######## radar_sweep_ctrl_flat ########
Fig. 1: radar_sweep_ctrl_flat, I/O nets highlighted
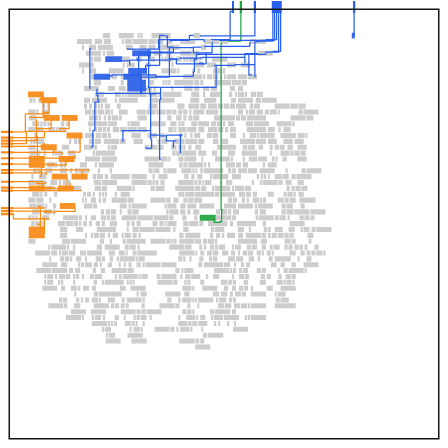
Fig. 2: radar_sweep_ctrl_flat, wiring by layer
The bar under the picture is 50 um long.
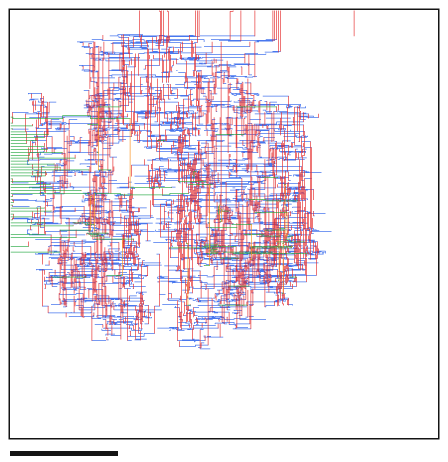
$ cat config.mk
export PLATFORM = sky130hd
export DESIGN_NAME = radar_sweep_ctrl_flat
export DESIGN_NICKNAME = d
export VERILOG_FILES = /design/src/rtl/radar_pkg.sv /design/src/rtl/radar_sweep_ctrl_if.sv /design/src/rtl/servo_pwm_gen.sv /design/src/rtl/radar_sweep_ctrl.sv /design/src/flat_wrapper.sv
export SDC_FILE = /design/constraint.sdc
export NUM_CORES = 1
export LEC_CHECK = 0
export CAP_MARGIN = 15
export CORE_MARGIN = 8
export CORE_UTILIZATION = 25
export CTS_CLUSTER_DIAMETER = 40
export DETAILED_ROUTE_END_ITERATION = 12
export SYNTH_ARGS = -nofsm -noshare
export SYNTH_HDL_FRONTEND = slang
export SYNTH_SLANG_ARGS = --single-unit
$ cat constraint.sdc
create_clock -name clk -period 5.1 [get_ports clk]
set_input_delay 1.53 -clock clk [delete_from_list [all_inputs] [get_ports clk]]
set_output_delay 1.53 -clock clk [all_outputs]
set_load 0.05 [all_outputs]
$ cat src/rtl/radar_pkg.sv
// Shared types and constants for the radar sweep controller.
// Holds the FSM encoding, the timeout distance code and pulse arithmetic.
package radar_pkg;

  typedef enum logic [2:0] {
    S_IDLE,
    S_SETTLE,
    S_MEASURE,
    S_EMIT,
    S_STEP
  } state_e;

  localparam logic [15:0] DIST_TIMEOUT = 16'hFFFF;
  localparam logic [7:0]  ANGLE_MAX    = 8'd180;

  // 32-bit unsigned so 180 degrees never overflows the pulse width
  function automatic logic [31:0] pulse_cycles(
    input logic [7:0]  ang,
    input int unsigned pw_min,
    input int unsigned pw_per_deg
  );
    return pw_min + 32'(ang) * pw_per_deg;
  endfunction

endpackage

$ cat src/rtl/radar_sweep_ctrl_if.sv
// Sample output handshake of the radar sweep controller.
// The controller is the master; the consumer drives sample_ready.
interface radar_sweep_ctrl_if;

  logic        sample_valid;
  logic        sample_ready;
  logic [7:0]  sample_angle;
  logic [15:0] sample_dist;
  logic        sample_timeout;

  modport master (
    output sample_valid,
    output sample_angle,
    output sample_dist,
    output sample_timeout,
    input  sample_ready
  );

  modport slave (
    input  sample_valid,
    input  sample_angle,
    input  sample_dist,
    input  sample_timeout,
    output sample_ready
  );

endinterface

$ cat src/rtl/servo_pwm_gen.sv
// Free-running servo PWM frame generator.
// Pulse width is latched once per frame so it is never cut short.
module servo_pwm_gen
  import radar_pkg::*;
#(
  parameter int unsigned SERVO_PERIOD = 2_000_000,
  parameter int unsigned PW_MIN       = 100_000,
  parameter int unsigned PW_PER_DEG   = 556
) (
  input  logic       clk,
  input  logic       reset,
  input  logic [7:0] angle,
  output logic       servo_pwm
);

  logic [31:0] cnt_q, cnt_d;
  logic [31:0] thr_q, thr_d;
  logic        pwm_q, pwm_d;

  always_comb begin
    cnt_d = (cnt_q == SERVO_PERIOD - 1) ? '0 : cnt_q + 32'd1;
    thr_d = thr_q;
    if (cnt_d == '0) begin
      thr_d = pulse_cycles(angle, PW_MIN, PW_PER_DEG);
    end
    pwm_d = (cnt_d < thr_d);
  end

  always_ff @(posedge clk) begin
    if (reset) begin
      cnt_q <= '0;
      thr_q <= PW_MIN;
      pwm_q <= 1'b0;
    end else begin
      cnt_q <= cnt_d;
      thr_q <= thr_d;
      pwm_q <= pwm_d;
    end
  end

  assign servo_pwm = pwm_q;

endmodule

$ cat src/rtl/radar_sweep_ctrl.sv
// Ping-pong servo sweep: settle, range, emit one sample per angle step.
// Samples are never aborted by start; only reset stops a sweep early.
module radar_sweep_ctrl
  import radar_pkg::*;
#(
  parameter int unsigned SERVO_PERIOD = 2_000_000,
  parameter int unsigned PW_MIN       = 100_000,
  parameter int unsigned PW_PER_DEG   = 556,
  parameter int unsigned STEP_DEG     = 10,
  parameter int unsigned SETTLE_CYC   = 25_000_000,
  parameter int unsigned MEAS_TIMEOUT = 6_000_000
) (
  input  logic                      clk,
  input  logic                      reset,
  input  logic                      start,
  input  logic                      done,
  input  logic [15:0]               distance,
  output logic                      enc,
  output logic                      servo_pwm,
  output logic [7:0]                angle,
  output logic                      busy,
  radar_sweep_ctrl_if.master        smp
);

  localparam logic [7:0] STEP = 8'(STEP_DEG);

  state_e      state_q, state_d;
  logic [7:0]  angle_q, angle_d;
  logic        up_q, up_d;
  logic [31:0] cnt_q, cnt_d;
  logic        done_q, done_d;
  logic [7:0]  sa_q, sa_d;
  logic [15:0] sd_q, sd_d;
  logic        st_q, st_d;
  logic        valid;
  logic [7:0]  next_ang;

  assign next_ang = up_q ? angle_q + STEP : angle_q - STEP;

  always_comb begin
    state_d = state_q;
    angle_d = angle_q;
    up_d    = up_q;
    cnt_d   = cnt_q;
    done_d  = done_q;
    sa_d    = sa_q;
    sd_d    = sd_q;
    st_d    = st_q;
    enc     = 1'b0;
    valid   = 1'b0;
    unique case (state_q)
      S_IDLE: begin
        if (start) begin
          state_d = S_SETTLE;
          cnt_d   = '0;
        end
      end
      S_SETTLE: begin
        if (cnt_q == SETTLE_CYC - 1) begin
          state_d = S_MEASURE;
          cnt_d   = '0;
          done_d  = 1'b0;
        end else begin
          cnt_d = cnt_q + 32'd1;
        end
      end
      S_MEASURE: begin
        enc    = 1'b1;
        done_d = done;
        // a done edge takes priority over a simultaneous timeout
        if (done && !done_q) begin
          state_d = S_EMIT;
          sa_d    = angle_q;
          sd_d    = distance;
          st_d    = 1'b0;
        end else if (cnt_q == MEAS_TIMEOUT - 1) begin
          state_d = S_EMIT;
          sa_d    = angle_q;
          sd_d    = DIST_TIMEOUT;
          st_d    = 1'b1;
        end else begin
          cnt_d = cnt_q + 32'd1;
        end
      end
      S_EMIT: begin
        valid = 1'b1;
        if (smp.sample_ready) begin
          state_d = S_STEP;
        end
      end
      S_STEP: begin
        angle_d = next_ang;
        if (next_ang == ANGLE_MAX) begin
          up_d = 1'b0;
        end else if (next_ang == 8'd0) begin
          up_d = 1'b1;
        end
        cnt_d   = '0;
        state_d = start ? S_SETTLE : S_IDLE;
      end
      default: state_d = S_IDLE;
    endcase
  end

  always_ff @(posedge clk) begin
    if (reset) begin
      state_q <= S_IDLE;
      angle_q <= '0;
      up_q    <= 1'b1;
      cnt_q   <= '0;
      done_q  <= 1'b0;
      sa_q    <= '0;
      sd_q    <= '0;
      st_q    <= 1'b0;
    end else begin
      state_q <= state_d;
      angle_q <= angle_d;
      up_q    <= up_d;
      cnt_q   <= cnt_d;
      done_q  <= done_d;
      sa_q    <= sa_d;
      sd_q    <= sd_d;
      st_q    <= st_d;
    end
  end

  assign angle              = angle_q;
  assign busy               = (state_q != S_IDLE);
  assign smp.sample_valid   = valid;
  assign smp.sample_angle   = sa_q;
  assign smp.sample_dist    = sd_q;
  assign smp.sample_timeout = st_q;

  servo_pwm_gen #(
    .SERVO_PERIOD (SERVO_PERIOD),
    .PW_MIN       (PW_MIN),
    .PW_PER_DEG   (PW_PER_DEG)
  ) u_pwm (
    .clk       (clk),
    .reset     (reset),
    .angle     (angle_q),
    .servo_pwm (servo_pwm)
  );

endmodule

$ cat src/flat_wrapper.sv
// flat-port wrapper written by rule: the top's interface ports become plain ports
module radar_sweep_ctrl_flat import radar_pkg::*;
#(
  parameter int unsigned SERVO_PERIOD = 2_000_000,
  parameter int unsigned PW_MIN       = 100_000,
  parameter int unsigned PW_PER_DEG   = 556,
  parameter int unsigned STEP_DEG     = 10,
  parameter int unsigned SETTLE_CYC   = 25_000_000,
  parameter int unsigned MEAS_TIMEOUT = 6_000_000
)
  (clk, reset, start, done, distance, enc, servo_pwm, angle, busy, smp_sample_valid, smp_sample_angle, smp_sample_dist, smp_sample_timeout, smp_sample_ready);
  radar_sweep_ctrl_if smp_i ();
  input  logic clk;
  input  logic reset;
  input  logic start;
  input  logic done;
  input  logic [15:0] distance;
  output logic enc;
  output logic servo_pwm;
  output logic [7:0] angle;
  output logic busy;
  output wire logic [$bits(smp_i.sample_valid)-1:0] smp_sample_valid;
  output wire logic [$bits(smp_i.sample_angle)-1:0] smp_sample_angle;
  output wire logic [$bits(smp_i.sample_dist)-1:0] smp_sample_dist;
  output wire logic [$bits(smp_i.sample_timeout)-1:0] smp_sample_timeout;
  input wire logic [$bits(smp_i.sample_ready)-1:0] smp_sample_ready;
  assign smp_sample_valid = smp_i.sample_valid;
  assign smp_sample_angle = smp_i.sample_angle;
  assign smp_sample_dist = smp_i.sample_dist;
  assign smp_sample_timeout = smp_i.sample_timeout;
  assign smp_i.sample_ready = smp_sample_ready;
  radar_sweep_ctrl #(.SERVO_PERIOD(SERVO_PERIOD), .PW_MIN(PW_MIN), .PW_PER_DEG(PW_PER_DEG), .STEP_DEG(STEP_DEG), .SETTLE_CYC(SETTLE_CYC), .MEAS_TIMEOUT(MEAS_TIMEOUT)) u_core (.clk(clk), .reset(reset), .start(start), .done(done), .distance(distance), .enc(enc), .servo_pwm(servo_pwm), .angle(angle), .busy(busy), .smp(smp_i));
endmodule
==> qor.yml <==
setup_path:
  worstPathRequired_ns: 5.46
  critPathKind: "flip-flop to flip-flop"
  cp.depth: 24
  crit_buf_inv: 4
  r2r_slack_ns: 0.19
clocking:
  insertion_delay_ns: 0.42
  clockRootBuffer: "clkbuf_16"
synthesis:
  synth.area.top_cells: "dfxtp_1, ha_1, nor2_1"
  synthArstFlopShare: 0
  top_cell_area_share: 0.321
  synth.most_common_cell: "nor2_1"
  synthCells: 986
  ys_sh_simple: 0.288
  edf_count: 0
grt:
  antenna_found_initial: 0
  grt_pass1_wl_mm: 33.6
  grt_pass1_vias: 6786
placed_design:
  dp.cells: 1471
  dp_slack_ns: -0.0601
  place_area_mm2: 0.00961
  io_buffers: 55
  hpwlAfterDp_mm: 15.1
hold_path:
  hp-class: "flip-flop to flip-flop"
  hold_end: "u_core.u_pwm.thr_q[20]"
cells_and_area:
  register_area_mm2: 0.00268
  clkbuf_count: 17
  nets: 1156
  fillers: 3360
  buffer_area_frac: 0.0871
  seq_cell_count: 133
  seq_area_frac: 0.260
  clk_share: 0.0552
  finalCoreUtilization: 0.317
  area_delta_synth_final_pct: 24.5
timing:
  maxSlewHeadroom: 0.530
  worst_pin_slew_ns: 0.705
drt:
  wl_met1_mm: 9.62
  finalWirelength_mm: 20.0
floorplanning:
  dieHeight_um: 198
  rows: 66
power_and_ir_drop:
  comb_power_w: 0.000111
  p_clk_w: 0.00119
  intPower_w: 0.00177
outcome:
  status: "finished clean"
## Picture notes: Fig. 1
legend:
  smp_sample_dist:
    color: orange
    bits: 16
    direction: output
    edge: left
    end_cells: 16
    buffers: 16
    wire: 548 um
  angle:
    color: blue
    bits: 8
    direction: output
    edge: top
    end_cells: 8
    buffers: 12
    wire: 924 um
  servo_pwm:
    color: green
    bits: 1
    direction: output
    edge: top
    end_cells: 1
    buffers: 1
    wire: 109 um

## Picture notes: Fig. 2
legend:
  metal 2:
    color: red
    wire_length: 8,920 um
  metal 3:
    color: green
    wire_length: 1,180 um
  metal 1:
    color: blue
    wire_length: 9,620 um
  metal 4:
    color: orange
    wire_length: 288 um


######## alu_issue_stage ########
Fig. 3: alu_issue_stage, wiring by layer
The bar under the picture is 100 um long.
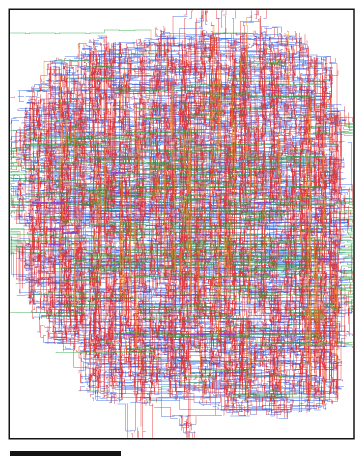
**src/rtl/alu_issue_stage.sv**
```systemverilog
// Operand issue stage ahead of the ALU: register file, EX/WB forwarding, immediate
// extension and a single registered slot with a valid/ready handshake toward the ALU.
module alu_issue_stage #(
  parameter int WIDTH = 32,
  parameter int AW    = 5
) (
  input  logic             clk,
  input  logic             rst,
  input  logic             in_valid,
  output logic             in_ready,
  input  logic [AW-1:0]    in_rs,
  input  logic [AW-1:0]    in_rt,
  input  logic [AW-1:0]    in_rd,
  input  logic [15:0]      in_imm,
  input  logic             in_use_imm,
  input  logic             in_sext,
  input  logic [2:0]       in_ctrl,
  input  logic             in_wen,
  input  logic             flush,
  output logic             out_valid,
  input  logic             out_ready,
  output logic [WIDTH-1:0] out_a,
  output logic [WIDTH-1:0] out_b,
  output logic [2:0]       out_ctrl,
  output logic [AW-1:0]    out_rd,
  output logic             out_wen,
  input  logic [WIDTH-1:0] ex_result,
  input  logic             wb_en,
  input  logic [AW-1:0]    wb_addr,
  input  logic [WIDTH-1:0] wb_data
);
  localparam int NREG = 1 << AW;

  // Handshake: a transfer happens on an edge where valid && ready are both high.
  // out_* stay stable while out_valid && !out_ready; flush drops the held slot and
  // blocks capture of the incoming instruction in the same cycle.

  logic [WIDTH-1:0] regs_q [NREG];
  logic [WIDTH-1:0] regs_d [NREG];

  logic             out_valid_q, out_valid_d;
  logic [WIDTH-1:0] out_a_q, out_a_d;
  logic [WIDTH-1:0] out_b_q, out_b_d;
  logic [2:0]       out_ctrl_q, out_ctrl_d;
  logic [AW-1:0]    out_rd_q, out_rd_d;
  logic             out_wen_q, out_wen_d;

  logic             capture;
  logic             ex_fwd_en;
  logic [WIDTH-1:0] imm_ext;
  logic [WIDTH-1:0] op_rs;
  logic [WIDTH-1:0] op_rt;

  assign in_ready  = !out_valid_q || out_ready;
  assign capture   = in_valid && in_ready && !flush;
  // The held op only forwards when it actually retires into the ALU this cycle.
  assign ex_fwd_en = out_valid_q && out_ready && out_wen_q && !flush;
  assign imm_ext   = in_sext ? {{(WIDTH-16){in_imm[15]}}, in_imm}
                             : {{(WIDTH-16){1'b0}}, in_imm};

  // Sources are resolved lowest priority first so later assignments win.
  always_comb begin
    op_rs = regs_q[in_rs];
    if (wb_en && wb_addr == in_rs)         op_rs = wb_data;
    if (ex_fwd_en && out_rd_q == in_rs)    op_rs = ex_result;
    if (in_rs == '0)                       op_rs = '0;
  end

  always_comb begin
    op_rt = regs_q[in_rt];
    if (wb_en && wb_addr == in_rt)         op_rt = wb_data;
    if (ex_fwd_en && out_rd_q == in_rt)    op_rt = ex_result;
    if (in_rt == '0)                       op_rt = '0;
  end

  always_comb begin
    regs_d = regs_q;
    if (wb_en && wb_addr != '0) regs_d[wb_addr] = wb_data;
  end

  always_comb begin
    out_valid_d = out_valid_q;
    out_a_d     = out_a_q;
    out_b_d     = out_b_q;
    out_ctrl_d  = out_ctrl_q;
    out_rd_d    = out_rd_q;
    out_wen_d   = out_wen_q;
    if (flush) begin
      out_valid_d = 1'b0;
    end else if (capture) begin
      out_valid_d = 1'b1;
      out_a_d     = op_rs;
      out_b_d     = in_use_imm ? imm_ext : op_rt;
      out_ctrl_d  = in_ctrl;
      out_rd_d    = in_rd;
      out_wen_d   = in_wen;
    end else if (out_ready) begin
      out_valid_d = 1'b0;
    end
  end

  always_ff @(posedge clk or posedge rst) begin
    if (rst) begin
      for (int i = 0; i < NREG; i++) regs_q[i] <= '0;
      out_valid_q <= 1'b0;
      out_a_q     <= '0;
      out_b_q     <= '0;
      out_ctrl_q  <= '0;
      out_rd_q    <= '0;
      out_wen_q   <= 1'b0;
    end else begin
      regs_q      <= regs_d;
      out_valid_q <= out_valid_d;
      out_a_q     <= out_a_d;
      out_b_q     <= out_b_d;
      out_ctrl_q  <= out_ctrl_d;
      out_rd_q    <= out_rd_d;
      out_wen_q   <= out_wen_d;
    end
  end

  assign out_valid = out_valid_q;
  assign out_a     = out_a_q;
  assign out_b     = out_b_q;
  assign out_ctrl  = out_ctrl_q;
  assign out_rd    = out_rd_q;
  assign out_wen   = out_wen_q;

endmodule
```
**config.mk**
```make
export PLATFORM = sky130hd
export DESIGN_NAME = alu_issue_stage
export DESIGN_NICKNAME = d
export VERILOG_FILES = /design/src/rtl/alu_issue_stage.sv
export SDC_FILE = /design/constraint.sdc
export NUM_CORES = 2
export LEC_CHECK = 0
export CORE_ASPECT_RATIO = 1.25
export CORE_MARGIN = 2
export CORE_UTILIZATION = 50
export DETAILED_ROUTE_END_ITERATION = 10
export PLACE_DENSITY_LB_ADDON = 0.3
export RECOVER_POWER = 100
export SYNTH_ARGS = -nofsm -noshare
export SYNTH_HDL_FRONTEND = slang
export SYNTH_SLANG_ARGS = --single-unit
```
**constraint.sdc**
```tcl
create_clock -name clk -period 55.5 [get_ports clk]
set_input_delay 5.55 -clock clk [delete_from_list [all_inputs] [get_ports clk]]
set_output_delay 5.55 -clock clk [all_outputs]
set_load 0.05 [all_outputs]
```
==> qor.yml <==
outcome:
  status: "complete, but fails checks"
  violations: "max-capacitance violations, max-slew violations"
power_and_ir_drop:
  vdd_drop_max_uv: 27.1
  p_sw_w: 0.000681
  comb_power_w: 0.000513
synthesis:
  top_area_cell: "dfrtp_1"
clocking:
  cts_tree: "built"
setup_path:
  crit_top_cell: "clkbuf_1"
  crit_buf_inv: 4
  crit_family: "buffers and inverters"
drt:
  wl_met3_mm: 19.9
  finalWirelength_mm: 192
  drc: 0
job:
  cap_viol_max_count: 64
timing:
  slew_viol_final: 2276
  grt_setup_unrepaired: "false"
cells_and_area:
  regMostFlops: "regs_q"
  largestClassByArea: "multi-input combinational cells"
  register_area_mm2: 0.0275
  layout_top_cell: "dfrtp_1"
grt:
  met1_usage: 0.439
hold_path:
  hp-start: "regs_q[993]"
placed_design:
  place_congestion: 0.849
About Fig. 3:
legend:
  metal 4:
    color: orange
    wire_length: 8,760 um
  metal 3:
    color: green
    wire_length: 19,900 um
  metal 1:
    color: blue
    wire_length: 74.6 mm
  metal 2:
    color: red
    wire_length: 88.6 mm
  metal 5:
    color: purple
    wire_length: 149 um


######## timing_generator ########
### src/rtl/mcs4_timing_pkg.sv
// Shared types for the 4004 timing stage: subcycle and quarter-phase encodings.
package mcs4_timing_pkg;

  localparam int SUBCYCLES = 8;
  localparam int QUARTERS  = 4;

  typedef enum logic [2:0] {
    A1 = 3'd0,
    A2 = 3'd1,
    A3 = 3'd2,
    M1 = 3'd3,
    M2 = 3'd4,
    X1 = 3'd5,
    X2 = 3'd6,
    X3 = 3'd7
  } subcycle_t;

  typedef enum logic [1:0] {
    Q0 = 2'd0,
    Q1 = 2'd1,
    Q2 = 2'd2,
    Q3 = 2'd3
  } quarter_t;

endpackage

### src/rtl/phase_divider.sv
// Quarter-phase divider: PHASE_LEN sysclk per quarter, walking Q0..Q3.
// Exports next-state values so the top can register its outputs on the same edge.
module phase_divider
  import mcs4_timing_pkg::*;
#(
  parameter int PHASE_LEN = 17
) (
  input  logic       sysclk,
  input  logic       poc_n,
  output logic [1:0] quarter,
  output logic [1:0] quarter_next,
  output logic       advance,
  output logic       clk1_next,
  output logic       clk2_next
);

  quarter_t q_q;
  quarter_t q_next;

  // With PHASE_LEN=1 there is nothing to count: the quarter moves every sysclk.
  generate
    if (PHASE_LEN > 1) begin : g_qcnt
      localparam int CW = $clog2(PHASE_LEN);
      localparam logic [CW-1:0] QCNT_LAST = CW'(PHASE_LEN - 1);
      logic [CW-1:0] qcnt;

      always_ff @(posedge sysclk or negedge poc_n) begin
        if (!poc_n) begin
          qcnt <= QCNT_LAST;
        end else if (qcnt == QCNT_LAST) begin
          qcnt <= '0;
        end else begin
          qcnt <= qcnt + 1'b1;
        end
      end

      assign advance = (qcnt == QCNT_LAST);
    end else begin : g_no_qcnt
      assign advance = 1'b1;
    end
  endgenerate

  always_comb begin
    q_next = q_q;
    if (advance) begin
      q_next = quarter_t'(q_q + 2'd1);
    end
  end

  always_ff @(posedge sysclk or negedge poc_n) begin
    if (!poc_n) begin
      q_q <= Q3;
    end else begin
      q_q <= q_next;
    end
  end

  assign quarter      = q_q;
  assign quarter_next = q_next;
  assign clk1_next    = (q_next == Q0);
  assign clk2_next    = (q_next == Q2);

endmodule

### src/rtl/timing_generator.sv
// 4004 timing generator: subcycle ring, phase-1/phase-2 state strobes and Power-On Clear.
// Every output is a register loaded from the next state, so all ports change together.
module timing_generator
  import mcs4_timing_pkg::*;
#(
  parameter int PHASE_LEN  = 17,
  parameter int POC_CYCLES = 4
) (
  input  logic       sysclk,
  input  logic       poc_n,
  output logic       clk1,
  output logic       clk2,
  output logic       sync,
  output logic       a11,
  output logic       a21,
  output logic       a31,
  output logic       m11,
  output logic       m21,
  output logic       x11,
  output logic       x21,
  output logic       x31,
  output logic       a12,
  output logic       a22,
  output logic       a32,
  output logic       m12,
  output logic       m22,
  output logic       x12,
  output logic       x22,
  output logic       x32,
  output logic       m12_m22_clk1_m11_m12,
  output logic [2:0] subcycle,
  output logic       poc
);

  localparam int PW = $clog2(POC_CYCLES + 1);
  localparam logic [PW-1:0] POC_LAST = PW'(POC_CYCLES);

  logic [1:0] quarter_raw;
  logic [1:0] quarter_next_raw;
  logic       advance;
  logic       clk1_next;
  logic       clk2_next;

  phase_divider #(
    .PHASE_LEN(PHASE_LEN)
  ) u_phase_divider (
    .sysclk      (sysclk),
    .poc_n       (poc_n),
    .quarter     (quarter_raw),
    .quarter_next(quarter_next_raw),
    .advance     (advance),
    .clk1_next   (clk1_next),
    .clk2_next   (clk2_next)
  );

  quarter_t              quarter;
  quarter_t              quarter_next;
  subcycle_t             sub_q;
  subcycle_t             sub_next;
  logic [2:0]            sub_inc;
  logic [2:0]            sub_dec;
  logic [SUBCYCLES-1:0]  p1_q;
  logic [SUBCYCLES-1:0]  p2_q;
  logic [SUBCYCLES-1:0]  p1_next;
  logic [SUBCYCLES-1:0]  p2_next;
  logic                  p2_valid_q;
  logic                  p2_valid_next;
  logic                  sync_next;
  logic                  comp_q;
  logic                  comp_next;
  logic                  entering_a1;
  logic                  poc_next;
  logic [PW-1:0]         poc_cnt;
  logic [PW-1:0]         poc_cnt_next;

  assign quarter      = quarter_t'(quarter_raw);
  assign quarter_next = quarter_t'(quarter_next_raw);

  // Phase-2 strobes lag phase-1 by half a subcycle; p2_valid keeps x32 quiet
  // until the first Q2 after reset, since no X3 preceded the first A1.
  always_comb begin
    sub_inc       = sub_q + 3'd1;
    entering_a1   = advance && (quarter == Q3) && (sub_q == X3);
    sub_next      = (advance && (quarter == Q3)) ? subcycle_t'(sub_inc) : sub_q;
    sub_dec       = sub_next - 3'd1;
    p1_next       = SUBCYCLES'(1) << sub_next;
    p2_valid_next = p2_valid_q | (quarter_next == Q2);
    p2_next       = '0;
    if (p2_valid_next) begin
      if ((quarter_next == Q2) || (quarter_next == Q3)) begin
        p2_next = SUBCYCLES'(1) << sub_next;
      end else begin
        p2_next = SUBCYCLES'(1) << sub_dec;
      end
    end
    sync_next = (sub_next == A1) && (quarter_next == Q0);
    comp_next = p2_next[M1] | p2_next[M2] | (clk1_next & ~(p1_next[M1] | p2_next[M1]));
    poc_next     = poc;
    poc_cnt_next = poc_cnt;
    if (poc && entering_a1) begin
      if (poc_cnt == POC_LAST) begin
        poc_next = 1'b0;
      end else begin
        poc_cnt_next = poc_cnt + 1'b1;
      end
    end
  end

  always_ff @(posedge sysclk or negedge poc_n) begin
    if (!poc_n) begin
      sub_q      <= X3;
      p1_q       <= '0;
      p2_q       <= '0;
      p2_valid_q <= 1'b0;
      clk1       <= 1'b0;
      clk2       <= 1'b0;
      sync       <= 1'b0;
      comp_q     <= 1'b0;
      poc        <= 1'b1;
      poc_cnt    <= '0;
    end else begin
      sub_q      <= sub_next;
      p1_q       <= p1_next;
      p2_q       <= p2_next;
      p2_valid_q <= p2_valid_next;
      clk1       <= clk1_next;
      clk2       <= clk2_next;
      sync       <= sync_next;
      comp_q     <= comp_next;
      poc        <= poc_next;
      poc_cnt    <= poc_cnt_next;
    end
  end

  assign {x31, x21, x11, m21, m11, a31, a21, a11} = p1_q;
  assign {x32, x22, x12, m22, m12, a32, a22, a12} = p2_q;
  assign m12_m22_clk1_m11_m12 = comp_q;
  assign subcycle = sub_q;

endmodule

### config.mk
export PLATFORM = sky130hd
export DESIGN_NAME = timing_generator
export DESIGN_NICKNAME = d
export VERILOG_FILES = /design/src/rtl/mcs4_timing_pkg.sv /design/src/rtl/phase_divider.sv /design/src/rtl/timing_generator.sv
export SDC_FILE = /design/constraint.sdc
export NUM_CORES = 1
export LEC_CHECK = 0
export ABC_AREA = 1
export CAP_MARGIN = 30
export CORE_MARGIN = 2
export CORE_UTILIZATION = 52
export DETAILED_ROUTE_END_ITERATION = 10
export PLACE_DENSITY = 0.88
export SYNTH_ARGS = -nofsm -noshare
export SYNTH_HDL_FRONTEND = slang
export SYNTH_SLANG_ARGS = --single-unit
### constraint.sdc
create_clock -name sysclk -period 2.1 [get_ports sysclk]
set_input_delay 0.63 -clock sysclk [delete_from_list [all_inputs] [get_ports sysclk]]
set_output_delay 0.63 -clock sysclk [all_outputs]
set_load 0.1 [all_outputs]
Fig. 4: timing_generator, wiring by layer
The bar under the picture is 20 um long.
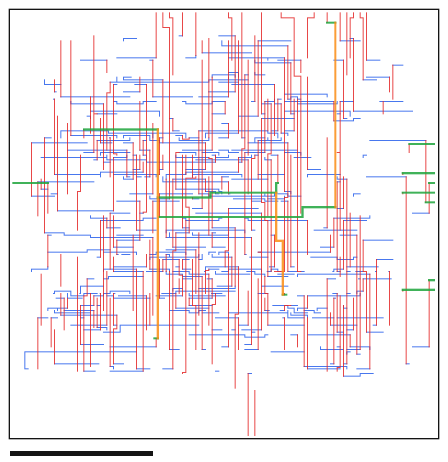
legend:
  metal 4:
    color: orange
    wire_length: 70.3 um
  metal 1:
    color: blue
    wire_length: 1,240 um
  metal 2:
    color: red
    wire_length: 1,740 um
  metal 3:
    color: green
    wire_length: 80.7 um
DR vias: 1,083
GRT Overall Usage: 0.200
DR WL/cell: 14.4 um
Routed WL: 3.13 mm

==> qor.yml <==
outcome:
  status: "finished clean"
synthesis:
  xor_share: 0.0439
  synth.area.top_cells: "dfrtp_1, dfstp_2, inv_1"
  yosysChipArea_mm2: 0.00163
  ff_type: "dfrtp_1"
  syn_avg_cell_area_um2: 10.7
  synthArstFlopShare: 1.00
  yosys-top-cells-count: "dfrtp_1, inv_1, nand2_1, nor2_1, nand2_2"
  synthCells: 152
  ys_seq_frac: 0.544
  ys_top_logic_family: "simple AND/OR/NAND/NOR gates"
setup_path:
  critPathKind: "flip-flop to flip-flop"
  crit_chain: "ha_1 -> nand3_4 -> nand2_1 -> nand2_1 -> nor2_4 -> nand2_2 -> nand2_1 -> o21ai_1 -> nor2_1"
  crit_family: "simple AND/OR/NAND/NOR gates"
  r2r_slack_ns: 0.26
  worstPathArrival_ns: 2.11
  reg2reg_to: "p2_q[5]"
  worstPathRequired_ns: 2.36
cells_and_area:
  clkbuf_count: 8
  finalCoreUtilization: 0.733
  layout.cells.non_filler: 218
  lay_top_cells: "dfrtp_1, inv_1, buf_12, nand2_1, nor2_1"
  register_area_um2: 885
  clk_share: 0.0222
  seq_cell_count: 35
  seq_area_frac: 0.402
  antennaDiodeCount: 0
power_and_ir_drop:
  intPower_w: 0.000810
  comb_power_w: 0.0000151
  power_frac_seq: 0.656
  p_sw_w: 0.000218
timing:
  slew_viol_final: 0
drt:
  drtIter0Drc: 33
  wl_met3_um: 80
  met2_length_mm: 1.74
grt:
  grt_pass1_wl_mm: 5.10
  gr-total-overflow: 0
placed_design:
  hpwlAfterDp_mm: 2.44
clocking:
  cts_sinks: 35
Fig. 5: timing_generator, clock network drawn from the DEF
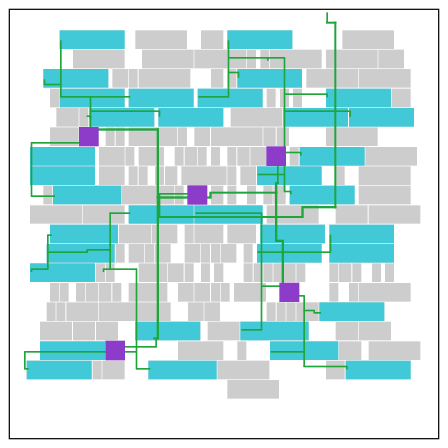
legend:
  clock wires:
    color: green
    length: 407 um
  flip-flops:
    color: cyan
    count: 35
  clock drivers:
    color: purple
    count: 5
flops lie: widely spread


######## stage_sequencer ########
Fig. 6: stage_sequencer, I/O nets highlighted
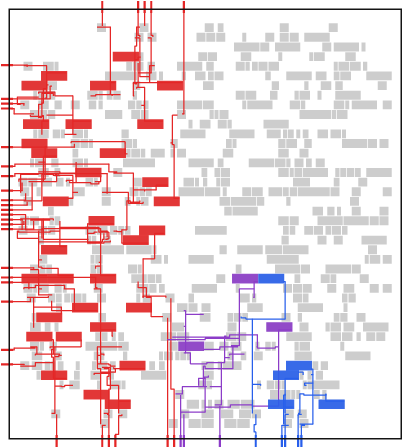
Fig. 7: stage_sequencer, pin placement
Pins as bars across the die edge, other pins in gray.
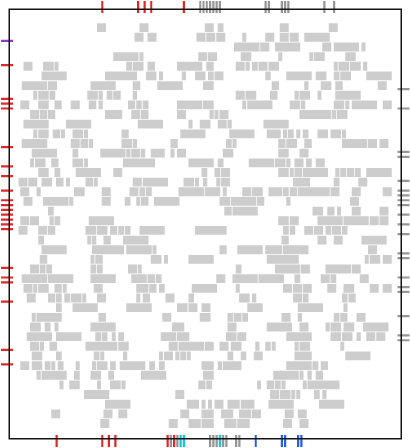
Fig. 8: stage_sequencer, clock network drawn from the DEF
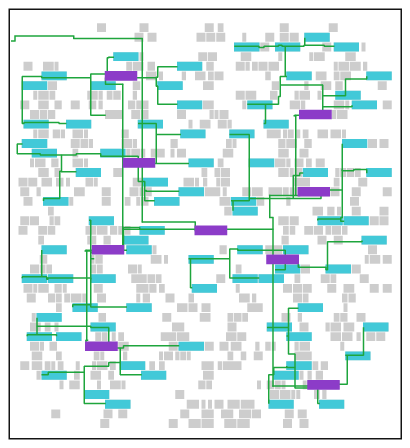
$ cat config.mk
export PLATFORM = sky130hd
export DESIGN_NAME = stage_sequencer
export DESIGN_NICKNAME = d
export VERILOG_FILES = /design/src/rtl/stage_sequencer.sv
export SDC_FILE = /design/constraint.sdc
export NUM_CORES = 1
export LEC_CHECK = 0
export ABC_CLOCK_PERIOD_IN_PS = 3100
export CORE_ASPECT_RATIO = 1.1
export CORE_MARGIN = 2
export CORE_UTILIZATION = 30
export CTS_CLUSTER_DIAMETER = 120
export DETAILED_ROUTE_END_ITERATION = 7
export PLACE_DENSITY_LB_ADDON = 0.05
export SETUP_SLACK_MARGIN = 0.05
export SYNTH_ARGS = -nofsm -noshare
export SYNTH_HDL_FRONTEND = slang
export SYNTH_SLANG_ARGS = --single-unit
export TNS_END_PERCENT = 5
$ cat constraint.sdc
create_clock -name sysclk -period 3.1 [get_ports sysclk]
set_input_delay 0.62 -clock sysclk [delete_from_list [all_inputs] [get_ports sysclk]]
set_output_delay 0.62 -clock sysclk [all_outputs]
set_load 0.1 [all_outputs]
$ cat src/rtl/stage_sequencer.sv
// -----------------------------------------------------------------------------
// stage_sequencer
//
// Rotates a one-hot stage enable across NUM_STAGES pipeline-less CPU stages
// (fetch/decode/execute/datamem/writeback for the default of five). Any active
// stage can be held by its stall_req bit. Instruction boundaries are the
// completion of the last stage; halt and single-step only take effect there,
// so an instruction in flight always finishes. Retired-instruction and
// stall-cycle counters are provided for debug and wrap silently.
//
// Ports:
//   sysclk        in   system clock, all state changes on its rising edge
//   reset         in   synchronous active-high reset
//   stall_req     in   [NUM_STAGES] per-stage hold, only the active bit matters
//   halt_req      in   level, stop at the next instruction boundary
//   step_mode     in   level, 1 = single-step, 0 = free-run
//   step_pulse    in   while halted in step mode, run one instruction
//   stage_en      out  [NUM_STAGES] one-hot active stage, zero when halted
//   stage_idx     out  [IDX_W] active stage index, NUM_STAGES-1 when halted
//   halted        out  high while halted
//   instr_done    out  registered pulse one cycle after retired_count changes
//   retired_count out  [CNT_WIDTH] completed instructions
//   stall_count   out  [CNT_WIDTH] cycles spent held by stall_req
//
// Handshake: stall_req is a plain level hold; a stage advances in every cycle
// it is active and its stall bit is low. There is no ready/valid pairing.
// -----------------------------------------------------------------------------
module stage_sequencer #(
    parameter int NUM_STAGES = 5,
    parameter int CNT_WIDTH  = 32,
    parameter int IDX_W      = $clog2(NUM_STAGES)
) (
    input  logic                  sysclk,
    input  logic                  reset,
    input  logic [NUM_STAGES-1:0] stall_req,
    input  logic                  halt_req,
    input  logic                  step_mode,
    input  logic                  step_pulse,
    output logic [NUM_STAGES-1:0] stage_en,
    output logic [IDX_W-1:0]      stage_idx,
    output logic                  halted,
    output logic                  instr_done,
    output logic [CNT_WIDTH-1:0]  retired_count,
    output logic [CNT_WIDTH-1:0]  stall_count
);

    typedef enum logic {
        S_RUN    = 1'b0,
        S_HALTED = 1'b1
    } state_t;

    localparam logic [IDX_W-1:0]      LAST_IDX = IDX_W'(NUM_STAGES - 1);
    localparam logic [NUM_STAGES-1:0] FIRST_EN = NUM_STAGES'(1);
    localparam logic [NUM_STAGES-1:0] LAST_EN  = FIRST_EN << (NUM_STAGES - 1);

    state_t                  state_q,      state_d;
    logic [IDX_W-1:0]        stage_idx_q,  stage_idx_d;
    logic [NUM_STAGES-1:0]   stage_en_q,   stage_en_d;
    logic                    halted_q,     halted_d;
    logic                    primed_q,     primed_d;
    logic                    done_pend_q,  done_pend_d;
    logic                    instr_done_q, instr_done_d;
    logic [CNT_WIDTH-1:0]    retired_q,    retired_d;
    logic [CNT_WIDTH-1:0]    stall_cnt_q,  stall_cnt_d;

    always_comb begin
        state_d      = state_q;
        stage_idx_d  = stage_idx_q;
        stage_en_d   = stage_en_q;
        halted_d     = halted_q;
        primed_d     = primed_q;
        retired_d    = retired_q;
        stall_cnt_d  = stall_cnt_q;
        // done_pend marks the cycle retired_count changes; instr_done follows
        // it by one cycle so the two are never high together.
        done_pend_d  = 1'b0;
        instr_done_d = done_pend_q;

        case (state_q)
            S_RUN: begin
                if (stall_req[stage_idx_q]) begin
                    stall_cnt_d = stall_cnt_q + 1'b1;
                end else if (stage_idx_q != LAST_IDX) begin
                    stage_idx_d = stage_idx_q + 1'b1;
                    stage_en_d  = stage_en_q << 1;
                end else begin
                    // Reset parks the rotation on the last stage, so the very
                    // first boundary is not a real instruction and is skipped.
                    if (primed_q) begin
                        retired_d   = retired_q + 1'b1;
                        done_pend_d = 1'b1;
                    end
                    primed_d = 1'b1;
                    if (halt_req || step_mode) begin
                        state_d     = S_HALTED;
                        halted_d    = 1'b1;
                        stage_en_d  = '0;
                        stage_idx_d = LAST_IDX;
                    end else begin
                        stage_idx_d = '0;
                        stage_en_d  = FIRST_EN;
                    end
                end
            end

            S_HALTED: begin
                if ((step_mode && step_pulse) || (!step_mode && !halt_req)) begin
                    state_d     = S_RUN;
                    halted_d    = 1'b0;
                    stage_idx_d = '0;
                    stage_en_d  = FIRST_EN;
                end
            end

            default: begin
                state_d = S_RUN;
            end
        endcase
    end

    always_ff @(posedge sysclk) begin
        if (reset) begin
            state_q      <= S_RUN;
            stage_idx_q  <= LAST_IDX;
            stage_en_q   <= LAST_EN;
            halted_q     <= 1'b0;
            primed_q     <= 1'b0;
            done_pend_q  <= 1'b0;
            instr_done_q <= 1'b0;
            retired_q    <= '0;
            stall_cnt_q  <= '0;
        end else begin
            state_q      <= state_d;
            stage_idx_q  <= stage_idx_d;
            stage_en_q   <= stage_en_d;
            halted_q     <= halted_d;
            primed_q     <= primed_d;
            done_pend_q  <= done_pend_d;
            instr_done_q <= instr_done_d;
            retired_q    <= retired_d;
            stall_cnt_q  <= stall_cnt_d;
        end
    end

    assign stage_en      = stage_en_q;
    assign stage_idx     = stage_idx_q;
    assign halted        = halted_q;
    assign instr_done    = instr_done_q;
    assign retired_count = retired_q;
    assign stall_count   = stall_cnt_q;

endmodule

==> qor.yml <==
cells_and_area:
  largestClassByArea: "multi-input combinational cells"
  sh_comb_area: 0.407
  layout_top_cell: "buf_4"
  antennaDiodeCount: 0
  nets: 542
floorplanning:
  ios: 84
  dieArea_mm2: 0.0133
  fp_util: 0.308
synthesis:
  synth_nets: 456
  yosysChipArea_mm2: 0.00371
  ys_seq_frac: 0.416
  ys_cells: 442
  syn_avg_cell_area_um2: 8.38
  ys_top_logic_family: "simple AND/OR/NAND/NOR gates"
  aoi_share: 0.129
  synth_flops: 77
  synthCells: 442
clocking:
  htree_levels: 3
  clkSlewWorstSetupHoldPaths_ns: 0.06
  cts_buffers: 9
  post_cts_buffers: 0
  insertion_delay_ns: 0.34
power_and_ir_drop:
  p_sw_frac: 0.376
  p_per_area_mw_per_mm2: 648
  p_sw_w: 0.00119
  power.group.top: "sequential cells"
outcome:
  status: "finished clean"
timing:
  finalCritPeriodShare: 0.884
  max_freq_mhz: 365
  skew_ns: 0.00545
drt:
  finalWirelength_mm: 9.89
  met2_length_mm: 4.71
  wl_met3_um: 469
  vias_per_cell: 4.98
placed_design:
  hpwlAfterDp_mm: 6.80
setup_path:
  crit_top_cell: "or3b_1"
  crit_end: "stall_count[24]"
  crit_family: "simple AND/OR/NAND/NOR gates"
  crit_chain: "clkdlybuf4s50_1 -> or3b_1 -> or3b_1 -> a211o_1 -> or4_1 -> a21oi_1"
hold_path:
  hp-class: "flip-flop to flip-flop"
grt:
  grtUsageTotal: 0.157
  met1_usage: 0.199
About Fig. 6:
legend:
  retired_count:
    color: red
    bits: 32
    direction: output
    edge: 21 left, 6 bottom, 5 top
    end_cells: 32
    buffers: 32
    wire: 1,370 um
  stage_idx:
    color: purple
    bits: 3
    direction: output
    edge: bottom
    end_cells: 3
    buffers: 4
    wire: 285 um
  stage_en:
    color: blue
    bits: 5
    direction: output
    edge: bottom
    end_cells: 5
    buffers: 5
    wire: 156 um

About Fig. 7:
legend:
  retired_count:
    color: red
    pins: 32
    direction: output
    edge: 21 left, 6 bottom, 5 top
  stage_en:
    color: blue
    pins: 5
    direction: output
    edge: bottom
  stage_idx:
    color: cyan
    pins: 3
    direction: output
    edge: bottom
  sysclk:
    color: purple
    pins: 1
    direction: input
    edge: left
all pins by edge: 23 bottom, 22 left, 20 right, 19 top

About Fig. 8:
legend:
  flip-flops:
    color: cyan
    count: 77
  clock drivers:
    color: purple
    count: 9
  clock wires:
    color: green
    length: 1,170 um
flops lie: widely spread
clock group power: 0.00103 W
clock share of power: 0.327


######## spi_reg_bridge_flat ########
--- src/rtl/spi_reg_bridge_pkg.sv ---
// spi_reg_pkg: shared definitions for the SPI-to-register bridge.
//   spi_reg_state_t   - bridge FSM state encoding
//   CMD_RD_BIT        - command-byte bit selecting read (1) or write (0)
//   IDLE_BYTE_DEFAULT - byte offered on MISO whenever no read data is staged
package spi_reg_pkg;

  localparam int         CMD_RD_BIT        = 7;
  localparam logic [7:0] IDLE_BYTE_DEFAULT = 8'hA5;

  typedef enum logic [2:0] {
    S_CMD      = 3'd0,
    S_WRITE    = 3'd1,
    S_RD_ISSUE = 3'd2,
    S_RD_CAP   = 3'd3,
    S_READ     = 3'd4
  } spi_reg_state_t;

endpackage

--- src/rtl/spi_reg_bridge_if.sv ---
// spi_reg_bridge_if: register-bus bundle between the bridge and the
// control/status register file.
//   reg_addr  - register address (ADDR_W bits)
//   reg_wdata - write data
//   reg_we    - one-cycle write strobe; reg_addr/reg_wdata valid in that cycle
//   reg_re    - one-cycle read strobe; reg_addr valid in that cycle
//   reg_rdata - read data, returned exactly one clk after reg_re
// Modports: master = bridge side, slave = register-file side.
// Strobe semantics: there is no back-pressure. A strobe high in a cycle is
// one complete transfer; the register file must accept it in that cycle and,
// for reads, present reg_rdata in the following cycle.
interface spi_reg_bridge_if #(
  parameter int ADDR_W = 7
);
  logic [ADDR_W-1:0] reg_addr;
  logic [7:0]        reg_wdata;
  logic              reg_we;
  logic              reg_re;
  logic [7:0]        reg_rdata;

  modport master (
    output reg_addr, reg_wdata, reg_we, reg_re,
    input  reg_rdata
  );

  modport slave (
    input  reg_addr, reg_wdata, reg_we, reg_re,
    output reg_rdata
  );
endinterface

--- src/rtl/spi_reg_bridge_sync_2ff.sv ---
// sync_2ff: 1-bit two-flop synchronizer, asynchronous active-low reset.
//   clk   - destination clock
//   rst_n - asynchronous active-low reset; both flops reset to 1
//   d     - asynchronous input
//   q     - synchronized output
// Resetting to 1 makes a chip select look idle (deselected) out of reset.
module sync_2ff (
  input  logic clk,
  input  logic rst_n,
  input  logic d,
  output logic q
);
  logic meta_q;
  logic sync_q;

  always_ff @(posedge clk or negedge rst_n) begin
    if (!rst_n) begin
      meta_q <= 1'b1;
      sync_q <= 1'b1;
    end else begin
      meta_q <= d;
      sync_q <= meta_q;
    end
  end

  assign q = sync_q;
endmodule

--- src/rtl/spi_reg_bridge.sv ---
// spi_reg_bridge: turns SPI frames (one ssel-low period) from a byte-level
// SPI slave into register-bus reads and writes.
//   clk, rst_n   - system clock (shared with the SPI slave), async active-low reset
//   ssel         - raw chip select, active low; synchronized internally
//   byte_valid   - one-cycle pulse when rx_byte holds a complete byte
//   rx_byte      - received byte
//   data_needed  - slave is loading its transmit buffer (underrun check only)
//   tx_byte      - registered next byte for the slave's transmit buffer
//   tx_underrun  - sticky: read data was not ready in time; cleared by reset only
//   dbg_state    - current FSM state, for observation
//   bus          - register bus (spi_reg_bridge_if.master)
// Frame format: command byte (bit7 = read, low ADDR_W bits = start address),
// then data bytes (write) or dummy bytes (read).
// Build option SPI_REG_BRIDGE_AUTOINC_EN: when defined, the address advances
// (with wrap) after each data byte; otherwise it stays at the command address
// for the whole frame.
module spi_reg_bridge
  import spi_reg_pkg::*;
#(
  parameter int         ADDR_W    = 7,
  parameter logic [7:0] IDLE_BYTE = IDLE_BYTE_DEFAULT
) (
  input  logic              clk,
  input  logic              rst_n,
  input  logic              ssel,
  input  logic              byte_valid,
  input  logic [7:0]        rx_byte,
  input  logic              data_needed,
  output logic [7:0]        tx_byte,
  output logic              tx_underrun,
  output spi_reg_state_t    dbg_state,
  spi_reg_bridge_if.master  bus
);

  function automatic logic [ADDR_W-1:0] next_addr(input logic [ADDR_W-1:0] a);
`ifdef SPI_REG_BRIDGE_AUTOINC_EN
    return ADDR_W'(a + 1'b1);
`else
    return a;
`endif
  endfunction

  logic ssel_s;

  sync_2ff u_ssel_sync (
    .clk   (clk),
    .rst_n (rst_n),
    .d     (ssel),
    .q     (ssel_s)
  );

  spi_reg_state_t    state_q,     state_d;
  logic [7:0]        tx_byte_q,   tx_byte_d;
  logic [ADDR_W-1:0] addr_q,      addr_d;
  logic [7:0]        wdata_q,     wdata_d;
  logic              we_q,        we_d;
  logic              re_q,        re_d;
  logic              underrun_q,  underrun_d;
  logic              dn_q,        dn_d;

  logic dn_fall;
  logic fetch_pending;

  assign dn_d          = data_needed;
  assign dn_fall       = dn_q & ~data_needed;
  assign fetch_pending = (state_q == S_RD_ISSUE) || (state_q == S_RD_CAP);

  always_comb begin
    state_d    = state_q;
    tx_byte_d  = tx_byte_q;
    addr_d     = addr_q;
    wdata_d    = wdata_q;
    we_d       = 1'b0;
    re_d       = 1'b0;
    underrun_d = underrun_q;

    if (ssel_s) begin
      // Frame ended or idle: abort whatever is in progress.
      state_d   = S_CMD;
      tx_byte_d = IDLE_BYTE;
    end else begin
      // A write strobe just went out at addr_q; step past it now so the
      // address was stable for the whole strobe cycle.
      if (we_q) begin
        addr_d = next_addr(addr_q);
      end

      case (state_q)
        S_CMD: begin
          tx_byte_d = IDLE_BYTE;
          if (byte_valid) begin
            addr_d = rx_byte[ADDR_W-1:0];
            if (rx_byte[CMD_RD_BIT]) begin
              // reg_re is registered, so it is high exactly while in S_RD_ISSUE.
              state_d = S_RD_ISSUE;
              re_d    = 1'b1;
            end else begin
              state_d = S_WRITE;
            end
          end
        end

        S_WRITE: begin
          tx_byte_d = IDLE_BYTE;
          if (byte_valid) begin
            wdata_d = rx_byte;
            we_d    = 1'b1;
          end
        end

        S_RD_ISSUE: begin
          state_d = S_RD_CAP;
          if (byte_valid) begin
            underrun_d = 1'b1;
          end
        end

        S_RD_CAP: begin
          // reg_rdata is valid in the cycle after reg_re.
          tx_byte_d = bus.reg_rdata;
          state_d   = S_READ;
          if (byte_valid) begin
            underrun_d = 1'b1;
          end
        end

        S_READ: begin
          if (byte_valid) begin
            // The staged byte has been shifted out; prefetch the next one.
            addr_d  = next_addr(addr_q);
            re_d    = 1'b1;
            state_d = S_RD_ISSUE;
          end
        end

        default: begin
          state_d = S_CMD;
        end
      endcase

      if (dn_fall && fetch_pending) begin
        underrun_d = 1'b1;
      end
    end
  end

  always_ff @(posedge clk or negedge rst_n) begin
    if (!rst_n) begin
      state_q    <= S_CMD;
      tx_byte_q  <= IDLE_BYTE;
      addr_q     <= '0;
      wdata_q    <= 8'h00;
      we_q       <= 1'b0;
      re_q       <= 1'b0;
      underrun_q <= 1'b0;
      dn_q       <= 1'b0;
    end else begin
      state_q    <= state_d;
      tx_byte_q  <= tx_byte_d;
      addr_q     <= addr_d;
      wdata_q    <= wdata_d;
      we_q       <= we_d;
      re_q       <= re_d;
      underrun_q <= underrun_d;
      dn_q       <= dn_d;
    end
  end

  assign tx_byte       = tx_byte_q;
  assign tx_underrun   = underrun_q;
  assign dbg_state     = state_q;
  assign bus.reg_addr  = addr_q;
  assign bus.reg_wdata = wdata_q;
  assign bus.reg_we    = we_q;
  assign bus.reg_re    = re_q;

endmodule

--- src/flat_wrapper.sv ---
// flat-port wrapper written by rule: the top's interface ports become plain ports
module spi_reg_bridge_flat import spi_reg_pkg::*;
#(
  parameter int         ADDR_W    = 7,
  parameter logic [7:0] IDLE_BYTE = IDLE_BYTE_DEFAULT
)
  (clk, rst_n, ssel, byte_valid, rx_byte, data_needed, tx_byte, tx_underrun, dbg_state, bus_reg_addr, bus_reg_wdata, bus_reg_we, bus_reg_re, bus_reg_rdata);
  spi_reg_bridge_if #(.ADDR_W(ADDR_W)) bus_i ();
  input  logic clk;
  input  logic rst_n;
  input  logic ssel;
  input  logic byte_valid;
  input  logic [7:0] rx_byte;
  input  logic data_needed;
  output logic [7:0] tx_byte;
  output logic tx_underrun;
  output spi_reg_state_t dbg_state;
  output wire logic [$bits(bus_i.reg_addr)-1:0] bus_reg_addr;
  output wire logic [$bits(bus_i.reg_wdata)-1:0] bus_reg_wdata;
  output wire logic [$bits(bus_i.reg_we)-1:0] bus_reg_we;
  output wire logic [$bits(bus_i.reg_re)-1:0] bus_reg_re;
  input wire logic [$bits(bus_i.reg_rdata)-1:0] bus_reg_rdata;
  assign bus_reg_addr = bus_i.reg_addr;
  assign bus_reg_wdata = bus_i.reg_wdata;
  assign bus_reg_we = bus_i.reg_we;
  assign bus_reg_re = bus_i.reg_re;
  assign bus_i.reg_rdata = bus_reg_rdata;
  spi_reg_bridge #(.ADDR_W(ADDR_W), .IDLE_BYTE(IDLE_BYTE)) u_core (.clk(clk), .rst_n(rst_n), .ssel(ssel), .byte_valid(byte_valid), .rx_byte(rx_byte), .data_needed(data_needed), .tx_byte(tx_byte), .tx_underrun(tx_underrun), .dbg_state(dbg_state), .bus(bus_i));
endmodule
--- config.mk ---
export PLATFORM = sky130hd
export DESIGN_NAME = spi_reg_bridge_flat
export DESIGN_NICKNAME = d
export VERILOG_FILES = /design/src/rtl/spi_reg_bridge_pkg.sv /design/src/rtl/spi_reg_bridge_if.sv /design/src/rtl/spi_reg_bridge_sync_2ff.sv /design/src/rtl/spi_reg_bridge.sv /design/src/flat_wrapper.sv
export SDC_FILE = /design/constraint.sdc
export NUM_CORES = 1
export LEC_CHECK = 0
export ABC_AREA = 1
export CORE_UTILIZATION = 41
export CTS_BUF_LIST = sky130_fd_sc_hd__clkbuf_4 sky130_fd_sc_hd__clkbuf_8
export DETAILED_ROUTE_END_ITERATION = 16
export PLACE_DENSITY = 0.84
export RECOVER_POWER = 50
export SYNTH_ARGS = -nofsm -noshare
export SYNTH_HDL_FRONTEND = slang
export SYNTH_SLANG_ARGS = --single-unit
--- constraint.sdc ---
create_clock -name clk -period 1.08 [get_ports clk]
set_input_delay 0.216 -clock clk [delete_from_list [all_inputs] [get_ports clk]]
set_output_delay 0.216 -clock clk [all_outputs]
set_load 0.005 [all_outputs]
Fig. 9: spi_reg_bridge_flat, I/O nets highlighted
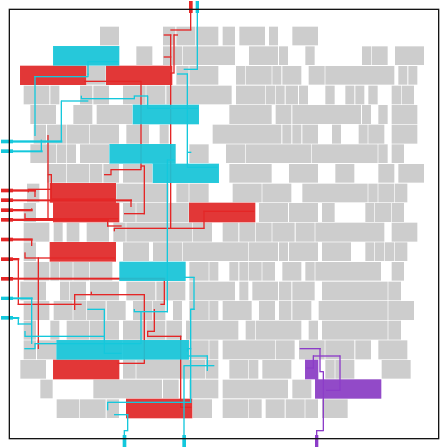
legend:
  bus_reg_wdata:
    color: red
    bits: 8
    direction: output
    edge: 7 left, 1 top
    end_cells: 8
    buffers: 8
    wire: 294 um
  data_needed:
    color: purple
    bits: 1
    direction: input
    edge: bottom
    end_cells: 2
    buffers: 1
    wire: 29.1 um
  bus_reg_addr:
    color: cyan
    bits: 7
    direction: output
    edge: 4 left, 2 bottom, 1 top
    end_cells: 7
    buffers: 7
    wire: 230 um
port bufs: 49
# IOs: 50

==> qor.yml <==
outcome:
  status: "complete, but fails checks"
  violations: "negative setup slack"
clocking:
  cts_buffers: 5
  clkSlewWorstSetupHoldPaths_ns: 0.10
power_and_ir_drop:
  combPwrFrac: 0.494
  p_seq_w: 0.00175
  p_sw_w: 0.00178
timing:
  worst_slack_ns: -0.153
  holdWs_ns: 0.347
  setup_viol: 49
  hold_viol: 0
setup_path:
  cp-end-kind: "flip-flop"
  critPathLaunchType: "flip-flop"
  worstSetupStartpoint: "u_core.dbg_state[2]"
cells_and_area:
  comb_area_um2: 641
  fin_area_mm2: 0.00244
grt:
  use_met3: 0.100
synthesis:
  aoi_share: 0.0982

######## board_button_debouncer ########
`config.mk`:
```
export PLATFORM = sky130hd
export DESIGN_NAME = board_button_debouncer
export DESIGN_NICKNAME = d
export VERILOG_FILES = /design/src/rtl/board_button_debouncer.sv
export SDC_FILE = /design/constraint.sdc
export NUM_CORES = 1
export LEC_CHECK = 0
export CAP_MARGIN = 20
export CORE_MARGIN = 2
export CORE_UTILIZATION = 55
export CTS_BUF_LIST = sky130_fd_sc_hd__clkbuf_4
export DETAILED_ROUTE_END_ITERATION = 10
export PLACE_DENSITY_LB_ADDON = 0.3
export SLEW_MARGIN = 20
export SYNTH_ARGS = -nofsm -noshare
export SYNTH_HDL_FRONTEND = slang
export SYNTH_SLANG_ARGS = --single-unit
```
`constraint.sdc`:
```
create_clock -name clock -period 2.32 [get_ports clock]
set_clock_uncertainty 0.15 [all_clocks]
set_input_delay 0.348 -clock clock [delete_from_list [all_inputs] [get_ports clock]]
set_output_delay 0.348 -clock clock [all_outputs]
set_load 0.05 [all_outputs]
```
`src/rtl/board_button_debouncer.sv`:
```
// Board push-button conditioner: 2-flop synchroniser and stability counter per button.
// Define BUTTON_DEBOUNCE_EDGE_EN to build the one-cycle press/release pulse registers.
module board_button_debouncer #(
  parameter int BUTTON_COUNT    = 2,
  parameter int DEBOUNCE_CYCLES = 500000
) (
  input  logic                    clock,
  input  logic                    reset_n,
  input  logic [BUTTON_COUNT-1:0] button_raw,
  output logic [BUTTON_COUNT-1:0] button_level,
  output logic [BUTTON_COUNT-1:0] button_press,
  output logic [BUTTON_COUNT-1:0] button_release
);
  // state    | meaning
  // STABLE   | cnt is 0; synchronised input agrees with level
  // COUNTING | input disagrees with level; cnt consecutive disagreeing cycles seen

  localparam int CNT_W = (DEBOUNCE_CYCLES > 1) ? $clog2(DEBOUNCE_CYCLES) : 1;
  localparam logic [CNT_W-1:0] CNT_LAST = CNT_W'(DEBOUNCE_CYCLES - 1);
  localparam logic [CNT_W-1:0] CNT_ONE  = CNT_W'(1);

  typedef enum logic {
    STABLE   = 1'b0,
    COUNTING = 1'b1
  } state_e;

  logic [BUTTON_COUNT-1:0] sync1_q;
  logic [BUTTON_COUNT-1:0] sync2_q;
  logic [BUTTON_COUNT-1:0] level_q;
  logic [BUTTON_COUNT-1:0] level_d;
  logic [BUTTON_COUNT-1:0] toggle;

  always_ff @(posedge clock or negedge reset_n) begin
    if (!reset_n) begin
      sync1_q <= '0;
      sync2_q <= '0;
      level_q <= '0;
    end else begin
      sync1_q <= button_raw;
      sync2_q <= sync1_q;
      level_q <= level_d;
    end
  end

  assign level_d      = level_q ^ toggle;
  assign button_level = level_q;

  for (genvar i = 0; i < BUTTON_COUNT; i++) begin : g_btn
    state_e           state_q;
    state_e           state_d;
    logic [CNT_W-1:0] cnt_q;
    logic [CNT_W-1:0] cnt_d;
    logic             differ;
    logic             toggle_b;

    assign differ    = sync2_q[i] ^ level_q[i];
    assign toggle[i] = toggle_b;

    always_ff @(posedge clock or negedge reset_n) begin
      if (!reset_n) begin
        state_q <= STABLE;
        cnt_q   <= '0;
      end else begin
        state_q <= state_d;
        cnt_q   <= cnt_d;
      end
    end

    always_comb begin
      state_d = state_q;
      case (state_q)
        STABLE:   if (differ && (DEBOUNCE_CYCLES > 1)) state_d = COUNTING;
        COUNTING: if (!differ || (cnt_q == CNT_LAST)) state_d = STABLE;
        default:  state_d = STABLE;
      endcase
    end

    // A single agreeing cycle drops the count back to zero so the full window restarts.
    always_comb begin
      cnt_d    = cnt_q;
      toggle_b = 1'b0;
      case (state_q)
        STABLE: begin
          if (differ) begin
            if (DEBOUNCE_CYCLES == 1) toggle_b = 1'b1;
            else                      cnt_d    = CNT_ONE;
          end
        end
        COUNTING: begin
          if (!differ) begin
            cnt_d = '0;
          end else if (cnt_q == CNT_LAST) begin
            toggle_b = 1'b1;
            cnt_d    = '0;
          end else begin
            cnt_d = cnt_q + CNT_ONE;
          end
        end
        default: cnt_d = '0;
      endcase
    end
  end

`ifdef BUTTON_DEBOUNCE_EDGE_EN
  logic [BUTTON_COUNT-1:0] press_q;
  logic [BUTTON_COUNT-1:0] release_q;

  // Pulses load on the same edge as the level toggle so they coincide with it.
  always_ff @(posedge clock or negedge reset_n) begin
    if (!reset_n) begin
      press_q   <= '0;
      release_q <= '0;
    end else begin
      press_q   <= toggle & ~level_q;
      release_q <= toggle & level_q;
    end
  end

  assign button_press   = press_q;
  assign button_release = release_q;
`else
  assign button_press   = '0;
  assign button_release = '0;
`endif

endmodule

```
Fig. 10: board_button_debouncer, clock network drawn from the DEF
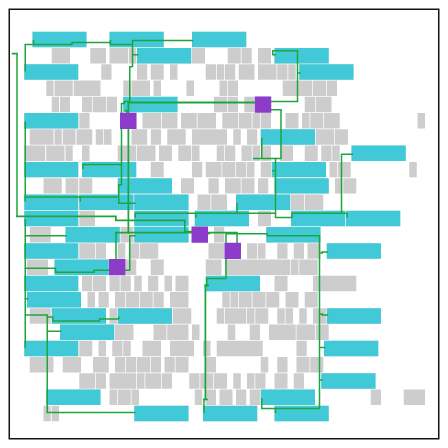
legend:
  flip-flops:
    color: cyan
    count: 46
  clock drivers:
    color: purple
    count: 5
  clock wires:
    color: green
    length: 544 um
flops lie: widely spread
clock group power: 0.000465 W
Latency at later pin: 0.35 ns
clock share of power: 0.326

==> qor.yml <==
outcome:
  status: "finished clean"
hold_path:
  hold_end: "sync2_q[0]"
grt:
  top_usage_layer: "met1"
  use_met2: 0.291
  grt_pass1_wl_mm: 8.38
cells_and_area:
  nets: 284
  buffers: 12
  buffer_area_frac: 0.0422
synthesis:
  ys_cells: 269
  synth_area_mm2: 0.00251
job:
  cap_viol_max_count: 0
floorplanning:
  die_w_um: 71.6
  dieArea_mm2: 0.00512
power_and_ir_drop:
  power_w: 0.00143
  p_sw_frac: 0.245
clocking:
  ctsHoldBuffers: 1
timing:
  max_freq_mhz: 473
  slew_viol_final: 0
  finalCritPeriodShare: 0.912
drt:
  vias_per_cell: 6.13
setup_path:
  critPathMaxFanout: 19
  worstPathArrival_ns: 2.19
  critPathSlowestCell: "or4b_4"
Fig. 11: board_button_debouncer, wiring by layer
The bar under the picture is 20 um long.
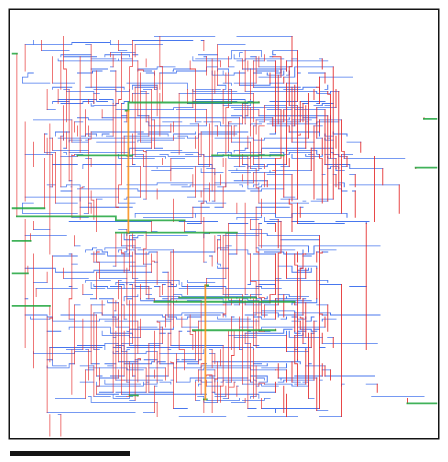
legend:
  metal 4:
    color: orange
    wire_length: 39.4 um
  metal 3:
    color: green
    wire_length: 174 um
  metal 1:
    color: blue
    wire_length: 2,570 um
  metal 2:
    color: red
    wire_length: 2,140 um


######## io_uart ########
Fig. 12: io_uart, I/O nets highlighted
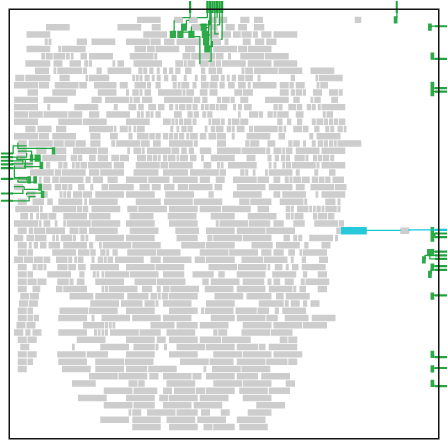
Fig. 13: io_uart, wiring by layer
The bar under the picture is 50 um long.
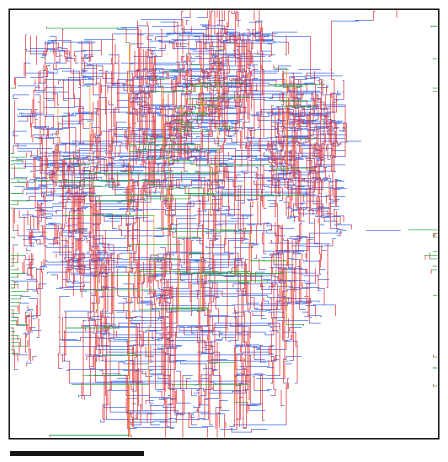
===== src/rtl/io_uart_pkg.sv =====
// io_uart_pkg: register offsets, STATUS bit positions and FSM encodings for io_uart
package io_uart_pkg;
  localparam logic [1:0] REG_TXDATA  = 2'd0;
  localparam logic [1:0] REG_STATUS  = 2'd1;
  localparam logic [1:0] REG_RXDATA  = 2'd2;
  localparam logic [1:0] REG_BAUDDIV = 2'd3;
  localparam int ST_TX_EMPTY  = 0;
  localparam int ST_TX_FULL   = 1;
  localparam int ST_TX_BUSY   = 2;
  localparam int ST_RX_VALID  = 3;
  localparam int ST_TX_OVF    = 4;
  localparam int ST_RX_OVR    = 5;
  localparam int ST_RX_FERR   = 6;
  typedef enum logic [1:0] {TX_IDLE, TX_START, TX_DATA, TX_STOP} tx_state_t;
  typedef enum logic [1:0] {RX_IDLE, RX_START, RX_DATA, RX_STOP} rx_state_t;
endpackage


===== src/rtl/uart_fifo.sv =====
// uart_fifo: synchronous FIFO, full pushes and empty pops are ignored
module uart_fifo #(
  parameter int W     = 8,
  parameter int DEPTH = 16
) (
  input  logic         clk_i,
  input  logic         reset_i,
  input  logic         i_push,
  input  logic [W-1:0] i_data,
  input  logic         i_pop,
  output logic [W-1:0] o_data,
  output logic         o_full,
  output logic         o_empty
);
  localparam int AW = $clog2(DEPTH);
  logic [W-1:0]  r_mem [DEPTH];
  logic [AW-1:0] r_wp, r_rp;
  logic [AW:0]   r_cnt;
  logic          w_push, w_pop;
  assign o_full  = r_cnt == (AW+1)'(DEPTH);
  assign o_empty = r_cnt == '0;
  assign w_push  = i_push && !o_full;
  assign w_pop   = i_pop && !o_empty;
  assign o_data  = r_mem[r_rp];
  // storage array, written only on accepted pushes
  always_ff @(posedge clk_i) begin
    if (w_push) r_mem[r_wp] <= i_data;
  end
  // pointers wrap naturally at the power-of-two depth
  always_ff @(posedge clk_i or negedge reset_i) begin
    if (!reset_i) begin
      r_wp  <= '0;
      r_rp  <= '0;
      r_cnt <= '0;
    end else begin
      r_wp  <= r_wp + AW'(w_push);
      r_rp  <= r_rp + AW'(w_pop);
      r_cnt <= r_cnt + (AW+1)'(w_push) - (AW+1)'(w_pop);
    end
  end
endmodule


===== src/rtl/io_uart.sv =====
// io_uart: memory-mapped 8N1 UART with TX FIFO and single-byte RX holding register
module io_uart import io_uart_pkg::*; #(
  parameter logic [31:0] BASE_ADDR  = 32'h0040_0000,
  parameter int          FIFO_DEPTH = 16,
  parameter int          DIV_W      = 16,
  parameter int          DIV_RESET  = 234
) (
  input  logic        clk_i,
  input  logic        reset_i,
  input  logic [31:0] io_addr_i,
  input  logic [31:0] io_wdata_i,
  input  logic        io_wr_i,
  output logic [31:0] io_rdata_o,
  output logic        uart_tx_o,
  input  logic        uart_rx_i
);
  tx_state_t        r_tx_state, w_tx_next;
  rx_state_t        r_rx_state, w_rx_next;
  logic [DIV_W-1:0] r_div, r_tx_cnt, r_rx_cnt, w_div_m1, w_half;
  logic [2:0]       r_tx_bit, r_rx_bit;
  logic [7:0]       r_tx_sh, r_rx_sh, r_rx_byte, w_fifo_data;
  logic             r_tx, r_rx_s1, r_rx_s2, r_rx_prev;
  logic             r_rx_valid, r_rx_ovr, r_rx_ferr, r_tx_ovf;
  logic             w_sel, w_we, w_push, w_full, w_empty, w_busy, w_tx_pop;
  logic             w_tx_tick, w_rx_tick, w_rx_done, w_rx_load;
  logic             w_clr_ovf, w_clr_ovr, w_clr_ferr, w_rx_clr;
  logic [1:0]       w_off;
  logic [31:0]      w_status;
  logic             w_unused;
  assign w_unused   = ^{io_addr_i[1:0], io_wdata_i[31:DIV_W]};
  assign w_sel      = io_addr_i[31:4] == BASE_ADDR[31:4];
  assign w_off      = io_addr_i[3:2];
  assign w_we       = w_sel && io_wr_i;
  assign w_push     = w_we && w_off == REG_TXDATA;
  assign w_rx_clr   = w_we && w_off == REG_RXDATA;
  assign w_clr_ovf  = w_we && w_off == REG_STATUS && io_wdata_i[ST_TX_OVF];
  assign w_clr_ovr  = w_we && w_off == REG_STATUS && io_wdata_i[ST_RX_OVR];
  assign w_clr_ferr = w_we && w_off == REG_STATUS && io_wdata_i[ST_RX_FERR];
  assign w_div_m1   = r_div - DIV_W'(1);
  assign w_half     = (r_div >> 1) == '0 ? DIV_W'(1) : r_div >> 1;
  assign w_busy     = r_tx_state != TX_IDLE || !w_empty;
  assign w_tx_pop   = r_tx_state == TX_IDLE && !w_empty;
  assign w_tx_tick  = r_tx_cnt == '0;
  assign w_rx_tick  = r_rx_cnt == '0;
  assign w_rx_done  = r_rx_state == RX_STOP && w_rx_tick;
  assign w_rx_load  = w_rx_done && r_rx_s2;
  assign uart_tx_o  = r_tx;

  uart_fifo #(.W(8), .DEPTH(FIFO_DEPTH)) u_fifo (
    .clk_i(clk_i), .reset_i(reset_i), .i_push(w_push), .i_data(io_wdata_i[7:0]),
    .i_pop(w_tx_pop), .o_data(w_fifo_data), .o_full(w_full), .o_empty(w_empty)
  );

  // status word and read mux; reads never change state
  always_comb begin
    w_status = '0;
    w_status[ST_TX_EMPTY] = w_empty;
    w_status[ST_TX_FULL]  = w_full;
    w_status[ST_TX_BUSY]  = w_busy;
    w_status[ST_RX_VALID] = r_rx_valid;
    w_status[ST_TX_OVF]   = r_tx_ovf;
    w_status[ST_RX_OVR]   = r_rx_ovr;
    w_status[ST_RX_FERR]  = r_rx_ferr;
    io_rdata_o = !w_sel ? 32'h0 :
                 w_off == REG_STATUS  ? w_status :
                 w_off == REG_RXDATA  ? {24'h0, r_rx_byte} :
                 w_off == REG_BAUDDIV ? 32'(r_div) : 32'h0;
  end

  // TX next state: every non-idle state lasts until the bit counter expires
  always_comb begin
    w_tx_next = r_tx_state;
    case (r_tx_state)
      TX_IDLE:  if (!w_empty) w_tx_next = TX_START;
      TX_START: if (w_tx_tick) w_tx_next = TX_DATA;
      TX_DATA:  if (w_tx_tick && r_tx_bit == 3'd7) w_tx_next = TX_STOP;
      default:  if (w_tx_tick) w_tx_next = TX_IDLE;
    endcase
  end

  // RX next state: a high line at mid start bit is treated as a glitch
  always_comb begin
    w_rx_next = r_rx_state;
    case (r_rx_state)
      RX_IDLE:  if (r_rx_prev && !r_rx_s2) w_rx_next = RX_START;
      RX_START: if (w_rx_tick) w_rx_next = r_rx_s2 ? RX_IDLE : RX_DATA;
      RX_DATA:  if (w_rx_tick && r_rx_bit == 3'd7) w_rx_next = RX_STOP;
      default:  if (w_rx_tick) w_rx_next = RX_IDLE;
    endcase
  end

  // FSM state registers
  always_ff @(posedge clk_i or negedge reset_i) begin
    if (!reset_i) begin
      r_tx_state <= TX_IDLE;
      r_rx_state <= RX_IDLE;
    end else begin
      r_tx_state <= w_tx_next;
      r_rx_state <= w_rx_next;
    end
  end

  // TX datapath; the line register lags the state by one cycle so the start bit
  // appears on the second edge after the write
  always_ff @(posedge clk_i or negedge reset_i) begin
    if (!reset_i) begin
      r_tx     <= 1'b1;
      r_tx_cnt <= '0;
      r_tx_bit <= '0;
      r_tx_sh  <= '0;
    end else begin
      r_tx <= r_tx_state == TX_START ? 1'b0 : r_tx_state == TX_DATA ? r_tx_sh[0] : 1'b1;
      if (w_tx_pop) begin
        r_tx_sh  <= w_fifo_data;
        r_tx_cnt <= w_div_m1;
        r_tx_bit <= '0;
      end else if (r_tx_state != TX_IDLE) begin
        r_tx_cnt <= w_tx_tick ? w_div_m1 : r_tx_cnt - DIV_W'(1);
        if (w_tx_tick && r_tx_state == TX_DATA) begin
          r_tx_sh  <= r_tx_sh >> 1;
          r_tx_bit <= r_tx_bit + 3'd1;
        end
      end
    end
  end

  // RX synchronizer and datapath; the counter preloads the half-bit delay while idle
  always_ff @(posedge clk_i or negedge reset_i) begin
    if (!reset_i) begin
      r_rx_s1   <= 1'b1;
      r_rx_s2   <= 1'b1;
      r_rx_prev <= 1'b1;
      r_rx_cnt  <= '0;
      r_rx_bit  <= '0;
      r_rx_sh   <= '0;
    end else begin
      r_rx_s1   <= uart_rx_i;
      r_rx_s2   <= r_rx_s1;
      r_rx_prev <= r_rx_s2;
      if (r_rx_state == RX_IDLE) begin
        r_rx_cnt <= w_half - DIV_W'(1);
        r_rx_bit <= '0;
      end else begin
        r_rx_cnt <= w_rx_tick ? w_div_m1 : r_rx_cnt - DIV_W'(1);
        if (w_rx_tick && r_rx_state == RX_DATA) begin
          r_rx_sh  <= {r_rx_s2, r_rx_sh[7:1]};
          r_rx_bit <= r_rx_bit + 3'd1;
        end
      end
    end
  end

  // software-visible registers; hardware set events beat software clears
  always_ff @(posedge clk_i or negedge reset_i) begin
    if (!reset_i) begin
      r_div      <= DIV_W'(DIV_RESET);
      r_rx_byte  <= '0;
      r_rx_valid <= 1'b0;
      r_rx_ovr   <= 1'b0;
      r_rx_ferr  <= 1'b0;
      r_tx_ovf   <= 1'b0;
    end else begin
      if (w_we && w_off == REG_BAUDDIV)
        r_div <= io_wdata_i[DIV_W-1:0] == '0 ? DIV_W'(1) : io_wdata_i[DIV_W-1:0];
      r_rx_byte  <= w_rx_load ? r_rx_sh : r_rx_byte;
      r_rx_valid <= w_rx_load || (r_rx_valid && !w_rx_clr);
      r_rx_ovr   <= (w_rx_load && r_rx_valid && !w_rx_clr) || (r_rx_ovr && !w_clr_ovr);
      r_rx_ferr  <= (w_rx_done && !r_rx_s2) || (r_rx_ferr && !w_clr_ferr);
      r_tx_ovf   <= (w_push && w_full) || (r_tx_ovf && !w_clr_ovf);
    end
  end
endmodule


===== config.mk =====
export PLATFORM = sky130hd
export DESIGN_NAME = io_uart
export DESIGN_NICKNAME = d
export VERILOG_FILES = /design/src/rtl/io_uart_pkg.sv /design/src/rtl/uart_fifo.sv /design/src/rtl/io_uart.sv
export SDC_FILE = /design/constraint.sdc
export NUM_CORES = 1
export LEC_CHECK = 0
export CORE_UTILIZATION = 45
export CTS_CLUSTER_SIZE = 20
export DETAILED_ROUTE_END_ITERATION = 10
export PLACE_DENSITY = 0.77
export SKIP_CTS_REPAIR_TIMING = 1
export SYNTH_ARGS = -nofsm -noshare
export SYNTH_HDL_FRONTEND = slang
export SYNTH_SLANG_ARGS = --single-unit

===== constraint.sdc =====
create_clock -name clk_i -period 4.7 [get_ports clk_i]
set_input_delay 0.705 -clock clk_i [delete_from_list [all_inputs] [get_ports clk_i]]
set_output_delay 0.705 -clock clk_i [all_outputs]
set_load 0.01 [all_outputs]

==> qor.yml <==
outcome:
  status: "finished clean"
cells_and_area:
  sh_comb_area: 0.345
  area_delta_synth_final_pct: 14.5
  comb_area_mm2: 0.00444
  nets: 1011
  buffers: 76
  finalCoreUtilization: 0.528
  clkbuf_count: 32
  seq_cell_count: 231
  layout.cells.non_filler: 1261
  clk_share: 0.0598
  drive_gt1_frac: 0.164
synthesis:
  synth.most_common_cell: "edfxtp_1"
  synthCells: 869
  synth_flops: 231
  synth.area.top_cells: "edfxtp_1, dfrtp_1, mux4_2"
  top_area_cell: "edfxtp_1"
  yosysChipArea_mm2: 0.0112
setup_path:
  r2r_start: "u_fifo.r_cnt[3]"
  cp.depth: 8
  r2r_slack_ns: 1.05
clocking:
  cts_sinks: 231
  insertion_delay_ns: 0.52
grt:
  antenna_found_initial: 0
  use_met2: 0.307
power_and_ir_drop:
  combPwrFrac: 0.116
  clkPwrFrac: 0.386
timing:
  tns_ns: 0
  grt_setup_unrepaired: "false"
  setup_viol: 0
  maxSlewHeadroom: 0.311
  worst_pin_slew_ns: 1.03
  finalCriticalPeriod_ns: 3.75
drt:
  dr.pass1.iters: 5
  vias_per_cell: 5.73
floorplanning:
  ios: 101
  die_w_um: 160
placed_design:
  place_congestion: 0.869
About Fig. 12:
legend:
  io_rdata_o:
    color: green
    bits: 32
    direction: output
    edge: 15 right, 9 top, 8 left
    end_cells: 32
    buffers: 16
    wire: 278 um
  uart_tx_o:
    color: cyan
    bits: 1
    direction: output
    edge: right
    end_cells: 1
    buffers: 1
    wire: 23.4 um

About Fig. 13:
legend:
  metal 4:
    color: orange
    wire_length: 543 um
  metal 2:
    color: red
    wire_length: 11,600 um
  metal 1:
    color: blue
    wire_length: 10,500 um
  metal 3:
    color: green
    wire_length: 1,360 um
Routed WL: 24.0 mm
DR WL/cell: 19.0 um


######## spike_window_decoder ########
Fig. 14: spike_window_decoder, pin placement
Pins as bars across the die edge, other pins in gray.
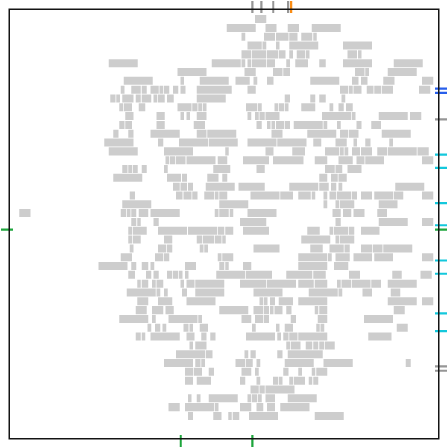
Fig. 15: spike_window_decoder, clock network drawn from the DEF
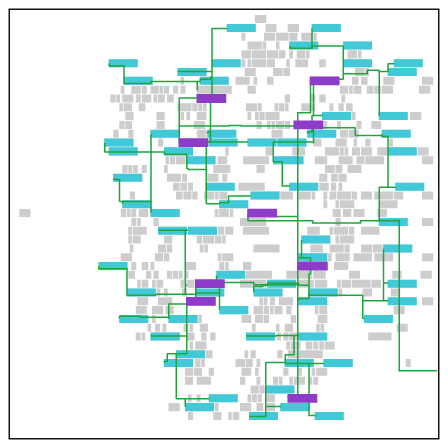
`src/rtl/spike_window_decoder.sv`:
```
// Per-class spike counting over a fixed window, followed by a sequential argmax.
// The winning class, its count and a tie flag are presented through a valid/ready handshake.
module spike_window_decoder #(
  parameter int unsigned NUM_CLASSES   = 4,
  parameter int unsigned CNT_WIDTH     = 8,
  parameter int unsigned WINDOW_CYCLES = 256
) (
  input  logic                           clk,
  input  logic                           rst_n,
  input  logic                           start,
  input  logic                           abort,
  input  logic [NUM_CLASSES-1:0]         spikes_in,
  output logic                           busy,
  output logic                           result_valid,
  input  logic                           result_ready,
  output logic [$clog2(NUM_CLASSES)-1:0] class_id,
  output logic [CNT_WIDTH-1:0]           class_count,
  output logic                           tie
);

  localparam int unsigned ID_W  = $clog2(NUM_CLASSES);
  localparam int unsigned WIN_W = (WINDOW_CYCLES > 1) ? $clog2(WINDOW_CYCLES) : 1;
  localparam logic [ID_W-1:0]  LAST_ID  = ID_W'(NUM_CLASSES - 1);
  localparam logic [WIN_W-1:0] WIN_LAST = WIN_W'(WINDOW_CYCLES - 1);

  typedef enum logic [1:0] {IDLE, COUNT, ARGMAX, HOLD} state_t;

  state_t               state;
  logic [CNT_WIDTH-1:0] cnt [NUM_CLASSES];
  logic [WIN_W-1:0]     win_cnt;
  logic [ID_W-1:0]      idx;
  logic [CNT_WIDTH-1:0] best, nxt_best, cur;
  logic [ID_W-1:0]      best_id, nxt_id;
  logic                 best_tie, nxt_tie;

  // Running argmax step for the class currently addressed by idx.
  always_comb begin
    nxt_best = best;
    nxt_id   = best_id;
    nxt_tie  = best_tie;
    cur      = cnt[idx];
    if (idx == '0) begin
      nxt_best = cur;
      nxt_id   = '0;
      nxt_tie  = 1'b0;
    end else if (cur > best) begin
      nxt_best = cur;
      nxt_id   = idx;
      nxt_tie  = 1'b0;
    end else if (cur == best) begin
      nxt_tie  = 1'b1;
    end
  end

  always_ff @(posedge clk or negedge rst_n) begin
    if (!rst_n) begin
      state        <= IDLE;
      busy         <= 1'b0;
      result_valid <= 1'b0;
      win_cnt      <= '0;
      idx          <= '0;
      best         <= '0;
      best_id      <= '0;
      best_tie     <= 1'b0;
      class_id     <= '0;
      class_count  <= '0;
      tie          <= 1'b0;
      for (int unsigned i = 0; i < NUM_CLASSES; i++) cnt[i] <= '0;
    end else if (abort) begin
      state        <= IDLE;
      busy         <= 1'b0;
      result_valid <= 1'b0;
    end else begin
      case (state)
        IDLE: begin
          if (start) begin
            for (int unsigned i = 0; i < NUM_CLASSES; i++) cnt[i] <= '0;
            win_cnt <= '0;
            state   <= COUNT;
            busy    <= 1'b1;
          end
        end
        COUNT: begin
          for (int unsigned i = 0; i < NUM_CLASSES; i++) begin
            if (spikes_in[i] && (cnt[i] != '1)) cnt[i] <= cnt[i] + CNT_WIDTH'(1);
          end
          if (win_cnt == WIN_LAST) begin
            idx   <= '0;
            state <= ARGMAX;
          end else begin
            win_cnt <= win_cnt + WIN_W'(1);
          end
        end
        ARGMAX: begin
          best     <= nxt_best;
          best_id  <= nxt_id;
          best_tie <= nxt_tie;
          if (idx == LAST_ID) begin
            class_id     <= nxt_id;
            class_count  <= nxt_best;
            tie          <= nxt_tie;
            result_valid <= 1'b1;
            state        <= HOLD;
          end else begin
            idx <= idx + ID_W'(1);
          end
        end
        HOLD: begin
          if (result_ready) begin
            result_valid <= 1'b0;
            busy         <= 1'b0;
            state        <= IDLE;
          end
        end
        default: begin
          state        <= IDLE;
          busy         <= 1'b0;
          result_valid <= 1'b0;
        end
      endcase
    end
  end

endmodule

```
`config.mk`:
```
export PLATFORM = sky130hd
export DESIGN_NAME = spike_window_decoder
export DESIGN_NICKNAME = d
export VERILOG_FILES = /design/src/rtl/spike_window_decoder.sv
export SDC_FILE = /design/constraint.sdc
export NUM_CORES = 1
export LEC_CHECK = 0
export CAP_MARGIN = 30
export CORE_UTILIZATION = 25
export DETAILED_ROUTE_END_ITERATION = 16
export PLACE_DENSITY = 0.44
export SYNTH_ARGS = -nofsm -noshare
export SYNTH_HDL_FRONTEND = slang
export SYNTH_SLANG_ARGS = --single-unit
```
`constraint.sdc`:
```
create_clock -name clk -period 3.25 [get_ports clk]
set_input_delay 0.65 -clock clk [delete_from_list [all_inputs] [get_ports clk]]
set_output_delay 0.65 -clock clk [all_outputs]
set_load 0.01 [all_outputs]
```
==> qor.yml <==
outcome:
  status: "finished clean"
cells_and_area:
  antennaDiodeCount: 0
  fin_area_mm2: 0.00504
  regMostFlops: "cnt"
  layout.cells.non_filler: 684
  seq_cell_count: 68
  area_delta_synth_final_pct: 19.3
  nets: 487
synthesis:
  ys_top_logic_family: "AND-OR/OR-AND gates"
  yosysWarnings: 0
  synth_nets: 462
  synth.most_common_cell: "dfrtp_1"
  synthCells: 434
  syn_avg_cell_area_um2: 9.74
  ys_seq_frac: 0.403
  yosysChipArea_mm2: 0.00423
grt:
  grt_pass1_wl_mm: 17.7
  use_met2: 0.205
floorplanning:
  fp_util: 0.256
power_and_ir_drop:
  vdd_drop_max_uv: 339
  combPwrFrac: 0.398
  power.group.top: "combinational cells"
  clkPwrFrac: 0.286
  power_w: 0.00375
  p_sw_w: 0.00143
  comb_power_w: 0.00149
  static-leakage-power_nw: 2.08
placed_design:
  place_area_mm2: 0.00471
  place_congestion: 0.763
drt:
  vias: 3447
  wl_met1_mm: 4.95
  ant_nets: 0
  dr.pass1.iters: 5
clocking:
  cts_max_path_buffers: 2
  post_cts_buffers: 0
  insertion_delay_ns: 0.34
  clkSlewWorstSetupHoldPaths_ns: 0.06
  ctsHoldBuffers: 0
setup_path:
  cp.depth: 7
  critPathSlowestCell: "mux4_2"
timing:
  max_freq_mhz: 345
  hold_viol: 0
Notes on Fig. 14 above:
legend:
  result_valid:
    color: orange
    pins: 1
    direction: output
    edge: top
  class_count:
    color: cyan
    pins: 8
    direction: output
    edge: right
  class_id:
    color: blue
    pins: 2
    direction: output
    edge: right
  spikes_in:
    color: green
    pins: 4
    direction: input
    edge: 2 bottom, 1 right, 1 left
all pins by edge: 14 right, 5 top, 2 bottom, 1 left
port bufs: 21
die height: 132 um
die width: 132 um

Notes on Fig. 15 above:
legend:
  clock wires:
    color: green
    length: 1,100 um
  flip-flops:
    color: cyan
    count: 68
  clock drivers:
    color: purple
    count: 9
routed clock nets: 10
flops lie: widely spread


######## pass_sequencer ########
Fig. 16: pass_sequencer, wiring by layer
The bar under the picture is 20 um long.
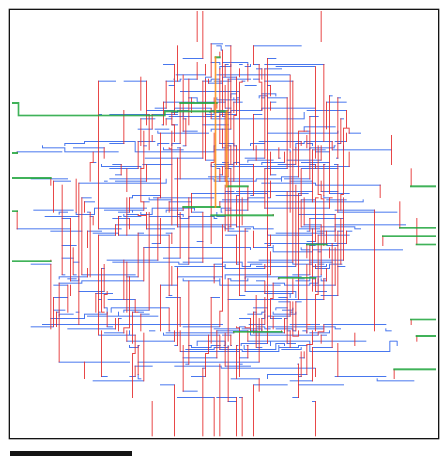
Fig. 17: pass_sequencer, I/O nets highlighted
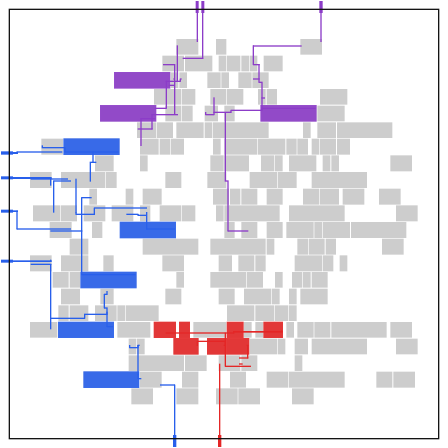
[src/rtl/pass_sequencer.sv]
// rtl/pass_sequencer.sv - walks weight-memory addresses for the selected training pass
// Emits one beat per accepted valid/ready handshake and reports completion to the pass controller.
module pass_sequencer #(
    parameter int N_IN  = 4,
    parameter int N_HID = 4,
    parameter int N_OUT = 2,
    parameter int AW    = 5
) (
    input  logic          clk_i,
    input  logic          rst_i,
    input  logic          en_i,
    input  logic          f0_pass_i,
    input  logic          f1_pass_i,
    input  logic          b_pass_i,
    input  logic          ready_i,
    output logic          valid_o,
    output logic [AW-1:0] addr_o,
    output logic [2:0]    row_o,
    output logic [2:0]    col_o,
    output logic [1:0]    pass_o,
    output logic          f0_end_o,
    output logic          end_check_o,
    output logic          busy_o
);

    typedef enum logic [1:0] {IDLE, RUN, DONE} state_t;

    localparam logic [1:0]    P_NONE  = 2'b00;
    localparam logic [1:0]    P_F0    = 2'b01;
    localparam logic [1:0]    P_F1    = 2'b10;
    localparam logic [1:0]    P_B     = 2'b11;
    localparam logic [2:0]    IN_LAST  = 3'(N_IN - 1);
    localparam logic [2:0]    HID_LAST = 3'(N_HID - 1);
    localparam logic [2:0]    OUT_LAST = 3'(N_OUT - 1);
    localparam logic [AW-1:0] F1_BASE  = AW'(N_IN * N_HID);
    localparam logic [AW-1:0] B_BASE   = AW'(N_IN * N_HID + N_HID * N_OUT - 1);

    state_t          state_q, state_d;
    logic [1:0]      pass_q, pass_d;
    logic [2:0]      row_q, row_d;
    logic [2:0]      col_q, col_d;
    logic [AW-1:0]   addr_q, addr_d;
    logic            f0_end_q, f0_end_d;
    logic            end_check_q, end_check_d;

    logic            req_held;
    logic            col_last;
    logic            last_beat;

    // The pass that was latched must stay requested, otherwise the run aborts or DONE releases.
    always_comb begin
        req_held  = 1'b0;
        col_last  = 1'b0;
        last_beat = 1'b0;
        case (pass_q)
            P_F0: begin
                req_held  = f0_pass_i;
                col_last  = (col_q == IN_LAST);
                last_beat = (row_q == HID_LAST) && (col_q == IN_LAST);
            end
            P_F1: begin
                req_held  = f1_pass_i;
                col_last  = (col_q == HID_LAST);
                last_beat = (row_q == OUT_LAST) && (col_q == HID_LAST);
            end
            P_B: begin
                req_held  = b_pass_i;
                last_beat = (row_q == 3'd0) && (col_q == 3'd0);
            end
            default: ;
        endcase
    end

    always_comb begin
        state_d     = state_q;
        pass_d      = pass_q;
        row_d       = row_q;
        col_d       = col_q;
        addr_d      = addr_q;
        f0_end_d    = f0_end_q;
        end_check_d = end_check_q;
        if (en_i) begin
            f0_end_d = 1'b0;
            case (state_q)
                IDLE: begin
                    if (f0_pass_i) begin
                        state_d = RUN;
                        pass_d  = P_F0;
                        row_d   = 3'd0;
                        col_d   = 3'd0;
                        addr_d  = '0;
                    end else if (f1_pass_i) begin
                        state_d = RUN;
                        pass_d  = P_F1;
                        row_d   = 3'd0;
                        col_d   = 3'd0;
                        addr_d  = F1_BASE;
                    end else if (b_pass_i) begin
                        state_d = RUN;
                        pass_d  = P_B;
                        row_d   = OUT_LAST;
                        col_d   = HID_LAST;
                        addr_d  = B_BASE;
                    end
                end
                RUN: begin
                    // Completion beats an abort requested in the same cycle.
                    if (ready_i && last_beat) begin
                        state_d     = DONE;
                        f0_end_d    = (pass_q == P_F0);
                        end_check_d = 1'b1;
                    end else if (!req_held) begin
                        state_d = IDLE;
                        pass_d  = P_NONE;
                    end else if (ready_i) begin
                        if (pass_q == P_B) begin
                            if (col_q == 3'd0) begin
                                col_d = HID_LAST;
                                row_d = row_q - 3'd1;
                            end else begin
                                col_d = col_q - 3'd1;
                            end
                            addr_d = addr_q - AW'(1);
                        end else begin
                            if (col_last) begin
                                col_d = 3'd0;
                                row_d = row_q + 3'd1;
                            end else begin
                                col_d = col_q + 3'd1;
                            end
                            addr_d = addr_q + AW'(1);
                        end
                    end
                end
                DONE: begin
                    if (!req_held) begin
                        state_d     = IDLE;
                        pass_d      = P_NONE;
                        end_check_d = 1'b0;
                    end
                end
                default: state_d = IDLE;
            endcase
        end
    end

    always_ff @(posedge clk_i or negedge rst_i) begin
        if (!rst_i) begin
            state_q     <= IDLE;
            pass_q      <= P_NONE;
            row_q       <= 3'd0;
            col_q       <= 3'd0;
            addr_q      <= '0;
            f0_end_q    <= 1'b0;
            end_check_q <= 1'b0;
        end else begin
            state_q     <= state_d;
            pass_q      <= pass_d;
            row_q       <= row_d;
            col_q       <= col_d;
            addr_q      <= addr_d;
            f0_end_q    <= f0_end_d;
            end_check_q <= end_check_d;
        end
    end

    assign valid_o     = (state_q == RUN);
    assign busy_o      = (state_q != IDLE);
    assign addr_o      = addr_q;
    assign row_o       = row_q;
    assign col_o       = col_q;
    assign pass_o      = pass_q;
    assign f0_end_o    = f0_end_q;
    assign end_check_o = end_check_q;

endmodule

[config.mk]
export PLATFORM = sky130hd
export DESIGN_NAME = pass_sequencer
export DESIGN_NICKNAME = d
export VERILOG_FILES = /design/src/rtl/pass_sequencer.sv
export SDC_FILE = /design/constraint.sdc
export NUM_CORES = 1
export LEC_CHECK = 0
export ABC_CLOCK_PERIOD_IN_PS = 2300
export CAP_MARGIN = 5
export CORE_MARGIN = 3
export CORE_UTILIZATION = 35
export CTS_BUF_LIST = sky130_fd_sc_hd__clkbuf_16
export CTS_CLUSTER_SIZE = 12
export DETAILED_ROUTE_END_ITERATION = 10
export PLACE_DENSITY = 0.56
export SYNTH_ARGS = -nofsm -noshare
export SYNTH_HDL_FRONTEND = slang
export SYNTH_SLANG_ARGS = --single-unit
[constraint.sdc]
create_clock -name clk_i -period 2.3 [get_ports clk_i]
set_input_delay 0.345 -clock clk_i [delete_from_list [all_inputs] [get_ports clk_i]]
set_output_delay 0.345 -clock clk_i [all_outputs]
set_load 0.01 [all_outputs]
==> qor.yml <==
floorplanning:
  ios: 24
  nWellTaps: 48
power_and_ir_drop:
  power.group.top: "combinational cells"
  power_w: 0.00251
  p_per_area_mw_per_mm2: 1340
  combPwrFrac: 0.629
  clkPwrFrac: 0.139
synthesis:
  mux_share: 0.0140
  synth_nets: 181
  edf_count: 0
  ys_sh_adder: 0.180
  ys_cells: 154
  yosysChipArea_mm2: 0.00143
clocking:
  cts_sinks: 17
drt:
  wl_met3_um: 129
  dr.pass1.iters: 4
setup_path:
  r2r_start: "pass_o[0]"
  cp-end-kind: "flip-flop"
cells_and_area:
  layout_top_cell: "clkdlybuf4s50_1"
  lay_top_cells: "clkdlybuf4s50_1, ha_1, dfrtp_1, inv_1, nand2_1"
  finalCoreUtilization: 0.495
  clk_share: 0.0419
grt:
  met1_usage: 0.216
  grt_max_degree: 20
placed_design:
  hpwlAfterDp_mm: 2.70
timing:
  worst_pin_slew_ns: 0.428
  holdWs_ns: 0.435
  max_freq_mhz: 463
  maxSlewHeadroom: 0.715
  setup_viol: 0
outcome:
  status: "finished clean"
About Fig. 16:
legend:
  metal 3:
    color: green
    wire_length: 129 um
  metal 4:
    color: orange
    wire_length: 36.7 um
  metal 1:
    color: blue
    wire_length: 1,810 um
  metal 2:
    color: red
    wire_length: 1,710 um

About Fig. 17:
legend:
  col_o:
    color: purple
    bits: 3
    direction: output
    edge: top
    end_cells: 3
    buffers: 3
    wire: 128 um
  f0_pass_i:
    color: red
    bits: 1
    direction: input
    edge: bottom
    end_cells: 7
    buffers: 2
    wire: 50.6 um
  addr_o:
    color: blue
    bits: 5
    direction: output
    edge: 4 left, 1 bottom
    end_cells: 5
    buffers: 5
    wire: 175 um


######## bless_inject_ctrl ########
Fig. 18: bless_inject_ctrl, pin placement
Pins as bars across the die edge, other pins in gray.
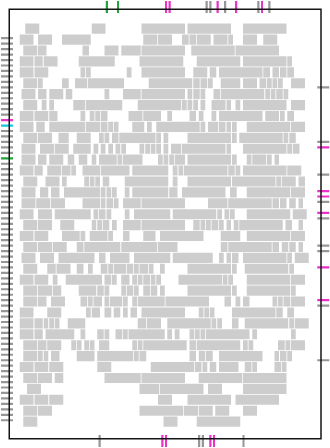
Fig. 19: bless_inject_ctrl, placed standard cells
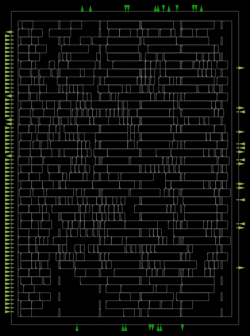
Fig. 20: bless_inject_ctrl, wiring by layer
The bar under the picture is 20 um long.
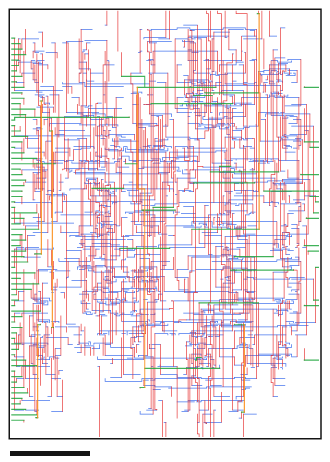
$ cat src/rtl/bless_inject_ctrl_pkg.sv
// Shared definitions for the BLESS local injection controller.
// Provides the router flit width, network port count, FSM state encodings
// and a helper that counts valid network flits.
package bless_inject_ctrl_pkg;

  localparam int unsigned FLIT_W = 16;

  localparam int unsigned NUM_NET_PORTS = 4;

  // FSM encodings kept numerically identical to the router-side definitions.
  localparam logic [1:0] ST_IDLE    = 2'd0;
  localparam logic [1:0] ST_WAIT    = 2'd1;
  localparam logic [1:0] ST_STARVED = 2'd2;

  // Number of set bits in a network-valid vector (0..NUM_NET_PORTS).
  function automatic logic [2:0] count_valid(input logic [NUM_NET_PORTS-1:0] v);
    logic [2:0] n;
    n = '0;
    for (int unsigned i = 0; i < NUM_NET_PORTS; i++) begin
      n = n + {2'b00, v[i]};
    end
    return n;
  endfunction

endpackage

$ cat src/rtl/bless_inject_ctrl_fifo.sv
// inject_fifo: synchronous FIFO buffering PE flits ahead of router injection.
// Ports:
//   clk, reset      clock, asynchronous active-low reset (clears pointers/count)
//   push_i, din_i   write request and data (ignored when full)
//   pop_i           read request (ignored when empty)
//   head_o          oldest entry (undefined content when empty)
//   count_o         occupancy 0..DEPTH
//   full_o, empty_o occupancy flags
module inject_fifo #(
  parameter int unsigned W     = 16,
  parameter int unsigned DEPTH = 4
) (
  input  logic                     clk,
  input  logic                     reset,
  input  logic                     push_i,
  input  logic                     pop_i,
  input  logic [W-1:0]             din_i,
  output logic [W-1:0]             head_o,
  output logic [$clog2(DEPTH):0]   count_o,
  output logic                     full_o,
  output logic                     empty_o
);

  localparam int unsigned AW = $clog2(DEPTH);

  logic [W-1:0]  mem_q [DEPTH];
  logic [AW-1:0] rd_q, wr_q;
  logic [AW:0]   cnt_q;
  logic          do_push, do_pop;

  assign full_o  = (cnt_q == (AW+1)'(DEPTH));
  assign empty_o = (cnt_q == '0);
  assign do_push = push_i & ~full_o;
  assign do_pop  = pop_i & ~empty_o;

  // Pointers wrap naturally at DEPTH (power of two); count tells full from empty.
  always_ff @(posedge clk or negedge reset) begin
    if (!reset) begin
      rd_q  <= '0;
      wr_q  <= '0;
      cnt_q <= '0;
    end else begin
      if (do_push) wr_q <= wr_q + AW'(1);
      if (do_pop)  rd_q <= rd_q + AW'(1);
      case ({do_push, do_pop})
        2'b10:   cnt_q <= cnt_q + (AW+1)'(1);
        2'b01:   cnt_q <= cnt_q - (AW+1)'(1);
        default: cnt_q <= cnt_q;
      endcase
    end
  end

  // Storage needs no reset: entries are only observable between push and pop.
  always_ff @(posedge clk) begin
    if (do_push) mem_q[wr_q] <= din_i;
  end

  assign head_o  = mem_q[rd_q];
  assign count_o = cnt_q;

endmodule

$ cat src/rtl/bless_inject_ctrl.sv
// bless_inject_ctrl: local injection scheduler between the PE and the BLESS
// router local input. Queues PE flits and injects the head flit whenever fewer
// than four network flits arrive this cycle. Flags head-of-line starvation.
// Ports:
//   clk, reset                 clock, asynchronous active-low reset
//   pe_flit, pe_valid          flit offered by the PE (all-zero = illegal)
//   pe_ready                   FIFO has room (registered occupancy only)
//   net_w/e/s/n                same-cycle router network inputs, nonzero = valid
//   dout_local, inject         flit driven to router dinLocal (zero when idle)
//   starve                     head flit blocked STARVE_LIMIT consecutive cycles
//   err_zero_flit              sticky: PE offered an all-zero flit
//   fifo_count                 current FIFO occupancy
module bless_inject_ctrl
  import bless_inject_ctrl_pkg::*;
#(
  parameter int unsigned DEPTH        = 4,
  parameter int unsigned STARVE_LIMIT = 8
) (
  input  logic                   clk,
  input  logic                   reset,
  input  logic [FLIT_W-1:0]      pe_flit,
  input  logic                   pe_valid,
  output logic                   pe_ready,
  input  logic [FLIT_W-1:0]      net_w,
  input  logic [FLIT_W-1:0]      net_e,
  input  logic [FLIT_W-1:0]      net_s,
  input  logic [FLIT_W-1:0]      net_n,
  output logic [FLIT_W-1:0]      dout_local,
  output logic                   inject,
  output logic                   starve,
  output logic                   err_zero_flit,
  output logic [$clog2(DEPTH):0] fifo_count
);

  localparam int unsigned CW = $clog2(DEPTH) + 1;
  localparam logic [7:0]  BLK_LAST = 8'(STARVE_LIMIT - 1);

  logic [1:0]              state_q, state_d;
  logic [7:0]              blk_q, blk_d;
  logic                    err_q, err_d;

  logic [NUM_NET_PORTS-1:0] net_valid;
  logic [2:0]              net_busy;
  logic                    grant, push, blocked, full, empty;
  logic [FLIT_W-1:0]       head;
  logic [CW-1:0]           cnt_after;

  inject_fifo #(
    .W     (FLIT_W),
    .DEPTH (DEPTH)
  ) u_fifo (
    .clk     (clk),
    .reset   (reset),
    .push_i  (push),
    .pop_i   (grant),
    .din_i   (pe_flit),
    .head_o  (head),
    .count_o (fifo_count),
    .full_o  (full),
    .empty_o (empty)
  );

  assign net_valid = {|net_n, |net_s, |net_e, |net_w};
  assign net_busy  = count_valid(net_valid);

  assign pe_ready  = ~full;
  assign push      = pe_valid & pe_ready & (|pe_flit);
  assign grant     = ~empty & (net_busy != 3'(NUM_NET_PORTS));
  assign blocked   = ~empty & ~grant;
  assign cnt_after = fifo_count + CW'(push) - CW'(grant);

  // Gated by the async-reset count, so dout_local drops with reset assertion.
  assign inject     = grant;
  assign dout_local = grant ? head : '0;

  assign starve        = (state_q == ST_STARVED);
  assign err_zero_flit = err_q;
  assign err_d         = err_q | (pe_valid & ~(|pe_flit));

  always_comb begin
    state_d = state_q;
    blk_d   = blk_q;
    case (state_q)
      ST_IDLE: begin
        if (push) state_d = ST_WAIT;
      end
      ST_WAIT, ST_STARVED: begin
        if (grant) begin
          blk_d   = '0;
          state_d = (cnt_after != '0) ? ST_WAIT : ST_IDLE;
        end else if (blocked) begin
          blk_d = (blk_q == 8'hFF) ? blk_q : blk_q + 8'd1;
          // Value before increment equals LIMIT-1 on the LIMIT-th blocked cycle.
          if (blk_q == BLK_LAST) state_d = ST_STARVED;
        end
      end
      default: state_d = ST_IDLE;
    endcase
  end

  always_ff @(posedge clk or negedge reset) begin
    if (!reset) begin
      state_q <= ST_IDLE;
      blk_q   <= '0;
      err_q   <= 1'b0;
    end else begin
      state_q <= state_d;
      blk_q   <= blk_d;
      err_q   <= err_d;
    end
  end

endmodule

$ cat config.mk
export PLATFORM = sky130hd
export DESIGN_NAME = bless_inject_ctrl
export DESIGN_NICKNAME = d
export VERILOG_FILES = /design/src/rtl/bless_inject_ctrl_pkg.sv /design/src/rtl/bless_inject_ctrl_fifo.sv /design/src/rtl/bless_inject_ctrl.sv
export SDC_FILE = /design/constraint.sdc
export NUM_CORES = 1
export LEC_CHECK = 0
export ABC_AREA = 1
export CAP_MARGIN = 30
export CORE_ASPECT_RATIO = 1.4
export CORE_MARGIN = 2
export CORE_UTILIZATION = 52
export DETAILED_ROUTE_END_ITERATION = 6
export PLACE_DENSITY = 0.85
export SLEW_MARGIN = 0
export SYNTH_ARGS = -nofsm -noshare
export SYNTH_HDL_FRONTEND = slang
export SYNTH_SLANG_ARGS = --single-unit
export TNS_END_PERCENT = 20
$ cat constraint.sdc
create_clock -name clk -period 11.87 [get_ports clk]
set_clock_uncertainty 0.2 [all_clocks]
set_input_delay 3.561 -clock clk [delete_from_list [all_inputs] [get_ports clk]]
set_output_delay 3.561 -clock clk [all_outputs]
set_load 0.01 [all_outputs]
==> qor.yml <==
outcome:
  status: "finished clean"
setup_path:
  r2r_slack_ns: 8.91
  reg2reg_to: "state_q[0]"
  max_stage_delay_ns: 0.50
  r2r_cells: 15
  crit_end: "dout_local[0]"
  critPathKind: "input pin to output port"
grt:
  grt_max_degree: 34
  antenna_found_initial: 0
floorplanning:
  ios: 106
  rows: 37
  fp_util: 0.535
placed_design:
  place_area_mm2: 0.00508
clocking:
  clkSlewWorstSetupHoldPaths_ns: 0.08
  cts.repair.resized: 0
  ctsHoldBuffers: 0
cells_and_area:
  fin_area_mm2: 0.00529
  lay_top_cells: "clkdlybuf4s50_1, nor2_1, edfxtp_1, nand2_1, o21ai_0"
  sh_comb_area: 0.258
  finalCoreUtilization: 0.723
power_and_ir_drop:
  power.group.top: "sequential cells"
  power_w: 0.000872
  clkPwrFrac: 0.240
  static-leakage-power_nw: 1.99
timing:
  holdWs_ns: 0.294
  worst_pin_slew_ns: 0.889
synthesis:
  yosys-top-cells-count: "nor2_1, edfxtp_1, nand2_1, o21ai_0, inv_1"
  ff_type: "edfxtp_1"
  aoi_share: 0.0940
  mux_share: 0
  ys_sh_adder: 0.0569
hold_path:
  min_path_cells: 1
## Picture notes: Fig. 18
legend:
  fifo_count:
    color: green
    pins: 3
    direction: output
    edge: 2 top, 1 left
  pe_flit:
    color: magenta
    pins: 16
    direction: input
    edge: 6 right, 5 top, 4 bottom, 1 left
  inject:
    color: cyan
    pins: 1
    direction: output
    edge: left
port bufs: 105
die height: 107 um
die width: 77.3 um

## Picture notes: Fig. 19
non-filler cells, final: 597
Seq cells: 82

## Picture notes: Fig. 20
legend:
  metal 1:
    color: blue
    wire_length: 3,230 um
  metal 2:
    color: red
    wire_length: 5,180 um
  metal 3:
    color: green
    wire_length: 503 um
  metal 4:
    color: orange
    wire_length: 262 um



==> notes/layouts.md <==
Pictures saved along the way, in no particular order.

Clock network drawn from the DEF.
picture 1
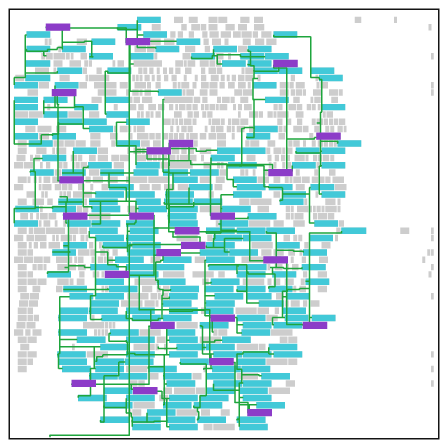
picture 2
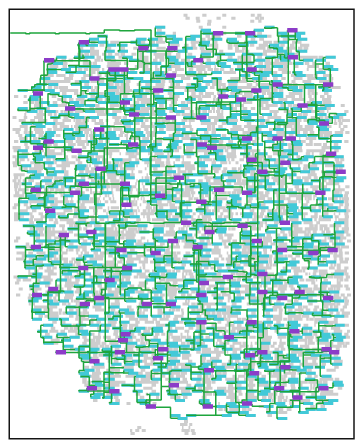
picture 3
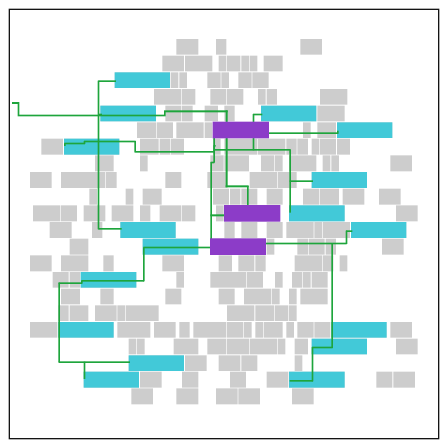
picture 4
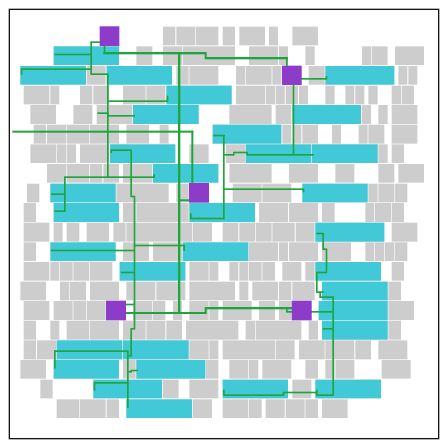
picture 5
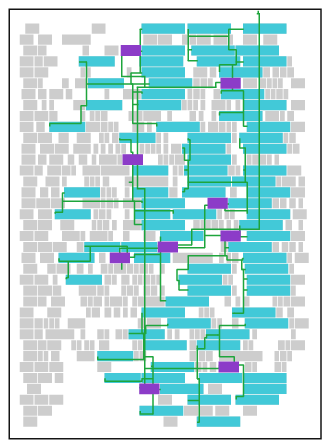
picture 6
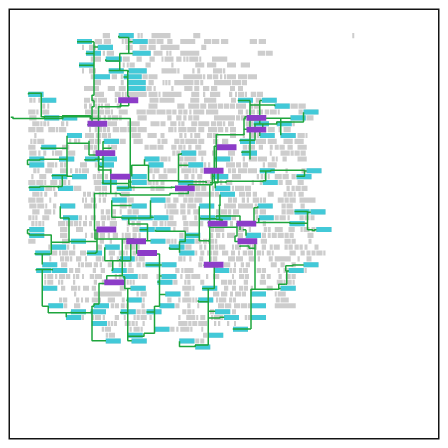
alu_issue_stage: picture 2
io_uart: picture 1
radar_sweep_ctrl_flat: picture 6
bless_inject_ctrl: picture 5
spi_reg_bridge_flat: picture 4
pass_sequencer: picture 3
The one with the most sequential cells is picture 2.

Key to picture 4:
legend:
  clock drivers:
    color: purple
    count: 5
  flip-flops:
    color: cyan
    count: 32
  clock wires:
    color: green
    length: 401 um
flops lie: widely spread


## Gallery

Wiring by layer.
shot_01.png
The bar under the picture is 20 um long.
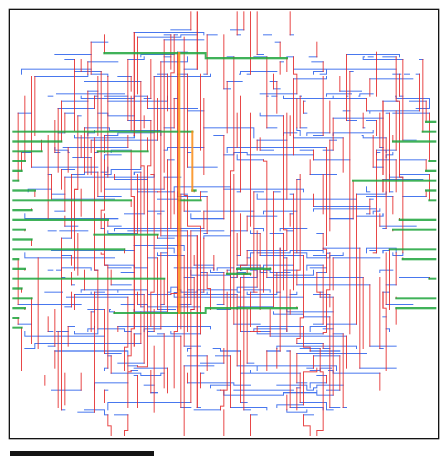
shot_02.png
The bar under the picture is 20 um long.
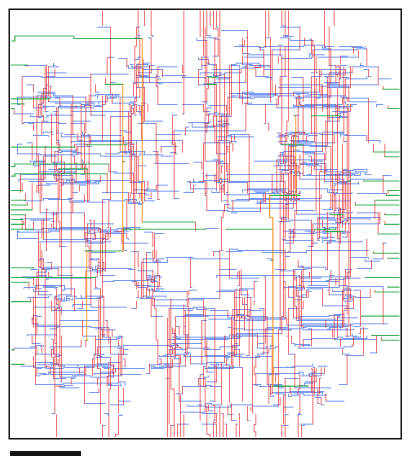
shot_03.png
The bar under the picture is 50 um long.
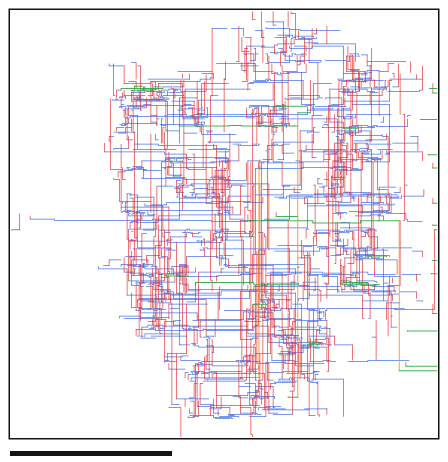
For spike_window_decoder, see shot_03.png.
For stage_sequencer, see shot_02.png.
For spi_reg_bridge_flat, see shot_01.png.
- largest die: shot_03.png
- smallest die: shot_01.png

Key to shot_01.png:
legend:
  metal 1:
    color: blue
    wire_length: 1,540 um
  metal 3:
    color: green
    wire_length: 260 um
  metal 2:
    color: red
    wire_length: 2,140 um
  metal 4:
    color: orange
    wire_length: 44.2 um

Power is estimated from default activity; no workload was simulated.
